# block 1

Fig. 1: block 1, signal metal coverage by tile
(6 px per um) 13 x 13 tiles, from dark purple (low) to yellow (high), scaled to the fullest tile. Values are wire area over tile area, all layers added.
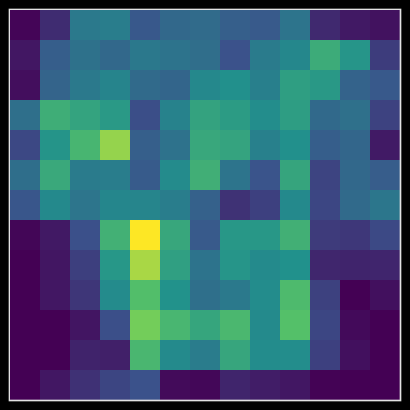

### config.mk
export PLATFORM = sky130hd
export DESIGN_NAME = uart_tx_arbiter
export DESIGN_NICKNAME = d
export VERILOG_FILES = /design/src/rtl/uart_tx_arbiter_pkg.sv /design/src/rtl/uart_tx_arbiter_rr_pick.sv /design/src/rtl/uart_tx_arbiter.sv
export SDC_FILE = /design/constraint.sdc
export NUM_CORES = 1
export LEC_CHECK = 0
export CAP_MARGIN = 30
export CORE_MARGIN = 1.5
export CORE_UTILIZATION = 49
export DETAILED_ROUTE_END_ITERATION = 12
export PLACE_DENSITY = 0.86
export SLEW_MARGIN = 30
export SYNTH_ARGS = -nofsm -noshare
export SYNTH_HDL_FRONTEND = slang
export SYNTH_SLANG_ARGS = --single-unit
### constraint.sdc
create_clock -name clk -period 6.7 [get_ports clk]
set_input_delay 1.34 -clock clk [delete_from_list [all_inputs] [get_ports clk]]
set_output_delay 1.34 -clock clk [all_outputs]
set_load 0.05 [all_outputs]
### src/rtl/uart_tx_arbiter_pkg.sv
// Shared definitions for the UART transmit arbiter: FSM state encoding
// and the parity-type codes carried on req_parity / tx_parity.
package uart_tx_arbiter_pkg;

  typedef enum logic [1:0] {
    ST_IDLE    = 2'd0,
    ST_SEND    = 2'd1,
    ST_WAIT    = 2'd2,
    ST_RELEASE = 2'd3
  } state_t;

  // Parity type codes; code 3 is also treated as "none" by the transmitter.
  localparam logic [1:0] PAR_NONE = 2'd0;
  localparam logic [1:0] PAR_ODD  = 2'd1;
  localparam logic [1:0] PAR_EVEN = 2'd2;

endpackage

### src/rtl/uart_tx_arbiter_rr_pick.sv
// Combinational round-robin picker: returns the first asserted request
// found when scanning upward from rr_ptr and wrapping at NUM_REQ.
module rr_pick
  import uart_tx_arbiter_pkg::*;
#(
  parameter int NUM_REQ = 4,
  parameter int IDX_W   = $clog2(NUM_REQ)
) (
  input  logic [NUM_REQ-1:0] req,
  input  logic [IDX_W-1:0]   rr_ptr,
  output logic               valid,
  output logic [IDX_W-1:0]   idx
);

  // One extra bit so rr_ptr + offset never overflows before the wrap.
  localparam logic [IDX_W:0] N_EXT = (IDX_W+1)'(NUM_REQ);

  logic [IDX_W:0]     sum  [NUM_REQ];
  logic [IDX_W-1:0]   cand [NUM_REQ];
  logic [NUM_REQ-1:0] hit;

  // Candidate gi is the requester sitting gi places after the pointer.
  generate
    for (genvar gi = 0; gi < NUM_REQ; gi++) begin : g_cand
      assign sum[gi]  = {1'b0, rr_ptr} + (IDX_W+1)'(gi);
      assign cand[gi] = (sum[gi] >= N_EXT) ? IDX_W'(sum[gi] - N_EXT)
                                           : IDX_W'(sum[gi]);
      assign hit[gi]  = req[cand[gi]];
    end
  endgenerate

  // Nearest candidate wins: scan from farthest to nearest, last hit overrides.
  always_comb begin
    valid = |req;
    idx   = '0;
    for (int k = NUM_REQ - 1; k >= 0; k--) begin
      if (hit[k]) begin
        idx = cand[k];
      end
    end
  end

endmodule

### src/rtl/uart_tx_arbiter.sv
// Round-robin arbiter granting one of NUM_REQ requesters access to a shared
// UART transmitter. Latches the winner's payload and parity, fires a single
// tx_send, waits for tx_done (or aborts after TIMEOUT_CYCLES WAIT cycles),
// then acks the winner and advances the round-robin pointer past it.
module uart_tx_arbiter
  import uart_tx_arbiter_pkg::*;
#(
  parameter int NUM_REQ        = 4,
  parameter int DATA_BITS      = 8,
  parameter int TIMEOUT_CYCLES = 5224
) (
  input  logic                           clk,
  input  logic                           rst,
  input  logic [NUM_REQ-1:0]             req,
  input  logic [NUM_REQ*DATA_BITS-1:0]   req_data,
  input  logic [NUM_REQ*2-1:0]           req_parity,
  output logic [NUM_REQ-1:0]             ack,
  output logic                           busy,
  output logic [$clog2(NUM_REQ)-1:0]     grant_id,
  output logic                           timeout_err,
  output logic                           tx_send,
  output logic [DATA_BITS-1:0]           tx_data,
  output logic [1:0]                     tx_parity,
  input  logic                           tx_done
);

  localparam int IDX_W = $clog2(NUM_REQ);
  localparam int CNT_W = $clog2(TIMEOUT_CYCLES + 1);
  localparam logic [CNT_W-1:0] CNT_LAST = CNT_W'(TIMEOUT_CYCLES - 1);
  localparam logic [CNT_W-1:0] CNT_SAT  = CNT_W'(TIMEOUT_CYCLES);
  localparam logic [IDX_W-1:0] IDX_LAST = IDX_W'(NUM_REQ - 1);

  state_t               state_reg, state_next;
  logic [IDX_W-1:0]     rr_ptr_reg;
  logic [IDX_W-1:0]     grant_id_reg;
  logic [DATA_BITS-1:0] tx_data_reg;
  logic [1:0]           tx_parity_reg;
  logic [CNT_W-1:0]     cnt_reg;
  logic                 timeout_err_reg;

  logic                 pick_valid;
  logic [IDX_W-1:0]     pick_idx;
  logic                 timeout_hit;

  logic [DATA_BITS-1:0] data_slice [NUM_REQ];
  logic [1:0]           par_slice  [NUM_REQ];

  // Unpack the flat per-requester buses so the winner can be indexed directly.
  generate
    for (genvar gi = 0; gi < NUM_REQ; gi++) begin : g_slice
      assign data_slice[gi] = req_data[gi*DATA_BITS +: DATA_BITS];
      assign par_slice[gi]  = req_parity[gi*2 +: 2];
    end
  endgenerate

  rr_pick #(
    .NUM_REQ (NUM_REQ),
    .IDX_W   (IDX_W)
  ) u_rr_pick (
    .req    (req),
    .rr_ptr (rr_ptr_reg),
    .valid  (pick_valid),
    .idx    (pick_idx)
  );

  assign timeout_hit = (cnt_reg == CNT_LAST);

  // State register.
  always_ff @(posedge clk or posedge rst) begin
    if (rst) begin
      state_reg <= ST_IDLE;
    end else begin
      state_reg <= state_next;
    end
  end

  // Next-state logic; tx_done is only looked at in WAIT and beats the timeout.
  always_comb begin
    state_next = state_reg;
    case (state_reg)
      ST_IDLE:    if (pick_valid) state_next = ST_SEND;
      ST_SEND:    state_next = ST_WAIT;
      ST_WAIT:    if (tx_done || timeout_hit) state_next = ST_RELEASE;
      ST_RELEASE: state_next = ST_IDLE;
      default:    state_next = ST_IDLE;
    endcase
  end

  // State-decoded outputs: busy, the single send strobe and the ack pulse.
  always_comb begin
    busy    = (state_reg != ST_IDLE);
    tx_send = (state_reg == ST_SEND);
    ack     = '0;
    if (state_reg == ST_RELEASE) begin
      ack[grant_id_reg] = 1'b1;
    end
  end

  // Grant latch, WAIT counter, timeout flag and round-robin pointer update.
  // The latched payload only changes on a new grant so the transmitter can
  // sample it for the whole frame.
  always_ff @(posedge clk or posedge rst) begin
    if (rst) begin
      rr_ptr_reg      <= '0;
      grant_id_reg    <= '0;
      tx_data_reg     <= '0;
      tx_parity_reg   <= PAR_NONE;
      cnt_reg         <= '0;
      timeout_err_reg <= 1'b0;
    end else begin
      timeout_err_reg <= 1'b0;
      case (state_reg)
        ST_IDLE: begin
          if (pick_valid) begin
            grant_id_reg  <= pick_idx;
            tx_data_reg   <= data_slice[pick_idx];
            tx_parity_reg <= par_slice[pick_idx];
          end
        end
        ST_SEND: begin
          cnt_reg <= '0;
        end
        ST_WAIT: begin
          if (cnt_reg != CNT_SAT) begin
            cnt_reg <= cnt_reg + 1'b1;
          end
          if (timeout_hit && !tx_done) begin
            timeout_err_reg <= 1'b1;
          end
        end
        ST_RELEASE: begin
          rr_ptr_reg <= (grant_id_reg == IDX_LAST) ? '0 : grant_id_reg + 1'b1;
        end
        default: ;
      endcase
    end
  end

  assign grant_id    = grant_id_reg;
  assign tx_data     = tx_data_reg;
  assign tx_parity   = tx_parity_reg;
  assign timeout_err = timeout_err_reg;

endmodule

# block 2

==> config.mk <==
export PLATFORM = sky130hd
export DESIGN_NAME = imm_encoder
export DESIGN_NICKNAME = d
export VERILOG_FILES = /design/src/rtl/imm_encoder.sv
export SDC_FILE = /design/constraint.sdc
export NUM_CORES = 1
export LEC_CHECK = 0
export CORE_ASPECT_RATIO = 0.8
export CORE_MARGIN = 1.5
export CORE_UTILIZATION = 30
export DETAILED_ROUTE_END_ITERATION = 16
export GPL_TIMING_DRIVEN = 1
export PLACE_DENSITY = 0.61
export SYNTH_ARGS = -nofsm -noshare
export SYNTH_HDL_FRONTEND = slang
export SYNTH_SLANG_ARGS = --single-unit
==> constraint.sdc <==
create_clock -name clk -period 2.5 [get_ports clk]
set_input_delay 0.375 -clock clk [delete_from_list [all_inputs] [get_ports clk]]
set_output_delay 0.375 -clock clk [all_outputs]
set_load 0.01 [all_outputs]
==> src/rtl/imm_encoder.sv <==
// Two-stage immediate encoder: scatters a signed immediate into I/S/SB/J fields.
// Define IMMENC_RANGE_CHECK_EN to build the representability check and error counter.
module imm_encoder (
  input  logic        clk,
  input  logic        rst,
  input  logic        in_valid,
  output logic        in_ready,
  input  logic [31:0] instruction,
  input  logic [1:0]  immSel,
  input  logic [31:0] immValue,
  output logic        out_valid,
  input  logic        out_ready,
  output logic [31:0] instOut,
  output logic        immErr,
  output logic [7:0]  errCount
);

  logic        s1_valid;
  logic [31:0] s1_inst;
  logic [1:0]  s1_sel;
  logic [31:0] s1_imm;
  logic        s2_valid;
  logic [31:0] s2_inst;
  logic        s2_will_load;
  logic        in_fire;
  logic [31:0] merged;

  function automatic logic [31:0] merge(
    input logic [31:0] b,
    input logic [1:0]  s,
    input logic [31:0] m
  );
    logic [31:0] r;
    r = b;
    unique case (1'b1)
      (s == 2'b00): r[31:20] = m[11:0];
      (s == 2'b01): begin
        r[31:25] = m[11:5];
        r[11:7]  = m[4:0];
      end
      (s == 2'b10): begin
        r[31]    = m[12];
        r[7]     = m[11];
        r[30:25] = m[10:5];
        r[11:8]  = m[4:1];
      end
      default: begin
        r[31]    = m[20];
        r[19:12] = m[19:12];
        r[20]    = m[11];
        r[30:21] = m[10:1];
      end
    endcase
    return r;
  endfunction

  assign s2_will_load = s1_valid && (!s2_valid || out_ready);
  assign in_ready     = !rst && (!s1_valid || s2_will_load);
  assign in_fire      = in_valid && in_ready;
  assign merged       = merge(s1_inst, s1_sel, s1_imm);

  always_ff @(posedge clk) begin
    if (rst) begin
      s1_valid <= 1'b0;
      s1_inst  <= '0;
      s1_sel   <= '0;
      s1_imm   <= '0;
    end else if (in_fire) begin
      s1_valid <= 1'b1;
      s1_inst  <= instruction;
      s1_sel   <= immSel;
      s1_imm   <= immValue;
    end else if (s2_will_load) begin
      s1_valid <= 1'b0;
    end
  end

  always_ff @(posedge clk) begin
    if (rst) begin
      s2_valid <= 1'b0;
      s2_inst  <= '0;
    end else if (s2_will_load) begin
      s2_valid <= 1'b1;
      s2_inst  <= merged;
    end else if (out_ready) begin
      s2_valid <= 1'b0;
    end
  end

  assign out_valid = s2_valid;
  assign instOut   = s2_inst;

`ifdef IMMENC_RANGE_CHECK_EN
  logic       s1_err;
  logic       s2_err;
  logic [7:0] err_cnt;

  // Upper bits must be a pure sign extension; branch/jump offsets must be even.
  function automatic logic bad_imm(input logic [1:0] s, input logic [31:0] m);
    logic r;
    unique case (1'b1)
      (s == 2'b10): r = !((&m[31:12]) || !(|m[31:12])) || m[0];
      (s == 2'b11): r = !((&m[31:20]) || !(|m[31:20])) || m[0];
      default:      r = !((&m[31:11]) || !(|m[31:11]));
    endcase
    return r;
  endfunction

  always_ff @(posedge clk) begin
    if (rst) begin
      s1_err <= 1'b0;
    end else if (in_fire) begin
      s1_err <= bad_imm(immSel, immValue);
    end
  end

  always_ff @(posedge clk) begin
    if (rst) begin
      s2_err <= 1'b0;
    end else if (s2_will_load) begin
      s2_err <= s1_err;
    end
  end

  always_ff @(posedge clk) begin
    if (rst) begin
      err_cnt <= '0;
    end else if (s2_valid && out_ready && s2_err && err_cnt != 8'hFF) begin
      err_cnt <= err_cnt + 8'd1;
    end
  end

  assign immErr   = s2_err;
  assign errCount = err_cnt;
`else
  assign immErr   = 1'b0;
  assign errCount = '0;
`endif

endmodule

# block 3

--- src/rtl/regfile_pkg.sv ---
// Shared constants and types for the scoreboarded register file.
// Holds default widths and the register-index / data typedefs.
package regfile_pkg;

  localparam int DATA_W = 16;
  localparam int ADDR_W = 2;

  typedef logic [ADDR_W-1:0] ridx_t;
  typedef logic [DATA_W-1:0] rdata_t;

endpackage

--- src/rtl/regfile_sb_scoreboard.sv ---
// rf_scoreboard: pending-write bits and registered popcount.
// Ports: clk_i, rst_ni, issue_valid_i/issue_dst_i, wb_en_i/wb_idx_i,
//        pending_o (one bit per register), pend_cnt_o.
module rf_scoreboard #(
  parameter int ADDR_W = regfile_pkg::ADDR_W
) (
  input  logic                clk_i,
  input  logic                rst_ni,
  input  logic                issue_valid_i,
  input  logic [ADDR_W-1:0]   issue_dst_i,
  input  logic                wb_en_i,
  input  logic [ADDR_W-1:0]   wb_idx_i,
  output logic [2**ADDR_W-1:0] pending_o,
  output logic [ADDR_W:0]     pend_cnt_o
);

  localparam int DEPTH = 2**ADDR_W;

  logic [DEPTH-1:0] pending_q;
  logic [DEPTH-1:0] pending_d;
  logic [ADDR_W:0]  cnt_q;
  logic [ADDR_W:0]  cnt_d;

  // Clear on writeback first, then set on issue, so a
  // same-index collision leaves the bit set.
  always_comb begin
    pending_d = pending_q;
    if (wb_en_i && wb_idx_i != '0)
      pending_d[wb_idx_i] = 1'b0;
    if (issue_valid_i && issue_dst_i != '0)
      pending_d[issue_dst_i] = 1'b1;
    pending_d[0] = 1'b0;
    cnt_d = '0;
    for (int i = 1; i < DEPTH; i++)
      cnt_d = cnt_d + {{ADDR_W{1'b0}}, pending_d[i]};
  end

  always_ff @(posedge clk_i or negedge rst_ni) begin
    if (!rst_ni) begin
      pending_q <= '0;
      cnt_q     <= '0;
    end else begin
      pending_q <= pending_d;
      cnt_q     <= cnt_d;
    end
  end

  assign pending_o  = pending_q;
  assign pend_cnt_o = cnt_q;

endmodule

--- src/rtl/regfile_sb.sv ---
// regfile_sb: 2R/1W register file with a pending-write scoreboard.
// Ports: clock, reset_n, rr1/rr2 -> rd1/rd2 and rr1_busy/rr2_busy,
//        regwrite/wr/wd writeback, issue_valid/issue_dst, pend_cnt.
// Optional macro REGFILE_BYPASS_EN forwards wd to reads of wr.
module regfile_sb #(
  parameter int DATA_W = regfile_pkg::DATA_W,
  parameter int ADDR_W = regfile_pkg::ADDR_W
) (
  input  logic              clock,
  input  logic              reset_n,
  input  logic [ADDR_W-1:0] rr1,
  input  logic [ADDR_W-1:0] rr2,
  output logic [DATA_W-1:0] rd1,
  output logic [DATA_W-1:0] rd2,
  input  logic              regwrite,
  input  logic [ADDR_W-1:0] wr,
  input  logic [DATA_W-1:0] wd,
  input  logic              issue_valid,
  input  logic [ADDR_W-1:0] issue_dst,
  output logic              rr1_busy,
  output logic              rr2_busy,
  output logic [ADDR_W:0]   pend_cnt
);

  localparam int DEPTH = 2**ADDR_W;

  logic [DATA_W-1:0] mem_q [DEPTH];
  logic [DEPTH-1:0]  pending;
  logic              wb_en;
  logic [DATA_W-1:0] st1;
  logic [DATA_W-1:0] st2;
  logic              hit1;
  logic              hit2;

  assign wb_en = regwrite && (wr != '0);

  always_ff @(posedge clock or negedge reset_n) begin
    if (!reset_n) begin
      for (int i = 0; i < DEPTH; i++)
        mem_q[i] <= '0;
    end else if (wb_en) begin
      mem_q[wr] <= wd;
    end
  end

  rf_scoreboard #(
    .ADDR_W (ADDR_W)
  ) u_sb (
    .clk_i         (clock),
    .rst_ni        (reset_n),
    .issue_valid_i (issue_valid),
    .issue_dst_i   (issue_dst),
    .wb_en_i       (regwrite),
    .wb_idx_i      (wr),
    .pending_o     (pending),
    .pend_cnt_o    (pend_cnt)
  );

  assign st1 = (rr1 == '0) ? '0 : mem_q[rr1];
  assign st2 = (rr2 == '0) ? '0 : mem_q[rr2];

`ifdef REGFILE_BYPASS_EN
  assign hit1 = wb_en && (rr1 == wr);
  assign hit2 = wb_en && (rr2 == wr);
`else
  assign hit1 = 1'b0;
  assign hit2 = 1'b0;
`endif

  assign rd1 = hit1 ? wd : st1;
  assign rd2 = hit2 ? wd : st2;

  // A forwarded read is no longer waiting on its writer.
  assign rr1_busy = pending[rr1] & ~hit1;
  assign rr2_busy = pending[rr2] & ~hit2;

endmodule
--- config.mk ---
export PLATFORM = sky130hd
export DESIGN_NAME = regfile_sb
export DESIGN_NICKNAME = d
export VERILOG_FILES = /design/src/rtl/regfile_pkg.sv /design/src/rtl/regfile_sb_scoreboard.sv /design/src/rtl/regfile_sb.sv
export SDC_FILE = /design/constraint.sdc
export NUM_CORES = 1
export LEC_CHECK = 0
export ABC_CLOCK_PERIOD_IN_PS = 3700
export CAP_MARGIN = 20
export CELL_PAD_IN_SITES_DETAIL_PLACEMENT = 0
export CELL_PAD_IN_SITES_GLOBAL_PLACEMENT = 1
export CORE_ASPECT_RATIO = 0.9
export CORE_MARGIN = 2
export CORE_UTILIZATION = 44
export CTS_BUF_LIST = sky130_fd_sc_hd__clkbuf_8 sky130_fd_sc_hd__clkbuf_16
export CTS_CLUSTER_DIAMETER = 200
export CTS_CLUSTER_SIZE = 30
export DETAILED_ROUTE_END_ITERATION = 8
export HOLD_SLACK_MARGIN = 0.08
export PLACE_DENSITY = 0.87
export SYNTH_ARGS = -nofsm -noshare
export SYNTH_HDL_FRONTEND = slang
export SYNTH_SLANG_ARGS = --single-unit
--- constraint.sdc ---
create_clock -name clock -period 3.7 [get_ports clock]
set_input_delay 1.11 -clock clock [delete_from_list [all_inputs] [get_ports clock]]
set_output_delay 1.11 -clock clock [all_outputs]
set_load 0.02 [all_outputs]
# block 4

[src/rtl/cam2axis.sv]
// cam2axis: DVP RGB565 camera capture to 24-bit AXI4-Stream video with frame skip and show-ahead FIFO.
// Optional CAM2AXIS_STAT_EN adds frame_cnt/line_cnt statistics ports.
module cam2axis #(
  parameter int SKIP_FRAMES    = 10,
  parameter int FIFO_DEPTH     = 16,
  parameter int VSYNC_ACT_HIGH = 1
) (
  input  logic        clk,
  input  logic        rst_n,
  input  logic        enable,
  input  logic        cam_vsync,
  input  logic        cam_href,
  input  logic [7:0]  cam_data,
  output logic [23:0] m_axis_tdata,
  output logic        m_axis_tvalid,
  input  logic        m_axis_tready,
  output logic        m_axis_tuser,
  output logic        m_axis_tlast,
  output logic        overflow,
  output logic        odd_err
`ifdef CAM2AXIS_STAT_EN
  ,
  output logic [15:0] frame_cnt,
  output logic [11:0] line_cnt
`endif
);
  localparam int AW = $clog2(FIFO_DEPTH);
  typedef enum logic [2:0] {WAIT_VS, SKIP, WAIT_FS, ACTIVE, DROP} state_t;
  state_t state, nxt, fs_nxt;
  logic blank, blank_q, href_q, fs, hfall, ph, pend_v, sof, done, push, full, pop, ovf, wr;
  logic [7:0] b0;
  logic [23:0] pend_d, pix;
  logic [15:0] skip;
  logic [25:0] mem [FIFO_DEPTH];
  logic [AW-1:0] wp, rp;
  logic [AW:0] cnt;
  assign blank = (VSYNC_ACT_HIGH != 0) ? cam_vsync : ~cam_vsync;
  assign fs = blank_q & ~blank;
  assign hfall = href_q & ~cam_href;
  assign done = (state == ACTIVE) && cam_href && ph;
  assign pix = {b0[7:3], b0[7:5], b0[2:0], cam_data[7:5], b0[2:1], cam_data[4:0], cam_data[4:2]};
  assign push = pend_v & (done | hfall);
  assign full = cnt == (AW+1)'(FIFO_DEPTH);
  assign pop = m_axis_tvalid & m_axis_tready;
  assign ovf = push & full & ~pop;
  assign wr = push & ~ovf;
  assign m_axis_tvalid = cnt != '0;
  assign {m_axis_tuser, m_axis_tlast, m_axis_tdata} = m_axis_tvalid ? mem[rp] : '0;
  // The frame start that exhausts the skip count is itself the first usable frame start.
  always_comb begin
    fs_nxt = enable ? ACTIVE : WAIT_FS;
    nxt = state;
    if (fs && state == WAIT_VS) nxt = (SKIP_FRAMES == 0) ? fs_nxt : SKIP;
    else if (fs && state == SKIP) nxt = (skip == 16'd1) ? fs_nxt : SKIP;
    else if (fs) nxt = fs_nxt;
    else if (ovf) nxt = DROP;
  end
  always_ff @(posedge clk)
    if (!rst_n) state <= WAIT_VS;
    else state <= nxt;
  always_ff @(posedge clk)
    if (wr) mem[wp] <= {sof, hfall, pend_d};
  always_ff @(posedge clk) begin
    if (!rst_n) begin
      blank_q  <= 1'b0;
      href_q   <= 1'b0;
      ph       <= 1'b0;
      pend_v   <= 1'b0;
      sof      <= 1'b0;
      skip     <= '0;
      b0       <= '0;
      pend_d   <= '0;
      overflow <= 1'b0;
      odd_err  <= 1'b0;
      wp       <= '0;
      rp       <= '0;
      cnt      <= '0;
    end else begin
      blank_q  <= blank;
      href_q   <= cam_href;
      skip     <= (fs && state == WAIT_VS) ? 16'(SKIP_FRAMES) : (fs && state == SKIP) ? skip - 16'd1 : skip;
      ph       <= (fs || hfall) ? 1'b0 : (state == ACTIVE && cam_href) ? ~ph : ph;
      if (state == ACTIVE && cam_href && !ph) b0 <= cam_data;
      if (done) pend_d <= pix;
      pend_v   <= (fs || hfall || ovf) ? 1'b0 : done ? 1'b1 : pend_v;
      sof      <= (fs && nxt == ACTIVE) ? 1'b1 : wr ? 1'b0 : sof;
      overflow <= overflow | ovf;
      odd_err  <= odd_err | (hfall && ph && state == ACTIVE);
      if (wr) wp <= wp + 1'b1;
      if (pop) rp <= rp + 1'b1;
      cnt      <= cnt + (AW+1)'(wr) - (AW+1)'(pop);
    end
  end
`ifdef CAM2AXIS_STAT_EN
  always_ff @(posedge clk) begin
    if (!rst_n) begin
      frame_cnt <= '0;
      line_cnt  <= '0;
    end else begin
      if (wr && sof) frame_cnt <= frame_cnt + 16'd1;
      line_cnt <= fs ? '0 : (wr && hfall) ? line_cnt + 12'd1 : line_cnt;
    end
  end
`endif
endmodule

[config.mk]
export PLATFORM = sky130hd
export DESIGN_NAME = cam2axis
export DESIGN_NICKNAME = d
export VERILOG_FILES = /design/src/rtl/cam2axis.sv
export SDC_FILE = /design/constraint.sdc
export NUM_CORES = 1
export LEC_CHECK = 0
export ABC_AREA = 1
export CAP_MARGIN = 20
export CORE_MARGIN = 3
export CORE_UTILIZATION = 48
export CTS_BUF_LIST = sky130_fd_sc_hd__clkbuf_2 sky130_fd_sc_hd__clkbuf_4 sky130_fd_sc_hd__clkbuf_8
export CTS_CLUSTER_DIAMETER = 80
export CTS_CLUSTER_SIZE = 28
export DETAILED_ROUTE_END_ITERATION = 7
export PLACE_DENSITY = 0.75
export SLEW_MARGIN = 25
export SYNTH_ARGS = -nofsm -noshare
export SYNTH_HDL_FRONTEND = slang
export SYNTH_SLANG_ARGS = --single-unit
[constraint.sdc]
create_clock -name clk -period 2.54 [get_ports clk]
set_input_delay 0.254 -clock clk [delete_from_list [all_inputs] [get_ports clk]]
set_output_delay 0.254 -clock clk [all_outputs]
set_load 0.03 [all_outputs]
Fig. 2: block 4, signal metal coverage by tile
(2 px per um) 36 x 36 tiles, from dark purple (low) to yellow (high), scaled to the fullest tile. Values are wire area over tile area, all layers added.
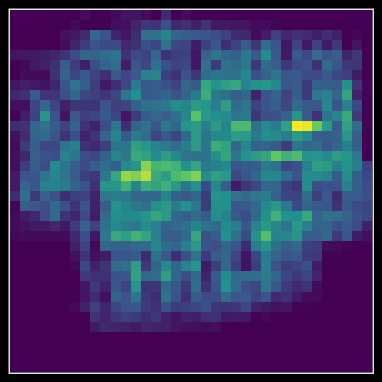
The mean over all tiles is 0.18. 8.6% of the tiles are over half the peak. 27% of the tiles are nearly empty. The densest ninth of the die: middle. The fullest tile reaches 0.85.
gr usage total: 20.61%
WL per Instance: 19.33 um
wirelength, routed: 35.99 mm
total via count in the routed design: 10460

Fig. 3: block 4, zoomed window
Window x 66 to 116, y 102 to 152 um. Cells in gray, sequential cells in the stronger gray; small squares are vias.
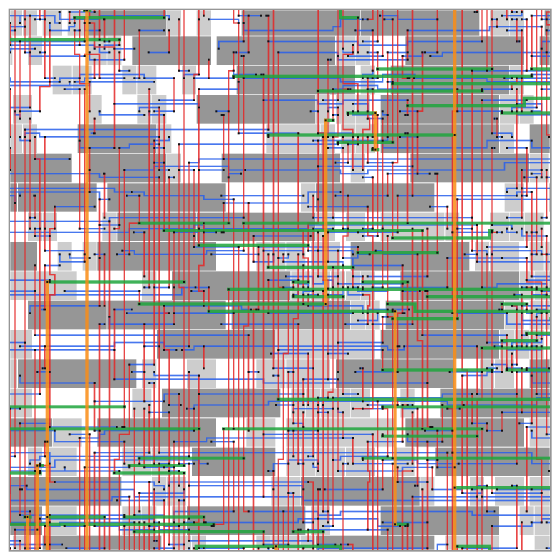
metal 3: marked green. metal 2: marked red. metal 4: marked orange. metal 1: marked blue.
171 logic cells have their middle in the window. Netlist names of flops here include mem (36), pend_d (7). Most frequent: nand2_1 (46), edfxtp_1 (36), nand3_1 (24). Sequential cells in the window: 45.

==> impl_metrics.tcl, block 4 <==
# collected from the flow reports
set metrics [dict create \
    status "finished, final reports clean" \
    power.largest_group "registers" \
    area_dominant_cell_class_after_layout "sequential cells" \
    clkSinkCount 355 \
    use_met2_pct 34.57 \
    hold_buffers 0 \
    place.detailed.instances 1822 \
    dieArea_um2 32830 \
    ys_top_cells_by_count "sky130_fd_sc_hd__nand2_1 (451), sky130_fd_sc_hd__edfxtp_1 (288), sky130_fd_sc_hd__nand3_1 (231), sky130_fd_sc_hd__nor2_1 (96), sky130_fd_sc_hd__dfxtp_1 (67)" \
    total_met2_wirelength_after_detailed_routing_mm 17.29 \
    nFillCells 2427 \
    crit-reg2reg-launch "cnt[3]" \
    wl_met3_mm 3.167 \
    ir_drop_mv 0.4985 \
    synth_area_um2 14730 \
    part_of_the_cycle_the_worst_path_needs_pct 99.84 \
    timing_worst_setup_path_type "flop to output port" \
    final_area_um2 16580 \
    well_tap_count 390 \
    reg2reg_slack_ns 0.14 \
    data_buffer_area_share_pct 7.409 \
    fp-utilization_pct 49.18 \
    synth-xor-area-share_pct 0.4162 \
    worst_path_dominant_cell_family "buffers and inverters" \
    power.combinational.total_uw 5000 \
    top_layer_used "met5" \
    hold_class "input pin to flop" \
    syn_nets 1436 \
    final_sequential_cell_count 355 \
    start_kind "flop" \
    p_comb_share_pct 36.1 \
    layout.cells.most_common "sky130_fd_sc_hd__nand2_1" \
    comb-cell-share_pct 25.82 \
    hold_slack_ns 0.2492 \
    yosys-dominant-comb-family "simple AND/OR/NAND/NOR gates" \
    start_point_of_the_worst_hold_path "cam_vsync" \
    cts_root_buffer "sky130_fd_sc_hd__clkbuf_8" \
    postCtsResizedCells 69 \
]
block 4: state kept, by name (all words and copies together), names as in the netlist, named ones only:
| signal | flops |
|---|---|
| rp | 4 |
| state | 3 |
| pend_d | 16 |
| b0 | 8 |
| ph | 1 |
| pend_v | 1 |
| skip | 16 |
| odd_err | 1 |
| sof | 1 |
| mem | 288 |
| cnt | 5 |
| href_q | 1 |
| overflow | 1 |
| wp | 4 |
| blank_q | 1 |
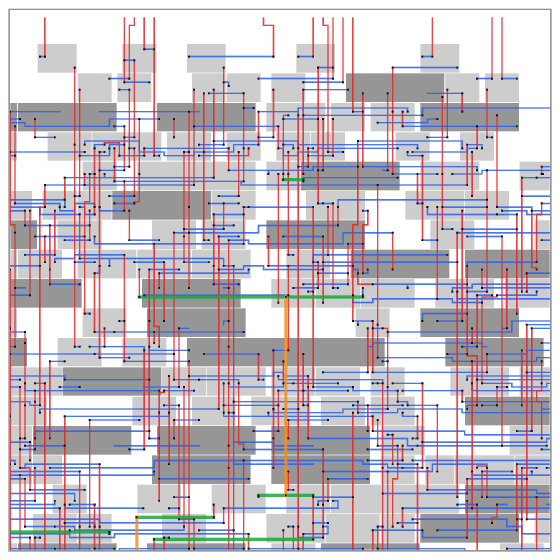
Fig. 4. Zoomed window (block 3).
Window x 20 to 70, y 32 to 82 um. Cells in gray, sequential cells in the stronger gray; small squares are vias.
metal 4: marked orange. metal 1: marked blue. metal 3: marked green. metal 2: marked red.
112 logic cells have their middle in the window. Most frequent: mux2_2 (32), dfrtp_1 (25), a22o_1 (17). Sequential cells in the window: 25. Netlist names of flops here include mem_q (25).

Fig. 5: block 3, cells by drive strength
(3 px per um)
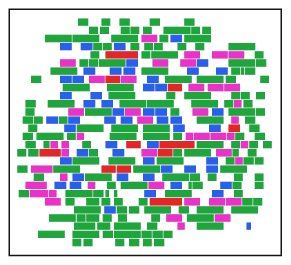
_2 cells: marked blue, cells 54. _0 and _1 cells: marked green, cells 166. _3 and _4 cells: marked magenta, cells 44. _6 and larger: marked red, cells 11.

==> impl_metrics.tcl, block 3 <==
# collected from the flow reports
set metrics [dict create \
    fmax_mhz 273.9 \
    timing.clock.skew_ns 0.001231 \
    worst-slew-pin-transition_ns 0.4716 \
    status "finished, final reports clean" \
    worstRegToRegCells 4 \
    crit_end "rd1[8]" \
    ys_dominant_reg_cell "sky130_fd_sc_hd__dfrtp_1" \
    num-clock-buffers 6 \
    cp.arrival_ns 2.54 \
    layout.cells.most_common_list "sky130_fd_sc_hd__dfrtp_1 (54), sky130_fd_sc_hd__mux2_2 (53), sky130_fd_sc_hd__dlygate4sd2_1 (35), sky130_fd_sc_hd__a22o_1 (32)" \
    wirelength_mm 6.932 \
    comb-cell-share_pct 38.67 \
    path_clk_slew_ns 0.09 \
    part_of_the_cycle_the_worst_path_needs_pct 98.67 \
    data_buffer_area_share_pct 19.71 \
]
[block 3: cell families after synthesis]
| family | share of synthesized area (%) |
|---|---|
| multiplexers | 35.42 |
| flip-flops | 45.92 |
| AND-OR/OR-AND | 10.46 |
| buffers and inverters | 3.359 |
| AND/OR/NAND/NOR | 2.891 |
| adder cells (fa/ha/maj) | 1.956 |
[block 3: where the power goes]
part	internal, uW	total, uW	switching, uW	leakage, uW
Clock	289	485	196	0.0000714
Combinational	340	603	263	0.00115
Sequential	703	782	78.5	0.000640
Total	1330	1870	538	0.00186
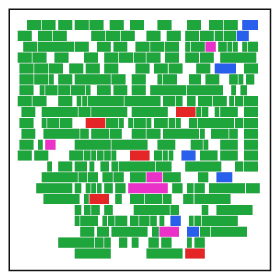
Fig. 6. Cells by drive strength (block 1).
(4 px per um)
_0 and _1 cells: marked green, cells 240. _6 and larger: marked red, cells 5. _3 and _4 cells: marked magenta, cells 5. _2 cells: marked blue, cells 7.

## Picture notes: Fig. 1
The mean over all tiles is 0.17. The fullest tile reaches 0.52. 9.5% of the tiles are nearly empty. 23% of the tiles are over half the peak. The emptiest ninth of the die: bottom left.

==> impl_metrics.tcl, block 1 <==
# collected from the flow reports
set metrics [dict create \
    vias_per_instance 5.659 \
    cp-startpoint "req[2]" \
    worst-path-max-fanout 13 \
    start_kind "input pin" \
    layout.cells.most_common_list "sky130_fd_sc_hd__clkdlybuf4s50_1 (65), sky130_fd_sc_hd__dfrtp_1 (30), sky130_fd_sc_hd__mux2i_1 (22), sky130_fd_sc_hd__nand2_1 (21), sky130_fd_sc_hd__inv_1 (13)" \
    worstRegToRegCells 4 \
    wirelength_mm 4.682 \
    final_sequential_cell_count 30 \
    synth_area_um2 1881 \
    most_common_cell_in_the_netlist "sky130_fd_sc_hd__dfrtp_1" \
    p_seq_uw 293 \
    data_buffer_area_share_pct 24.89 \
    sw_frac_of_total_pct 47.32 \
    yosys-dominant-comb-family "simple AND/OR/NAND/NOR gates" \
    cts_tree "done" \
    top_layer_used "met4" \
    mux_area_share_pct 13.51 \
    layoutNonFillerInstCount 305 \
    cts_buffer_depth 2 \
    well_tap_count 48 \
    routed-via-count 1726 \
    synth-edff-count 0 \
    layout.nets 314 \
    postCtsResizedCells 0 \
    part_of_the_cycle_the_worst_path_needs_pct 48.86 \
    clk-insertion-delay-late_ns 0.28 \
    status "finished, final reports clean" \
]
[block 1: how the worst min path moves through the flow]
| stage | startpoint | end | slack [ns] | depth (start not counted) |
|---|---|---|---|---|
| 2_1_floorplan | cnt_reg[5] | cnt_reg[5] | 0.51 | 1 |
| 3_3_place_gp | tx_data[5] | tx_data[5] | 0.47 | 2 |
| 3_5_place_dp | tx_data[5] | tx_data[5] | 0.47 | 2 |
| 4_1_cts | tx_data[5] | tx_data[5] | 0.49 | 2 |
| 5_1_grt | tx_data[5] | tx_data[5] | 0.51 | 2 |
| 6_report | tx_data[5] | tx_data[5] | 0.49 | 2 |
Fig. 7: block 2, zoomed window
Window x 38 to 88, y 46 to 96 um. Cells in gray, sequential cells in the stronger gray; small squares are vias.
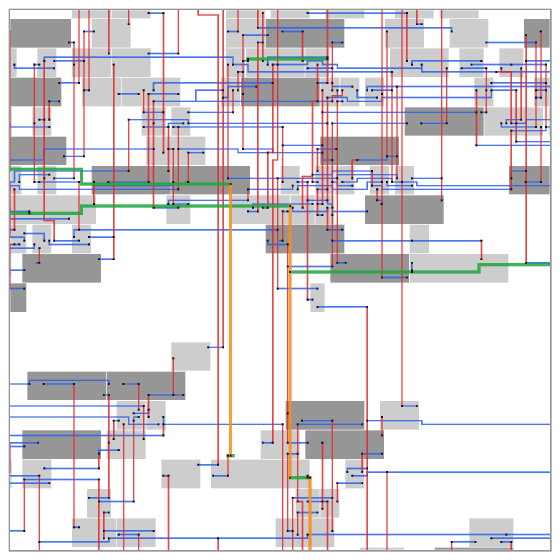
metal 2: marked red. metal 1: marked blue. metal 4: marked orange. metal 3: marked green.
Sequential cells in the window: 19. 80 logic cells have their middle in the window. Most frequent: dfxtp_1 (19), clkdlybuf4s50_1 (12). Netlist names of flops here include instOut (10), s1_imm (8).

==> impl_metrics.tcl, block 2 <==
# collected from the flow reports
set metrics [dict create \
    path_clk_slew_ns 0.05 \
    num-clock-buffers 11 \
    vias_per_instance 4.626 \
    die_height_um 100.8 \
    regArea_um2 1642 \
    post_synth_main_area_contributors "sky130_fd_sc_hd__dfxtp_1 (46%), sky130_fd_sc_hd__mux2_2 (8.8%), sky130_fd_sc_hd__mux2_4 (8.4%)" \
    use_met2_pct 21.65 \
    synth-xor-area-share_pct 0 \
    setup_tns_ns 0 \
    synth-edff-count 0 \
    cpPeakStageDelay_ns 0.60 \
    p_switching_uw 732.1 \
    antenna_cells_inserted 0 \
    setup_repair_after_global_routing_missed_its_margin "false" \
    status "finished, final reports clean" \
    cts_htree_levels 3 \
]
==> block 2: state kept, by name, indices dropped and copies added (netlist names) <==
register and flops:
instOut 32, s1_inst 25, s1_imm 21, s1_sel 2, out_valid 1, s1_valid 1
==> block 2: final timing paths <==
kind	from	end	slack, ns	cells after the start
setup / recovery	out_ready	in_ready	0.26	4
hold reg to reg	s1_inst[6]	instOut[6]	0.47	2
setup reg to reg	s1_sel[0]	instOut[31]	0.71	4
hold / removal	s1_inst[6]	instOut[6]	0.47	2

==> layout pictures side by side <==
PDN straps and rails.
Plate I
(8 px per um) Pins as bars on the die edge.
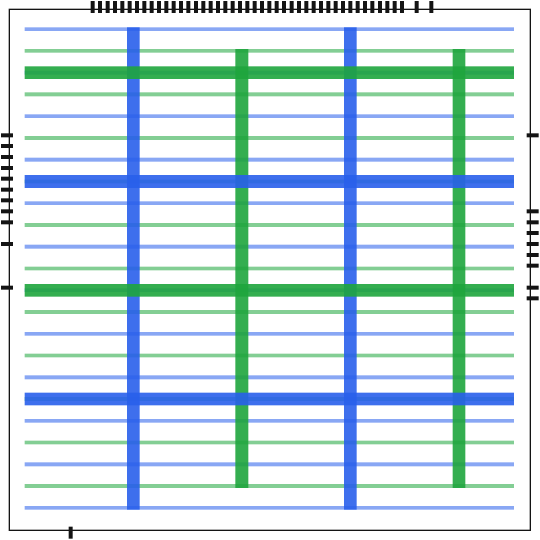
Plate II
(4 px per um) Pins as bars on the die edge.
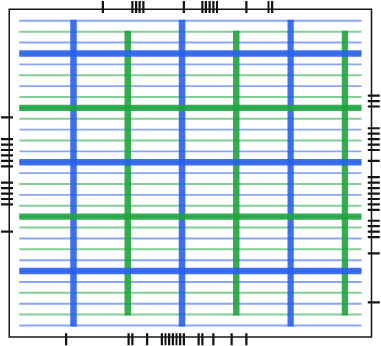
Plate III
(2 px per um) Pins as bars on the die edge.
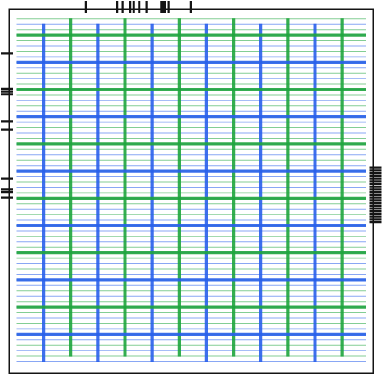
Plate IV
(4 px per um) Pins as bars on the die edge.
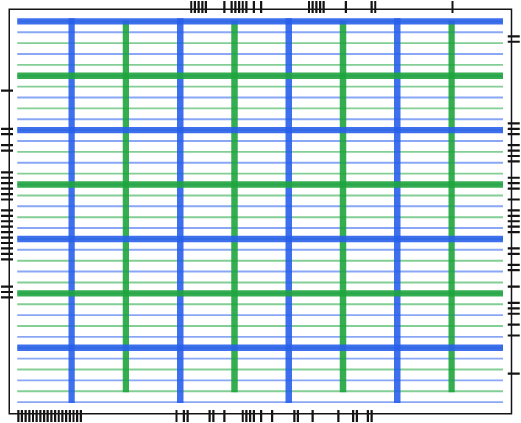
Plate I is block 1.
Plate III is block 4.
Plate II is block 3.
Plate IV is block 2.


# block 5

Fig. 8: block 5, signal metal coverage by tile
(2 px per um) 21 x 21 tiles, from dark purple (low) to yellow (high), scaled to the fullest tile. Values are wire area over tile area, all layers added.
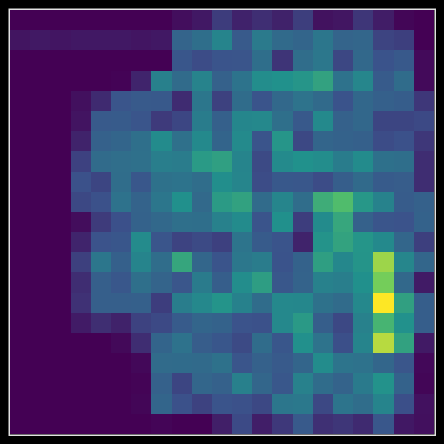

[src/rtl/ucie_pattern_generator.sv]
// ============================================================================
// Module   : ucie_pattern_generator
// Purpose  : 16-lane PRBS23 / per-lane-ID pattern source for mainband training
// Revision : 1.0  initial release
// ============================================================================
`default_nettype none

module ucie_pattern_generator #(
  parameter logic [22:0] SEED_BASE    = 23'h1DBFBC,
  parameter int          PATTERN_LEN  = 4096,
  parameter int          ID_REPS      = 128,
  parameter logic [7:0]  LANE_ID_BASE = 8'h00
) (
  input  logic        clk,
  input  logic        rst_n,
  input  logic [1:0]  i_state,
  input  logic        i_start,
  input  logic        i_hold,
  output logic [15:0] o_generated,
  output logic        o_enable_buffer,
  output logic        o_busy,
  output logic        o_done,
  output logic [12:0] o_bit_count
);

  localparam logic [12:0] c_lfsr_len = 13'(PATTERN_LEN);
  localparam logic [12:0] c_id_len   = 13'(16 * ID_REPS);

  typedef enum logic [1:0] {
    S_IDLE = 2'd0,
    S_LFSR = 2'd1,
    S_ID   = 2'd2
  } state_t;

  state_t      r_state;
  logic        r_enable;
  logic        r_busy;
  logic        r_done;
  logic [12:0] r_bit_count;
  logic [3:0]  r_bit_idx;
  logic [7:0]  r_word_count;

  logic        w_clear;
  logic        w_start;
  logic [12:0] w_limit;
  logic        w_advance;
  logic        w_load_lfsr;
  logic        w_load_id;
  logic [3:0]  w_idx;

  // Busy stays high through the done cycle, so a start there is also ignored.
  assign w_clear     = (i_state == 2'b01);
  assign w_start     = (r_state == S_IDLE) && !r_busy && i_start && i_state[1];
  assign w_limit     = (r_state == S_ID) ? c_id_len : c_lfsr_len;
  assign w_advance   = (r_state != S_IDLE) && !i_hold && (r_bit_count != w_limit);
  assign w_load_lfsr = !w_clear && ((w_start && !i_state[0]) || (w_advance && (r_state == S_LFSR)));
  assign w_load_id   = !w_clear && ((w_start && i_state[0])  || (w_advance && (r_state == S_ID)));
  assign w_idx       = w_start ? 4'd0 : r_bit_idx;

  // Each lane register always holds the next bit to issue in its top bit.
  for (genvar i = 0; i < 16; i++) begin : g_lane
    localparam logic [22:0] c_seed = SEED_BASE ^ {4'(i), 19'b0};
    localparam logic [7:0]  c_id   = LANE_ID_BASE + 8'(i);
    localparam logic [15:0] c_word = {4'b1010, c_id, 4'b1010};

    logic [22:0] r_lfsr;
    logic        r_bit;
    logic        w_fb;

    assign w_fb = r_lfsr[22] ^ r_lfsr[20] ^ r_lfsr[15] ^ r_lfsr[7] ^ r_lfsr[4] ^ r_lfsr[1];

    always_ff @(posedge clk or negedge rst_n) begin
      if (!rst_n) begin
        r_lfsr <= c_seed;
        r_bit  <= 1'b0;
      end else if (w_clear) begin
        r_lfsr <= c_seed;
      end else if (w_load_lfsr) begin
        r_bit  <= r_lfsr[22];
        r_lfsr <= {r_lfsr[21:0], w_fb};
      end else if (w_load_id) begin
        r_bit  <= c_word[w_idx];
      end
    end

    assign o_generated[i] = r_bit;
  end

  always_ff @(posedge clk or negedge rst_n) begin
    if (!rst_n) begin
      r_state      <= S_IDLE;
      r_enable     <= 1'b0;
      r_busy       <= 1'b0;
      r_done       <= 1'b0;
      r_bit_count  <= '0;
      r_bit_idx    <= '0;
      r_word_count <= '0;
    end else begin
      r_done <= 1'b0;
      if (w_clear) begin
        r_state      <= S_IDLE;
        r_enable     <= 1'b0;
        r_busy       <= 1'b0;
        r_bit_count  <= '0;
        r_bit_idx    <= '0;
        r_word_count <= '0;
      end else begin
        case (r_state)
          S_IDLE: begin
            r_enable <= 1'b0;
            r_busy   <= 1'b0;
            if (w_start) begin
              r_state      <= i_state[0] ? S_ID : S_LFSR;
              r_enable     <= 1'b1;
              r_busy       <= 1'b1;
              r_bit_count  <= 13'd1;
              r_bit_idx    <= 4'd1;
              r_word_count <= '0;
            end
          end
          default: begin
            if (i_hold) begin
              r_enable <= 1'b0;
            end else if (r_bit_count == w_limit) begin
              r_enable <= 1'b0;
              r_done   <= 1'b1;
              r_state  <= S_IDLE;
            end else begin
              r_enable    <= 1'b1;
              r_bit_count <= r_bit_count + 13'd1;
              if (r_state == S_ID) begin
                r_bit_idx <= r_bit_idx + 4'd1;
                if (r_bit_idx == 4'd15) r_word_count <= r_word_count + 8'd1;
              end
            end
          end
        endcase
      end
    end
  end

  assign o_enable_buffer = r_enable;
  assign o_busy          = r_busy;
  assign o_done          = r_done;
  assign o_bit_count     = r_bit_count;

endmodule

`default_nettype wire

[config.mk]
export PLATFORM = sky130hd
export DESIGN_NAME = ucie_pattern_generator
export DESIGN_NICKNAME = d
export VERILOG_FILES = /design/src/rtl/ucie_pattern_generator.sv
export SDC_FILE = /design/constraint.sdc
export NUM_CORES = 1
export LEC_CHECK = 0
export ABC_AREA = 1
export CAP_MARGIN = 0
export CORE_MARGIN = 1
export CORE_UTILIZATION = 40
export CTS_BUF_LIST = sky130_fd_sc_hd__clkbuf_8
export CTS_CLUSTER_DIAMETER = 100
export DETAILED_ROUTE_END_ITERATION = 6
export SLEW_MARGIN = 20
export SYNTH_ARGS = -nofsm -noshare
export SYNTH_HDL_FRONTEND = slang
export SYNTH_SLANG_ARGS = --single-unit
[constraint.sdc]
create_clock -name clk -period 3 [get_ports clk]
set_input_delay 0.6 -clock clk [delete_from_list [all_inputs] [get_ports clk]]
set_output_delay 0.6 -clock clk [all_outputs]
set_load 0.02 [all_outputs]
# block 6

===== src/rtl/pipelined_ripple_adder_pkg.sv =====
// Shared definitions for the pipelined ripple-carry adder/subtractor:
// op encoding, chunk-width derivation and the geometry legality check.
package pipelined_ripple_adder_pkg;

  localparam logic ADD = 1'b0;
  localparam logic SUB = 1'b1;

  // Bits handled by each pipeline stage. Guarded so an illegal STAGES value
  // still elaborates far enough to reach the legality error.
  function automatic int chunk_width(input int width, input int stages);
    return (stages >= 1) ? (width / stages) : 1;
  endfunction

  // WIDTH must split into STAGES equal, non-empty chunks.
  function automatic bit geometry_ok(input int width, input int stages);
    return (stages >= 1) && (width >= stages) && ((width % stages) == 0);
  endfunction

endpackage


===== src/rtl/pipelined_ripple_adder_adder_chunk.sv =====
// Combinational W-bit ripple-carry adder built from a chain of full-adder cells.
module adder_chunk
  import pipelined_ripple_adder_pkg::*;
#(
  parameter int W = 4
) (
  input  logic [W-1:0] a,
  input  logic [W-1:0] b,
  input  logic         cin,
  output logic [W-1:0] s,
  output logic         cout
);

  logic [W:0] c;

  assign c[0] = cin;

  for (genvar i = 0; i < W; i++) begin : g_fa
    assign s[i]     = a[i] ^ b[i] ^ c[i];
    assign c[i + 1] = (a[i] & b[i]) | (c[i] & (a[i] ^ b[i]));
  end

  assign cout = c[W];

endmodule


===== src/rtl/pipelined_ripple_adder.sv =====
// Pipelined WIDTH-bit ripple adder/subtractor. Each stage adds one CHUNK of
// the operands and registers the carry for the next stage. A single global
// enable (driven by output backpressure) advances or freezes the whole pipe.
//
// Per-stage register k holds:
//   word_q[k]  : sum chunks 0..k in the low bits, untouched A chunks above
//   bsk_q[k]   : Beff shifted down so its lowest chunk feeds stage k+1
//   carry_q[k] : carry out of chunk k
//   am_q/bm_q  : MSBs of A and Beff, needed for the overflow flag at the end
module pipelined_ripple_adder
  import pipelined_ripple_adder_pkg::*;
#(
  parameter int WIDTH  = 16,
  parameter int STAGES = 4
) (
  input  logic             clk,
  input  logic             rst_n,
  input  logic             in_valid,
  output logic             in_ready,
  input  logic [WIDTH-1:0] A,
  input  logic [WIDTH-1:0] B,
  input  logic             Cin,
  input  logic             sub,
  output logic             out_valid,
  input  logic             out_ready,
  output logic [WIDTH-1:0] S,
  output logic             Cout,
  output logic             ovf
);

  localparam int CHUNK = chunk_width(WIDTH, STAGES);
  localparam int MSB   = WIDTH - 1;
  localparam int LAST  = STAGES - 1;
  localparam bit LEGAL = geometry_ok(WIDTH, STAGES);

  if (!LEGAL) begin : g_bad_geometry
    $error("pipelined_ripple_adder: WIDTH=%0d is not a positive multiple of STAGES=%0d",
           WIDTH, STAGES);
  end

  logic             en;
  logic [WIDTH-1:0] b_eff;
  logic             c0;

  logic [WIDTH-1:0] word_q  [STAGES];
  logic [WIDTH-1:0] bsk_q   [STAGES];
  logic             carry_q [STAGES];
  logic             valid_q [STAGES];
  logic             am_q    [STAGES];
  logic             bm_q    [STAGES];

  // Bubbles are not collapsed: the pipe moves as a whole whenever the
  // output slot is empty or being drained.
  assign en       = !out_valid || out_ready;
  assign in_ready = en;

  // Subtraction as A + ~B + 1; Cin is ignored in that mode.
  assign b_eff = (sub == SUB) ? ~B : B;
  assign c0    = (sub == SUB) ? 1'b1 : Cin;

  for (genvar k = 0; k < STAGES; k++) begin : g_stage
    logic [WIDTH-1:0] word_in;
    logic [WIDTH-1:0] b_in;
    logic [WIDTH-1:0] word_nx;
    logic             c_in;
    logic             v_in;
    logic             am_in;
    logic             bm_in;
    logic [CHUNK-1:0] s_chunk;
    logic             c_out;

    if (k == 0) begin : g_head
      assign word_in = A;
      assign b_in    = b_eff;
      assign c_in    = c0;
      assign v_in    = in_valid;
      assign am_in   = A[MSB];
      assign bm_in   = b_eff[MSB];
    end else begin : g_body
      assign word_in = word_q[k-1];
      assign b_in    = bsk_q[k-1];
      assign c_in    = carry_q[k-1];
      assign v_in    = valid_q[k-1];
      assign am_in   = am_q[k-1];
      assign bm_in   = bm_q[k-1];
    end

    adder_chunk #(
      .W(CHUNK)
    ) u_chunk (
      .a    (word_in[k*CHUNK +: CHUNK]),
      .b    (b_in[CHUNK-1:0]),
      .cin  (c_in),
      .s    (s_chunk),
      .cout (c_out)
    );

    // Replace the A chunk consumed by this stage with its sum chunk.
    always_comb begin
      word_nx                    = word_in;
      word_nx[k*CHUNK +: CHUNK]  = s_chunk;
    end

    // Stage register: clears on reset, advances only with the global enable.
    always_ff @(posedge clk or negedge rst_n) begin
      if (!rst_n) begin
        word_q[k]  <= '0;
        bsk_q[k]   <= '0;
        carry_q[k] <= 1'b0;
        valid_q[k] <= 1'b0;
        am_q[k]    <= 1'b0;
        bm_q[k]    <= 1'b0;
      end else if (en) begin
        word_q[k]  <= word_nx;
        bsk_q[k]   <= b_in >> CHUNK;
        carry_q[k] <= c_out;
        valid_q[k] <= v_in;
        am_q[k]    <= am_in;
        bm_q[k]    <= bm_in;
      end
    end
  end

  assign out_valid = valid_q[LAST];
  assign S         = word_q[LAST];
  assign Cout      = carry_q[LAST];
  assign ovf       = (am_q[LAST] == bm_q[LAST]) && (S[MSB] != am_q[LAST]);

endmodule


===== config.mk =====
export PLATFORM = sky130hd
export DESIGN_NAME = pipelined_ripple_adder
export DESIGN_NICKNAME = d
export VERILOG_FILES = /design/src/rtl/pipelined_ripple_adder_pkg.sv /design/src/rtl/pipelined_ripple_adder_adder_chunk.sv /design/src/rtl/pipelined_ripple_adder.sv
export SDC_FILE = /design/constraint.sdc
export NUM_CORES = 1
export LEC_CHECK = 0
export ABC_AREA = 0
export CORE_MARGIN = 2
export CORE_UTILIZATION = 45
export CTS_CLUSTER_SIZE = 20
export DETAILED_ROUTE_END_ITERATION = 16
export GPL_TIMING_DRIVEN = 1
export PLACE_DENSITY = 0.68
export RECOVER_POWER = 50
export SYNTH_ARGS = -nofsm -noshare
export SYNTH_HDL_FRONTEND = slang
export SYNTH_HIERARCHICAL = 1
export SYNTH_SLANG_ARGS = --single-unit

===== constraint.sdc =====
create_clock -name clk -period 2.9 [get_ports clk]
set_clock_uncertainty 0.2 [all_clocks]
set_input_delay 0.58 -clock clk [delete_from_list [all_inputs] [get_ports clk]]
set_output_delay 0.58 -clock clk [all_outputs]
set_load 0.02 [all_outputs]

# block 7

$ cat src/rtl/prog_cntr_ras.sv
// Program counter for the 32-bit core. Sequences increment/branch/jump/register-jump
// and call/return through a circular return-address stack with sticky over/underflow flags.
module prog_cntr_ras #(
   parameter int              AW        = 32,
   parameter int              JMP_W     = 26,
   parameter int              OFFS_W    = 16,
   parameter int              RAS_DEPTH = 4,
   parameter logic [AW-1:0]   RESET_VEC = '0,
   localparam int             PW        = $clog2(RAS_DEPTH)
) (
   input  logic              clk,
   input  logic              rst_n,
   input  logic              stall,
   input  logic              zero,
   input  logic              brnch,
   input  logic              jmp,
   input  logic              jr,
   input  logic              call,
   input  logic              ret,
   input  logic [JMP_W-1:0]  jmp_addr,
   input  logic [OFFS_W-1:0] brnch_offs,
   input  logic [AW-1:0]     reg_addr,
   output logic [AW-1:0]     pc,
   output logic [AW-1:0]     link,
   output logic [PW:0]       ras_cnt,
   output logic              ras_ovf,
   output logic              ras_unf
);

   logic [AW-1:0] pc_incr;
   logic [AW-1:0] offs_ext;
   logic [AW-1:0] ras_top;
   logic [AW-1:0] pc_next;
   logic [AW-1:0] ras_mem [RAS_DEPTH];
   logic [PW-1:0] sp;
   logic          push;
   logic          pop;
   logic          empty;
   logic          full;

   assign pc_incr  = pc + AW'(1);
   assign link     = pc_incr;
   assign offs_ext = AW'($signed(brnch_offs));
   assign ras_top  = ras_mem[sp - PW'(1)];
   assign empty    = (ras_cnt == '0);
   assign full     = (ras_cnt == (PW+1)'(RAS_DEPTH));

   // NOTE: every combinational output gets a default first so no path leaves it unassigned (no latch).
   always_comb begin
      pc_next = pc_incr;
      pop     = 1'b0;
      push    = call && (jr || jmp) && !ret;
      if (ret) begin
         if (!empty) begin
            pc_next = ras_top;
            pop     = 1'b1;
         end
      end else if (jr) begin
         pc_next = reg_addr;
      end else if (jmp) begin
         pc_next = {pc_incr[AW-1:JMP_W], jmp_addr};
      end else if (brnch && zero) begin
         pc_next = pc_incr + offs_ext;
      end
   end

   // NOTE: state registers use non-blocking assignments so all flops update from pre-edge values.
   always_ff @(posedge clk or negedge rst_n) begin
      if (!rst_n) begin
         pc      <= RESET_VEC;
         sp      <= '0;
         ras_cnt <= '0;
         ras_ovf <= 1'b0;
         ras_unf <= 1'b0;
      end else if (!stall) begin
         pc <= pc_next;
         if (push) begin
            sp <= sp + PW'(1);
            if (full) ras_ovf <= 1'b1;
            else      ras_cnt <= ras_cnt + (PW+1)'(1);
         end else if (pop) begin
            sp      <= sp - PW'(1);
            ras_cnt <= ras_cnt - (PW+1)'(1);
         end else if (ret && empty) begin
            ras_unf <= 1'b1;
         end
      end
   end

   // NOTE: stack storage is deliberately not reset; validity is tracked by ras_cnt alone.
   // When full, sp points at the oldest entry, so a push overwrites it naturally.
   always_ff @(posedge clk) begin
      if (!stall && push) ras_mem[sp] <= link;
   end

endmodule

$ cat config.mk
export PLATFORM = sky130hd
export DESIGN_NAME = prog_cntr_ras
export DESIGN_NICKNAME = d
export VERILOG_FILES = /design/src/rtl/prog_cntr_ras.sv
export SDC_FILE = /design/constraint.sdc
export NUM_CORES = 1
export LEC_CHECK = 0
export ABC_CLOCK_PERIOD_IN_PS = 4930
export CAP_MARGIN = 20
export CELL_PAD_IN_SITES_DETAIL_PLACEMENT = 2
export CELL_PAD_IN_SITES_GLOBAL_PLACEMENT = 2
export CORE_MARGIN = 2
export CORE_UTILIZATION = 36
export DETAILED_ROUTE_END_ITERATION = 16
export PLACE_DENSITY_LB_ADDON = 0.05
export SETUP_SLACK_MARGIN = 0.05
export SYNTH_ARGS = -nofsm -noshare
export SYNTH_HDL_FRONTEND = slang
export SYNTH_SLANG_ARGS = --single-unit
$ cat constraint.sdc
create_clock -name clk -period 4.93 [get_ports clk]
set_input_delay 1.479 -clock clk [delete_from_list [all_inputs] [get_ports clk]]
set_output_delay 1.479 -clock clk [all_outputs]
set_load 0.05 [all_outputs]

==> notes/layouts.md <==
Pictures saved along the way, in no particular order.

Placed standard cells.
shot_01.png
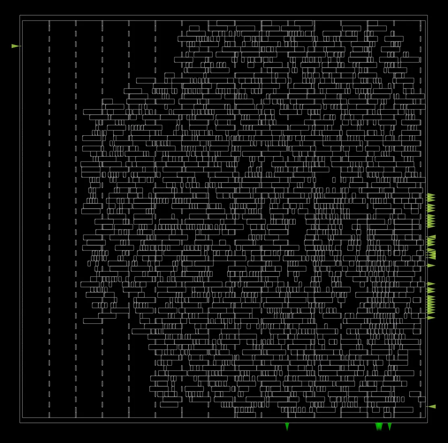
shot_02.png
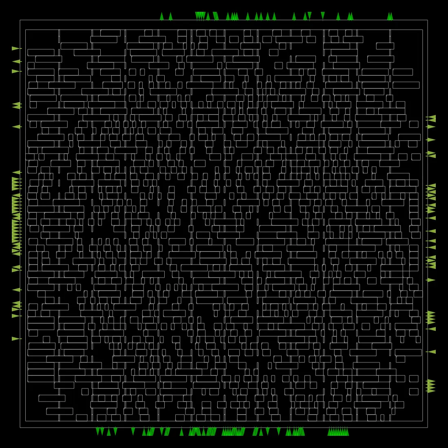
shot_03.png
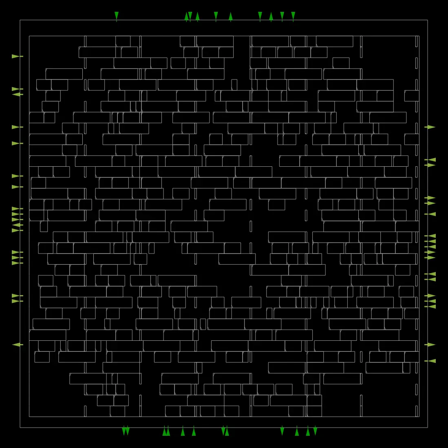
shot_02.png comes from block 7.
shot_01.png comes from block 5.
shot_03.png comes from block 6.

Fig. 9: block 6, PDN straps and rails
(4 px per um) Pins as bars on the die edge.
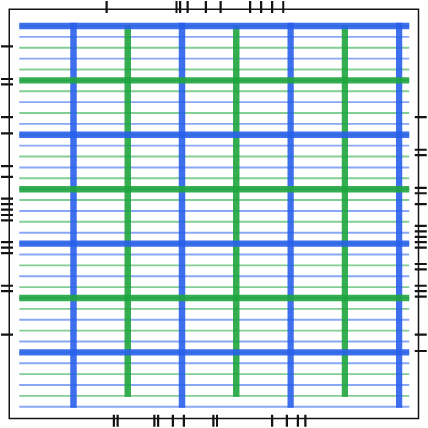
VSS: marked blue. VDD: marked green.
36 met1 rails follow the rows. 7 straps on met4. The core has 35 rows. 58 signal pins sit on the boundary. 7 straps on met5.

Fig. 10: block 6, signal metal coverage by tile
(4 px per um) 20 x 20 tiles, from dark purple (low) to yellow (high), scaled to the fullest tile. Values are wire area over tile area, all layers added.
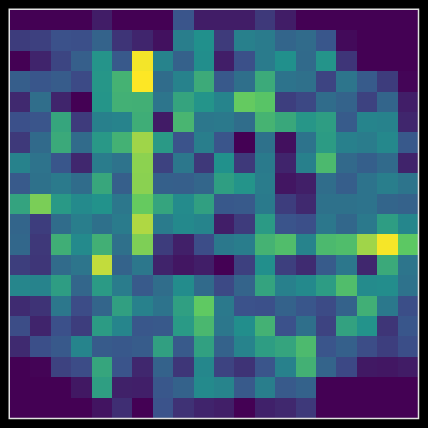
20% of the tiles are over half the peak. The densest ninth of the die: left middle. The fullest tile reaches 0.31.

==> impl_metrics.tcl, block 6 <==
# collected from the flow reports
set metrics [dict create \
    yosys_register_bits 98 \
    maxCapViolCount 0 \
    m1WireLength_mm 3.140 \
    setup_tns_ns 0 \
    cpPeakStageDelay_ns 0.41 \
    ys.warnings.count 6 \
    dr.first_iter.drc_count 58 \
    yosysTopAreaCell "sky130_fd_sc_hd__dfrtp_1" \
    cp.arrival_ns 2.92 \
    yosysChipArea_um2 4314 \
    p_seq_uw 2310 \
    setup_bufs_post_cts 0 \
    layout.cells.most_common "sky130_fd_sc_hd__dfrtp_1" \
    power.internal_uw 3585 \
    post-route-worst-setup-slack_ns 0.07594 \
    holdPathStages 1 \
    status "finished, final reports clean" \
]
[block 6: cells by family after synthesis]
| kind of cell | share of synthesized area [%] |
|---|---|
| buf+inv | 5.481 |
| flops | 56.84 |
| fa+ha+maj | 7.425 |
| xor+xnor | 3.248 |
| mux | 26.02 |
| simple gates | 0.8410 |
| compound gates | 0.1451 |
[block 6: final cells by class]
type                       instances  area (um2)  area share (%)
sequential                        98        2452           47.25
multi-input combinational        135        1613           31.08
timing repair buffer              64       616.8           11.89
tap                              129       161.4           3.110
inverter                          40       150.1           2.893
clock buffer                      12       145.1           2.797
clock inverter                     4       51.30          0.9884
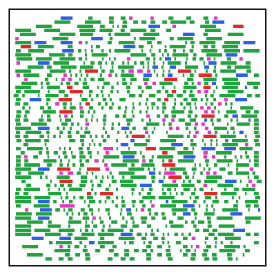
Fig. 11. Cells by drive strength (block 7).
(1.5 px per um)
_6 and larger: marked red, cells 28. _3 and _4 cells: marked magenta, cells 75. _0 and _1 cells: marked green, cells 914. _2 cells: marked blue, cells 56.
number of non-clock buffers: 207
area added between synthesis and finish: 27.66%
setup ws final: 0.2410 ns
area of all placed cells without fillers: 12660 um2

==> impl_metrics.tcl, block 7 <==
# collected from the flow reports
set metrics [dict create \
    largest_register_ffs 128 \
    dieArea_um2 28890 \
    log.warning_count 39 \
    top_layer_used "met5" \
    routed-via-count 8343 \
    nFillCells 2769 \
    synth_area_um2 9917 \
    m1WireLength_mm 17.47 \
    clkSinkCount 167 \
    p_comb_share_pct 56.1 \
    yosys-dominant-comb-family "AND-OR/OR-AND gates" \
    grt.total_usage_pct 27.62 \
    part_of_the_cycle_the_worst_path_needs_pct 95.11 \
    critical_path_buffer_and_inverter_count 2 \
    hold_slack_ns 0.4835 \
    ys_cells 877 \
    die-width_um 170.0 \
    comb-cell-share_pct 37.88 \
    route.detailed.drc 0 \
    status "finished, final reports clean" \
    worstHoldEndpoint "ras_ovf" \
]
-- block 7: Yosys cell counts, drive strengths merged (15+ instances only) --
cell | number | area [um2]
nand2 | 66 | 255.2
a211oi | 15 | 112.6
inv | 36 | 135.1
a21o | 19 | 142.6
nor2 | 59 | 221.5
ha | 44 | 550.5
clkbuf | 33 | 123.9
dfrtp | 39 | 975.9
o21ai | 51 | 259.0
mux4 | 32 | 720.7
xnor2 | 31 | 294.0
a21oi | 75 | 375.4
xor2 | 29 | 254.0
nand3 | 29 | 150.1
edfxtp | 128 | 3844
Fig. 12: block 5, PDN straps and rails
(2 px per um) Pins as bars on the die edge.
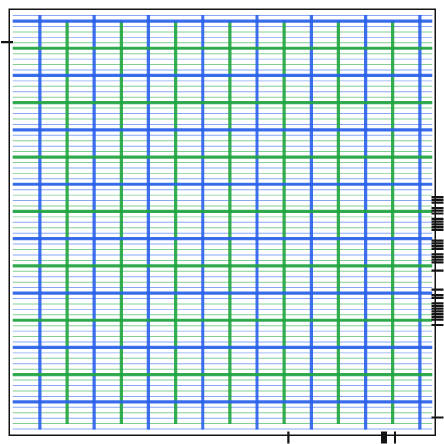
VDD: marked green. VSS: marked blue.
15 straps on met4. 77 met1 rails follow the rows. 38 signal pins sit on the boundary. 15 straps on met5.

Notes on Fig. 8 above:
The mean over all tiles is 0.12. 22% of the tiles are nearly empty. The fullest tile reaches 0.47. 6.8% of the tiles are over half the peak.

==> impl_metrics.tcl, block 5 <==
# collected from the flow reports
set metrics [dict create \
    fp-utilization_pct 40.78 \
    slew_violations 0 \
    power.internal_uw 11130 \
    layout.core_utilization_pct 45.98 \
    critical_path_buffer_and_inverter_count 3 \
    hold_buffers 1 \
    dieArea_um2 45050 \
    synth-seq-area-share_pct 59.27 \
    worst-path-max-fanout 42 \
    setup_bufs_post_cts 0 \
    critical-path-slowest-cell "sky130_fd_sc_hd__dfrtp_1" \
    syn_nets 1935 \
    use_met2_pct 24.32 \
    p_switching_uw 5608 \
    cp.arrival_ns 2.85 \
    synth-xor-area-share_pct 4.062 \
    antenna_found_initial 0 \
    status "finished, final reports clean" \
    cts_root_buffer "sky130_fd_sc_hd__clkbuf_8" \
    dr.first_iter.drc_count 935 \
    placedInstanceArea_um2 18590 \
    placement_rows 76 \
    worst-slew-pin-transition_ns 0.6878 \
    holdPathStages 2 \
    yosys_register_bits 406 \
    place.detailed.instances 2463 \
    routed-via-count 12090 \
    total_met2_wirelength_after_detailed_routing_mm 15.14 \
    final_area_um2 19940 \
    grt_pass1_vias 11930 \
]
-- block 5: registers in the layout, summed over array words and instances (netlist names) --
| register | flops |
|---|---|
| g_lane.r_bit | 16 |
| r_state | 2 |
| o_bit_count | 13 |
| o_done | 1 |
| o_busy | 1 |
| r_bit_idx | 4 |
| g_lane.r_lfsr | 368 |
| o_enable_buffer | 1 |
-- block 5: final cells by class --
cell class	count	area, um2	share of cell area [%]
clock buffers	84	1156	5.798
clock inverters	41	186.4	0.9350
inverters	156	590.6	2.962
multi-input cells	1243	5938	29.78
flip-flops and latches	406	10480	52.56
well taps	585	732.0	3.671
repair buffers	74	855.8	4.292

# block 8

Fig. 13: block 8, PDN straps and rails
(4 px per um) Pins as bars on the die edge.
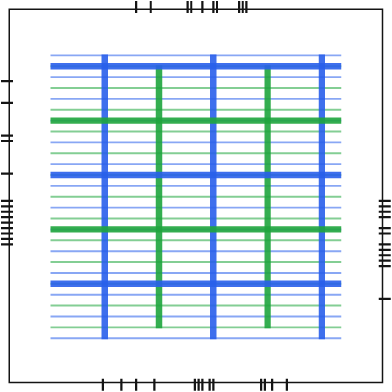
Fig. 14: block 8, cells by drive strength
(3 px per um)
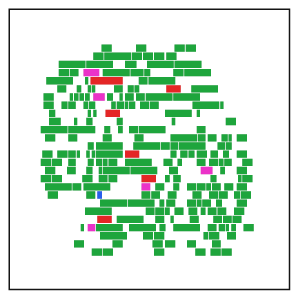
File: src/rtl/pipe_pkg.sv
// pipe_pkg: shared types and constants for the pipeline hazard/forwarding controller.
//   SEL_RF      - forwarding select value meaning "take operand from the register file"
//   PC_IDX_DEF  - default register index that is never forwarded (PC)
//   RB_MAX      - storage width of a slot's destination index (RB must not exceed it)
//   slot_t      - per-stage shadow record {v, rd, we, ld}
//   sel_width() - width of a forwarding select for a given tracking depth
package pipe_pkg;

    localparam int unsigned SEL_RF     = 0;
    localparam int unsigned PC_IDX_DEF = 15;
    localparam int unsigned RB_MAX     = 8;

    typedef struct packed {
        logic              v;
        logic [RB_MAX-1:0] rd;
        logic              we;
        logic              ld;
    } slot_t;

    function automatic int unsigned sel_width(input int unsigned depth);
        return (depth < 1) ? 1 : $clog2(depth + 1);
    endfunction

endpackage

File: src/rtl/fwd_prio_enc.sv
// fwd_prio_enc: per-operand forwarding priority encoder (combinational).
//   match_i [DEPTH] - slot k holds a producer of this operand
//   sel_c_o [SELW]  - SEL_RF when nothing matches, else lowest matching k plus 1
module fwd_prio_enc
    import pipe_pkg::*;
#(
    parameter int unsigned DEPTH = 3,
    parameter int unsigned SELW  = 2
) (
    input  logic [DEPTH-1:0] match_i,
    output logic [SELW-1:0]  sel_c_o
);

    // Scan oldest to youngest so the youngest producer overwrites older ones.
    always_comb begin
        sel_c_o = SELW'(SEL_RF);
        for (int k = int'(DEPTH) - 1; k >= 0; k--) begin
            if (match_i[k]) begin
                sel_c_o = SELW'(k + 1);
            end
        end
    end

endmodule

File: src/rtl/pipe_hazard_ctrl.sv
// pipe_hazard_ctrl: hazard and forwarding controller for the ID stage.
// Shadows {valid, rd, write-enable, load} of every instruction in the DEPTH
// stages after ID and derives forwarding selects, load-use stall and a
// multi-cycle branch flush. Also keeps a saturating stall-cycle counter.
//   clk, reset            - clock (rising edge), asynchronous active-high reset
//   id_valid/id_rd/id_rf_we/id_load - ID instruction destination info
//   id_src/id_src_used    - NSRC source indices (operand i at [i*RB +: RB]) and use flags
//   branch_taken          - taken branch resolved in EX this cycle
//   stall, flush, fwd_sel - combinational control outputs
//   stall_count           - registered saturating stall counter
module pipe_hazard_ctrl
    import pipe_pkg::*;
#(
    parameter  int unsigned RB        = 4,
    parameter  int unsigned NSRC      = 3,
    parameter  int unsigned DEPTH     = 3,
    parameter  int unsigned FLUSH_LEN = 1,
    parameter  int unsigned PC_IDX    = PC_IDX_DEF,
    parameter  int unsigned CNTW      = 16,
    localparam int unsigned SELW      = sel_width(DEPTH)
) (
    input  logic                 clk,
    input  logic                 reset,
    input  logic                 id_valid,
    input  logic [RB-1:0]        id_rd,
    input  logic                 id_rf_we,
    input  logic                 id_load,
    input  logic [NSRC*RB-1:0]   id_src,
    input  logic [NSRC-1:0]      id_src_used,
    input  logic                 branch_taken,
    output logic                 stall,
    output logic                 flush,
    output logic [NSRC*SELW-1:0] fwd_sel,
    output logic [CNTW-1:0]      stall_count
);

    localparam int unsigned FCW = (FLUSH_LEN > 1) ? $clog2(FLUSH_LEN) : 1;

    slot_t            slot_q [DEPTH];
    slot_t            slot_d [DEPTH];
    logic [FCW-1:0]   fcnt_q, fcnt_d;
    logic [CNTW-1:0]  cnt_q, cnt_d;
    logic [DEPTH-1:0] match [NSRC];
    logic [NSRC-1:0]  src_ok;
    logic             ex_hit;

    // State registers: slot shift register, flush window counter, stall counter.
    always_ff @(posedge clk or posedge reset) begin
        if (reset) begin
            for (int k = 0; k < int'(DEPTH); k++) begin
                slot_q[k] <= '0;
            end
            fcnt_q <= '0;
            cnt_q  <= '0;
        end else begin
            for (int k = 0; k < int'(DEPTH); k++) begin
                slot_q[k] <= slot_d[k];
            end
            fcnt_q <= fcnt_d;
            cnt_q  <= cnt_d;
        end
    end

    // Operand-vs-slot match matrix; PC and unused operands never match.
    always_comb begin
        for (int i = 0; i < int'(NSRC); i++) begin
            src_ok[i] = id_src_used[i] & (id_src[i*RB +: RB] != RB'(PC_IDX));
            for (int k = 0; k < int'(DEPTH); k++) begin
                match[i][k] = slot_q[k].v & slot_q[k].we & src_ok[i]
                            & (slot_q[k].rd == RB_MAX'(id_src[i*RB +: RB]));
            end
        end
    end

    // Any operand depending on the instruction currently in EX.
    always_comb begin
        ex_hit = 1'b0;
        for (int i = 0; i < int'(NSRC); i++) begin
            ex_hit = ex_hit | match[i][0];
        end
    end

    // Control outputs; flush masks the load-use stall.
    always_comb begin
        flush = branch_taken | (fcnt_q != '0);
        stall = id_valid & ~flush & slot_q[0].ld & ex_hit;
    end

    // Next state: a taken branch (re)starts the window, otherwise count down.
    always_comb begin
        fcnt_d = fcnt_q;
        if (branch_taken) begin
            fcnt_d = FCW'(FLUSH_LEN - 1);
        end else if (fcnt_q != '0) begin
            fcnt_d = fcnt_q - FCW'(1);
        end

        cnt_d = cnt_q;
        if (stall && (cnt_q != '1)) begin
            cnt_d = cnt_q + CNTW'(1);
        end

        // Stalled or flushed ID instructions enter EX as a bubble.
        slot_d[0].v  = id_valid & ~stall & ~flush;
        slot_d[0].rd = RB_MAX'(id_rd);
        slot_d[0].we = id_rf_we;
        slot_d[0].ld = id_load;
        for (int k = 1; k < int'(DEPTH); k++) begin
            slot_d[k] = slot_q[k-1];
        end
    end

    assign stall_count = cnt_q;

    for (genvar i = 0; i < int'(NSRC); i++) begin : g_enc
        fwd_prio_enc #(
            .DEPTH (DEPTH),
            .SELW  (SELW)
        ) u_enc (
            .match_i (match[i]),
            .sel_c_o (fwd_sel[i*SELW +: SELW])
        );
    end

endmodule

File: config.mk
export PLATFORM = sky130hd
export DESIGN_NAME = pipe_hazard_ctrl
export DESIGN_NICKNAME = d
export VERILOG_FILES = /design/src/rtl/pipe_pkg.sv /design/src/rtl/fwd_prio_enc.sv /design/src/rtl/pipe_hazard_ctrl.sv
export SDC_FILE = /design/constraint.sdc
export NUM_CORES = 1
export LEC_CHECK = 0
export CAP_MARGIN = 20
export CORE_MARGIN = 10
export CORE_UTILIZATION = 35
export CTS_CLUSTER_DIAMETER = 120
export DETAILED_ROUTE_END_ITERATION = 8
export GPL_ROUTABILITY_DRIVEN = 0
export PLACE_DENSITY_LB_ADDON = 0.15
export SETUP_SLACK_MARGIN = 0.02
export SLEW_MARGIN = 10
export SYNTH_ARGS = -nofsm -noshare
export SYNTH_HDL_FRONTEND = slang
export SYNTH_SLANG_ARGS = --single-unit
export TNS_END_PERCENT = 30
File: constraint.sdc
create_clock -name clk -period 4.5 [get_ports clk]
set_input_delay 0.675 -clock clk [delete_from_list [all_inputs] [get_ports clk]]
set_output_delay 0.675 -clock clk [all_outputs]
set_load 0.02 [all_outputs]
==> impl_metrics.tcl <==
# collected from the flow reports
set metrics [dict create \
    wl_per_cell_um 15.69 \
    dpl.hpwl_mm 3.626 \
    setup_tns_ns 0 \
    power.combinational.total_uw 82.3 \
    cpPeakStageDelay_ns 0.63 \
    postCtsResizedCells 0 \
    worstRegToRegCells 6 \
    worst-slew-pin-transition_ns 0.5654 \
    clockPowerShare_pct 40.4 \
    post-synth-top-area-fraction_pct 47.04 \
    routed-via-count 1451 \
    worstHoldEndpoint "slot_q[1]" \
    sw_frac_of_total_pct 23.90 \
    seq_power_share_pct 47.9 \
    fmax_mhz 255.3 \
    r2r_end "stall_count[12]" \
    cp.arrival_ns 3.24 \
    crit-reg2reg-launch "slot_d[14]" \
    grt.total_usage_pct 11.24 \
    path_clk_slew_ns 0.08 \
    dieArea_um2 8637 \
    ir_drop_mv 0.1528 \
    port_buffers 48 \
    async_reset_ff_share_pct 100.0 \
    power_density_nw_per_um2 277.8 \
    timing_worst_setup_path_type "input pin to output port" \
    number_of_hold_slack_violations_in_the_final_timing_report 0 \
    crit_path_end_kind "output port" \
    yosys-dominant-comb-family "simple AND/OR/NAND/NOR gates" \
    clkSinkCount 35 \
    layout.core_utilization_pct 49.17 \
    cts_buffer_depth 2 \
    status "finished, final reports clean" \
    grt_start_max_net_pins 36 \
    vias_per_instance 4.853 \
    part_of_the_cycle_the_worst_path_needs_pct 87.04 \
    fp-utilization_pct 36.22 \
    start_kind "input pin" \
    synth-xor-area-share_pct 23.05 \
    crit_end "stall" \
    timing.clock.skew_ns 0.008634 \
    holdPathStages 0 \
    p_comb_share_pct 11.7 \
    p_switching_uw 167.8 \
]
Notes on Fig. 13 above:
VSS: marked blue. VDD: marked green.
27 met1 rails follow the rows. 5 straps on met5. The core has 26 rows. 5 straps on met4. 49 signal pins sit on the boundary.

Notes on Fig. 14 above:
_6 and larger: marked red, cells 6. _0 and _1 cells: marked green, cells 217. _3 and _4 cells: marked magenta, cells 5. _2 cells: marked blue, cells 1.
setup ws final: 0.5834 ns
area added between synthesis and finish: 35.75%
number of non-clock buffers: 49
area of all placed cells without fillers: 2527 um2

## sequential cells by signal, indices dropped and copies added, names as in the netlist
register	count
slot_q	6
stall_count	16
slot_d	13
## per-layer routing
| layer | wire length (um) | global-route usage, % |
|---|---|---|
| met1 | 2135 | 13.63 |
| met2 | 2177 | 17.64 |
| met3 | 325 | 4.439 |
| met4 | 53 | 3.985 |
| met5 | 0 | 0 |
## area by class of cell
type	instances	area [um2]
Inverter	1	3.754
Timing Repair Buffer	49	488.0
Tap cell	70	87.58
Clock inverter	3	43.79
Clock buffer	5	68.82
Sequential cell	35	875.8
Multi-Input combinational cell	136	959.7
Fill cell	512	2613


==> notes/layouts.md <==
Pictures saved along the way, in no particular order.

Signal metal coverage by tile.
panel A
(4 px per um) 18 x 16 tiles, from dark purple (low) to yellow (high), scaled to the fullest tile. Values are wire area over tile area, all layers added.
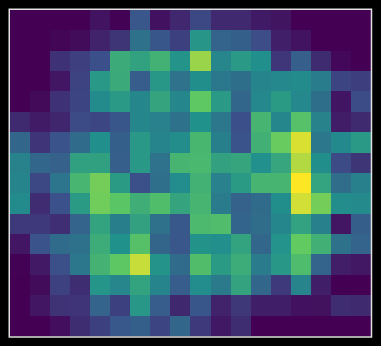
panel B
(2 px per um) 34 x 34 tiles, from dark purple (low) to yellow (high), scaled to the fullest tile. Values are wire area over tile area, all layers added.
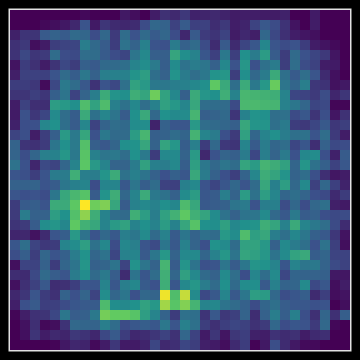
panel C
(3 px per um) 25 x 20 tiles, from dark purple (low) to yellow (high), scaled to the fullest tile. Values are wire area over tile area, all layers added.
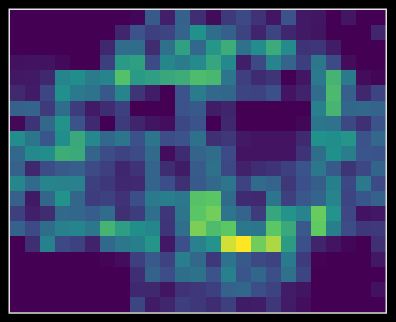
panel D
(4 px per um) 19 x 19 tiles, from dark purple (low) to yellow (high), scaled to the fullest tile. Values are wire area over tile area, all layers added.
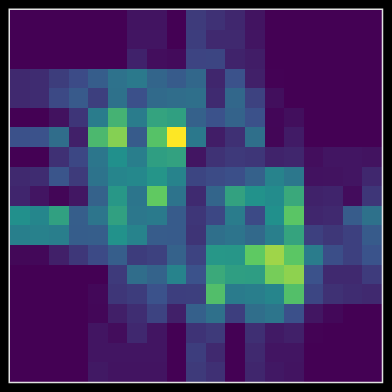
- largest die: panel B
- block 3 = panel A
- block 7 = panel B
- block 8 = panel D
- block 2 = panel C

Key to panel D:
The mean over all tiles is 0.087. 31% of the tiles are nearly empty. 8.9% of the tiles are over half the peak.


==> layout pictures side by side <==
Placed standard cells.
(a)
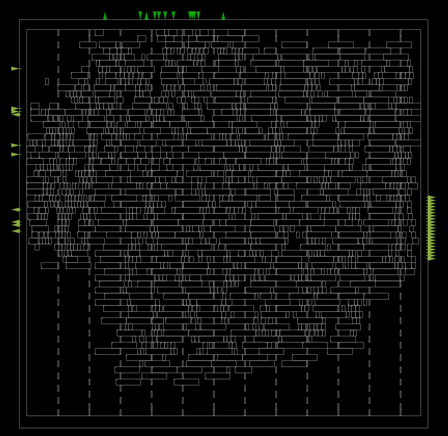
(b)
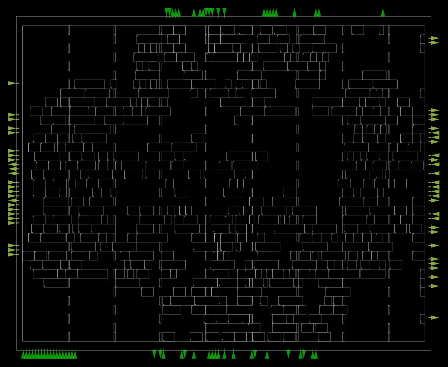
(c)
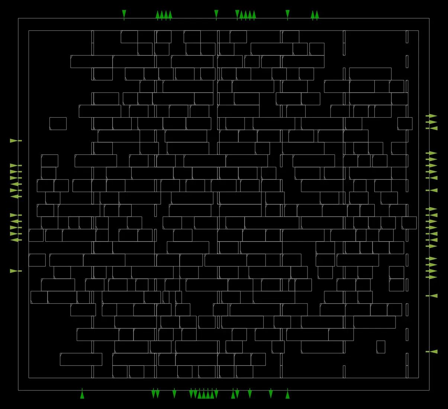
(d)
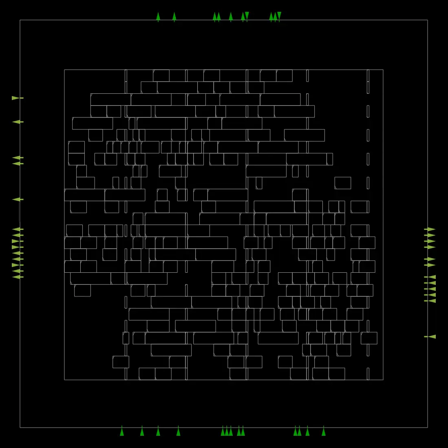
(e)
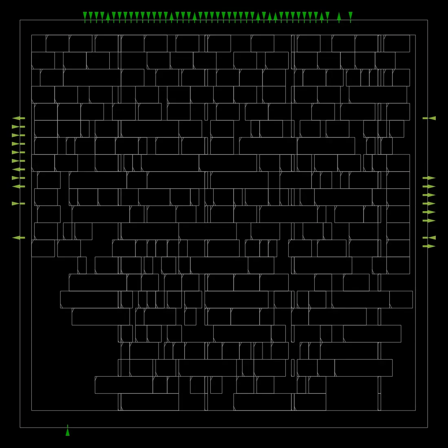
- highest utilization: (e)
block 8: (d)
block 3: (c)
block 2: (b)
block 4: (a)
block 1: (e)

Power and IR drop assume default switching activity.
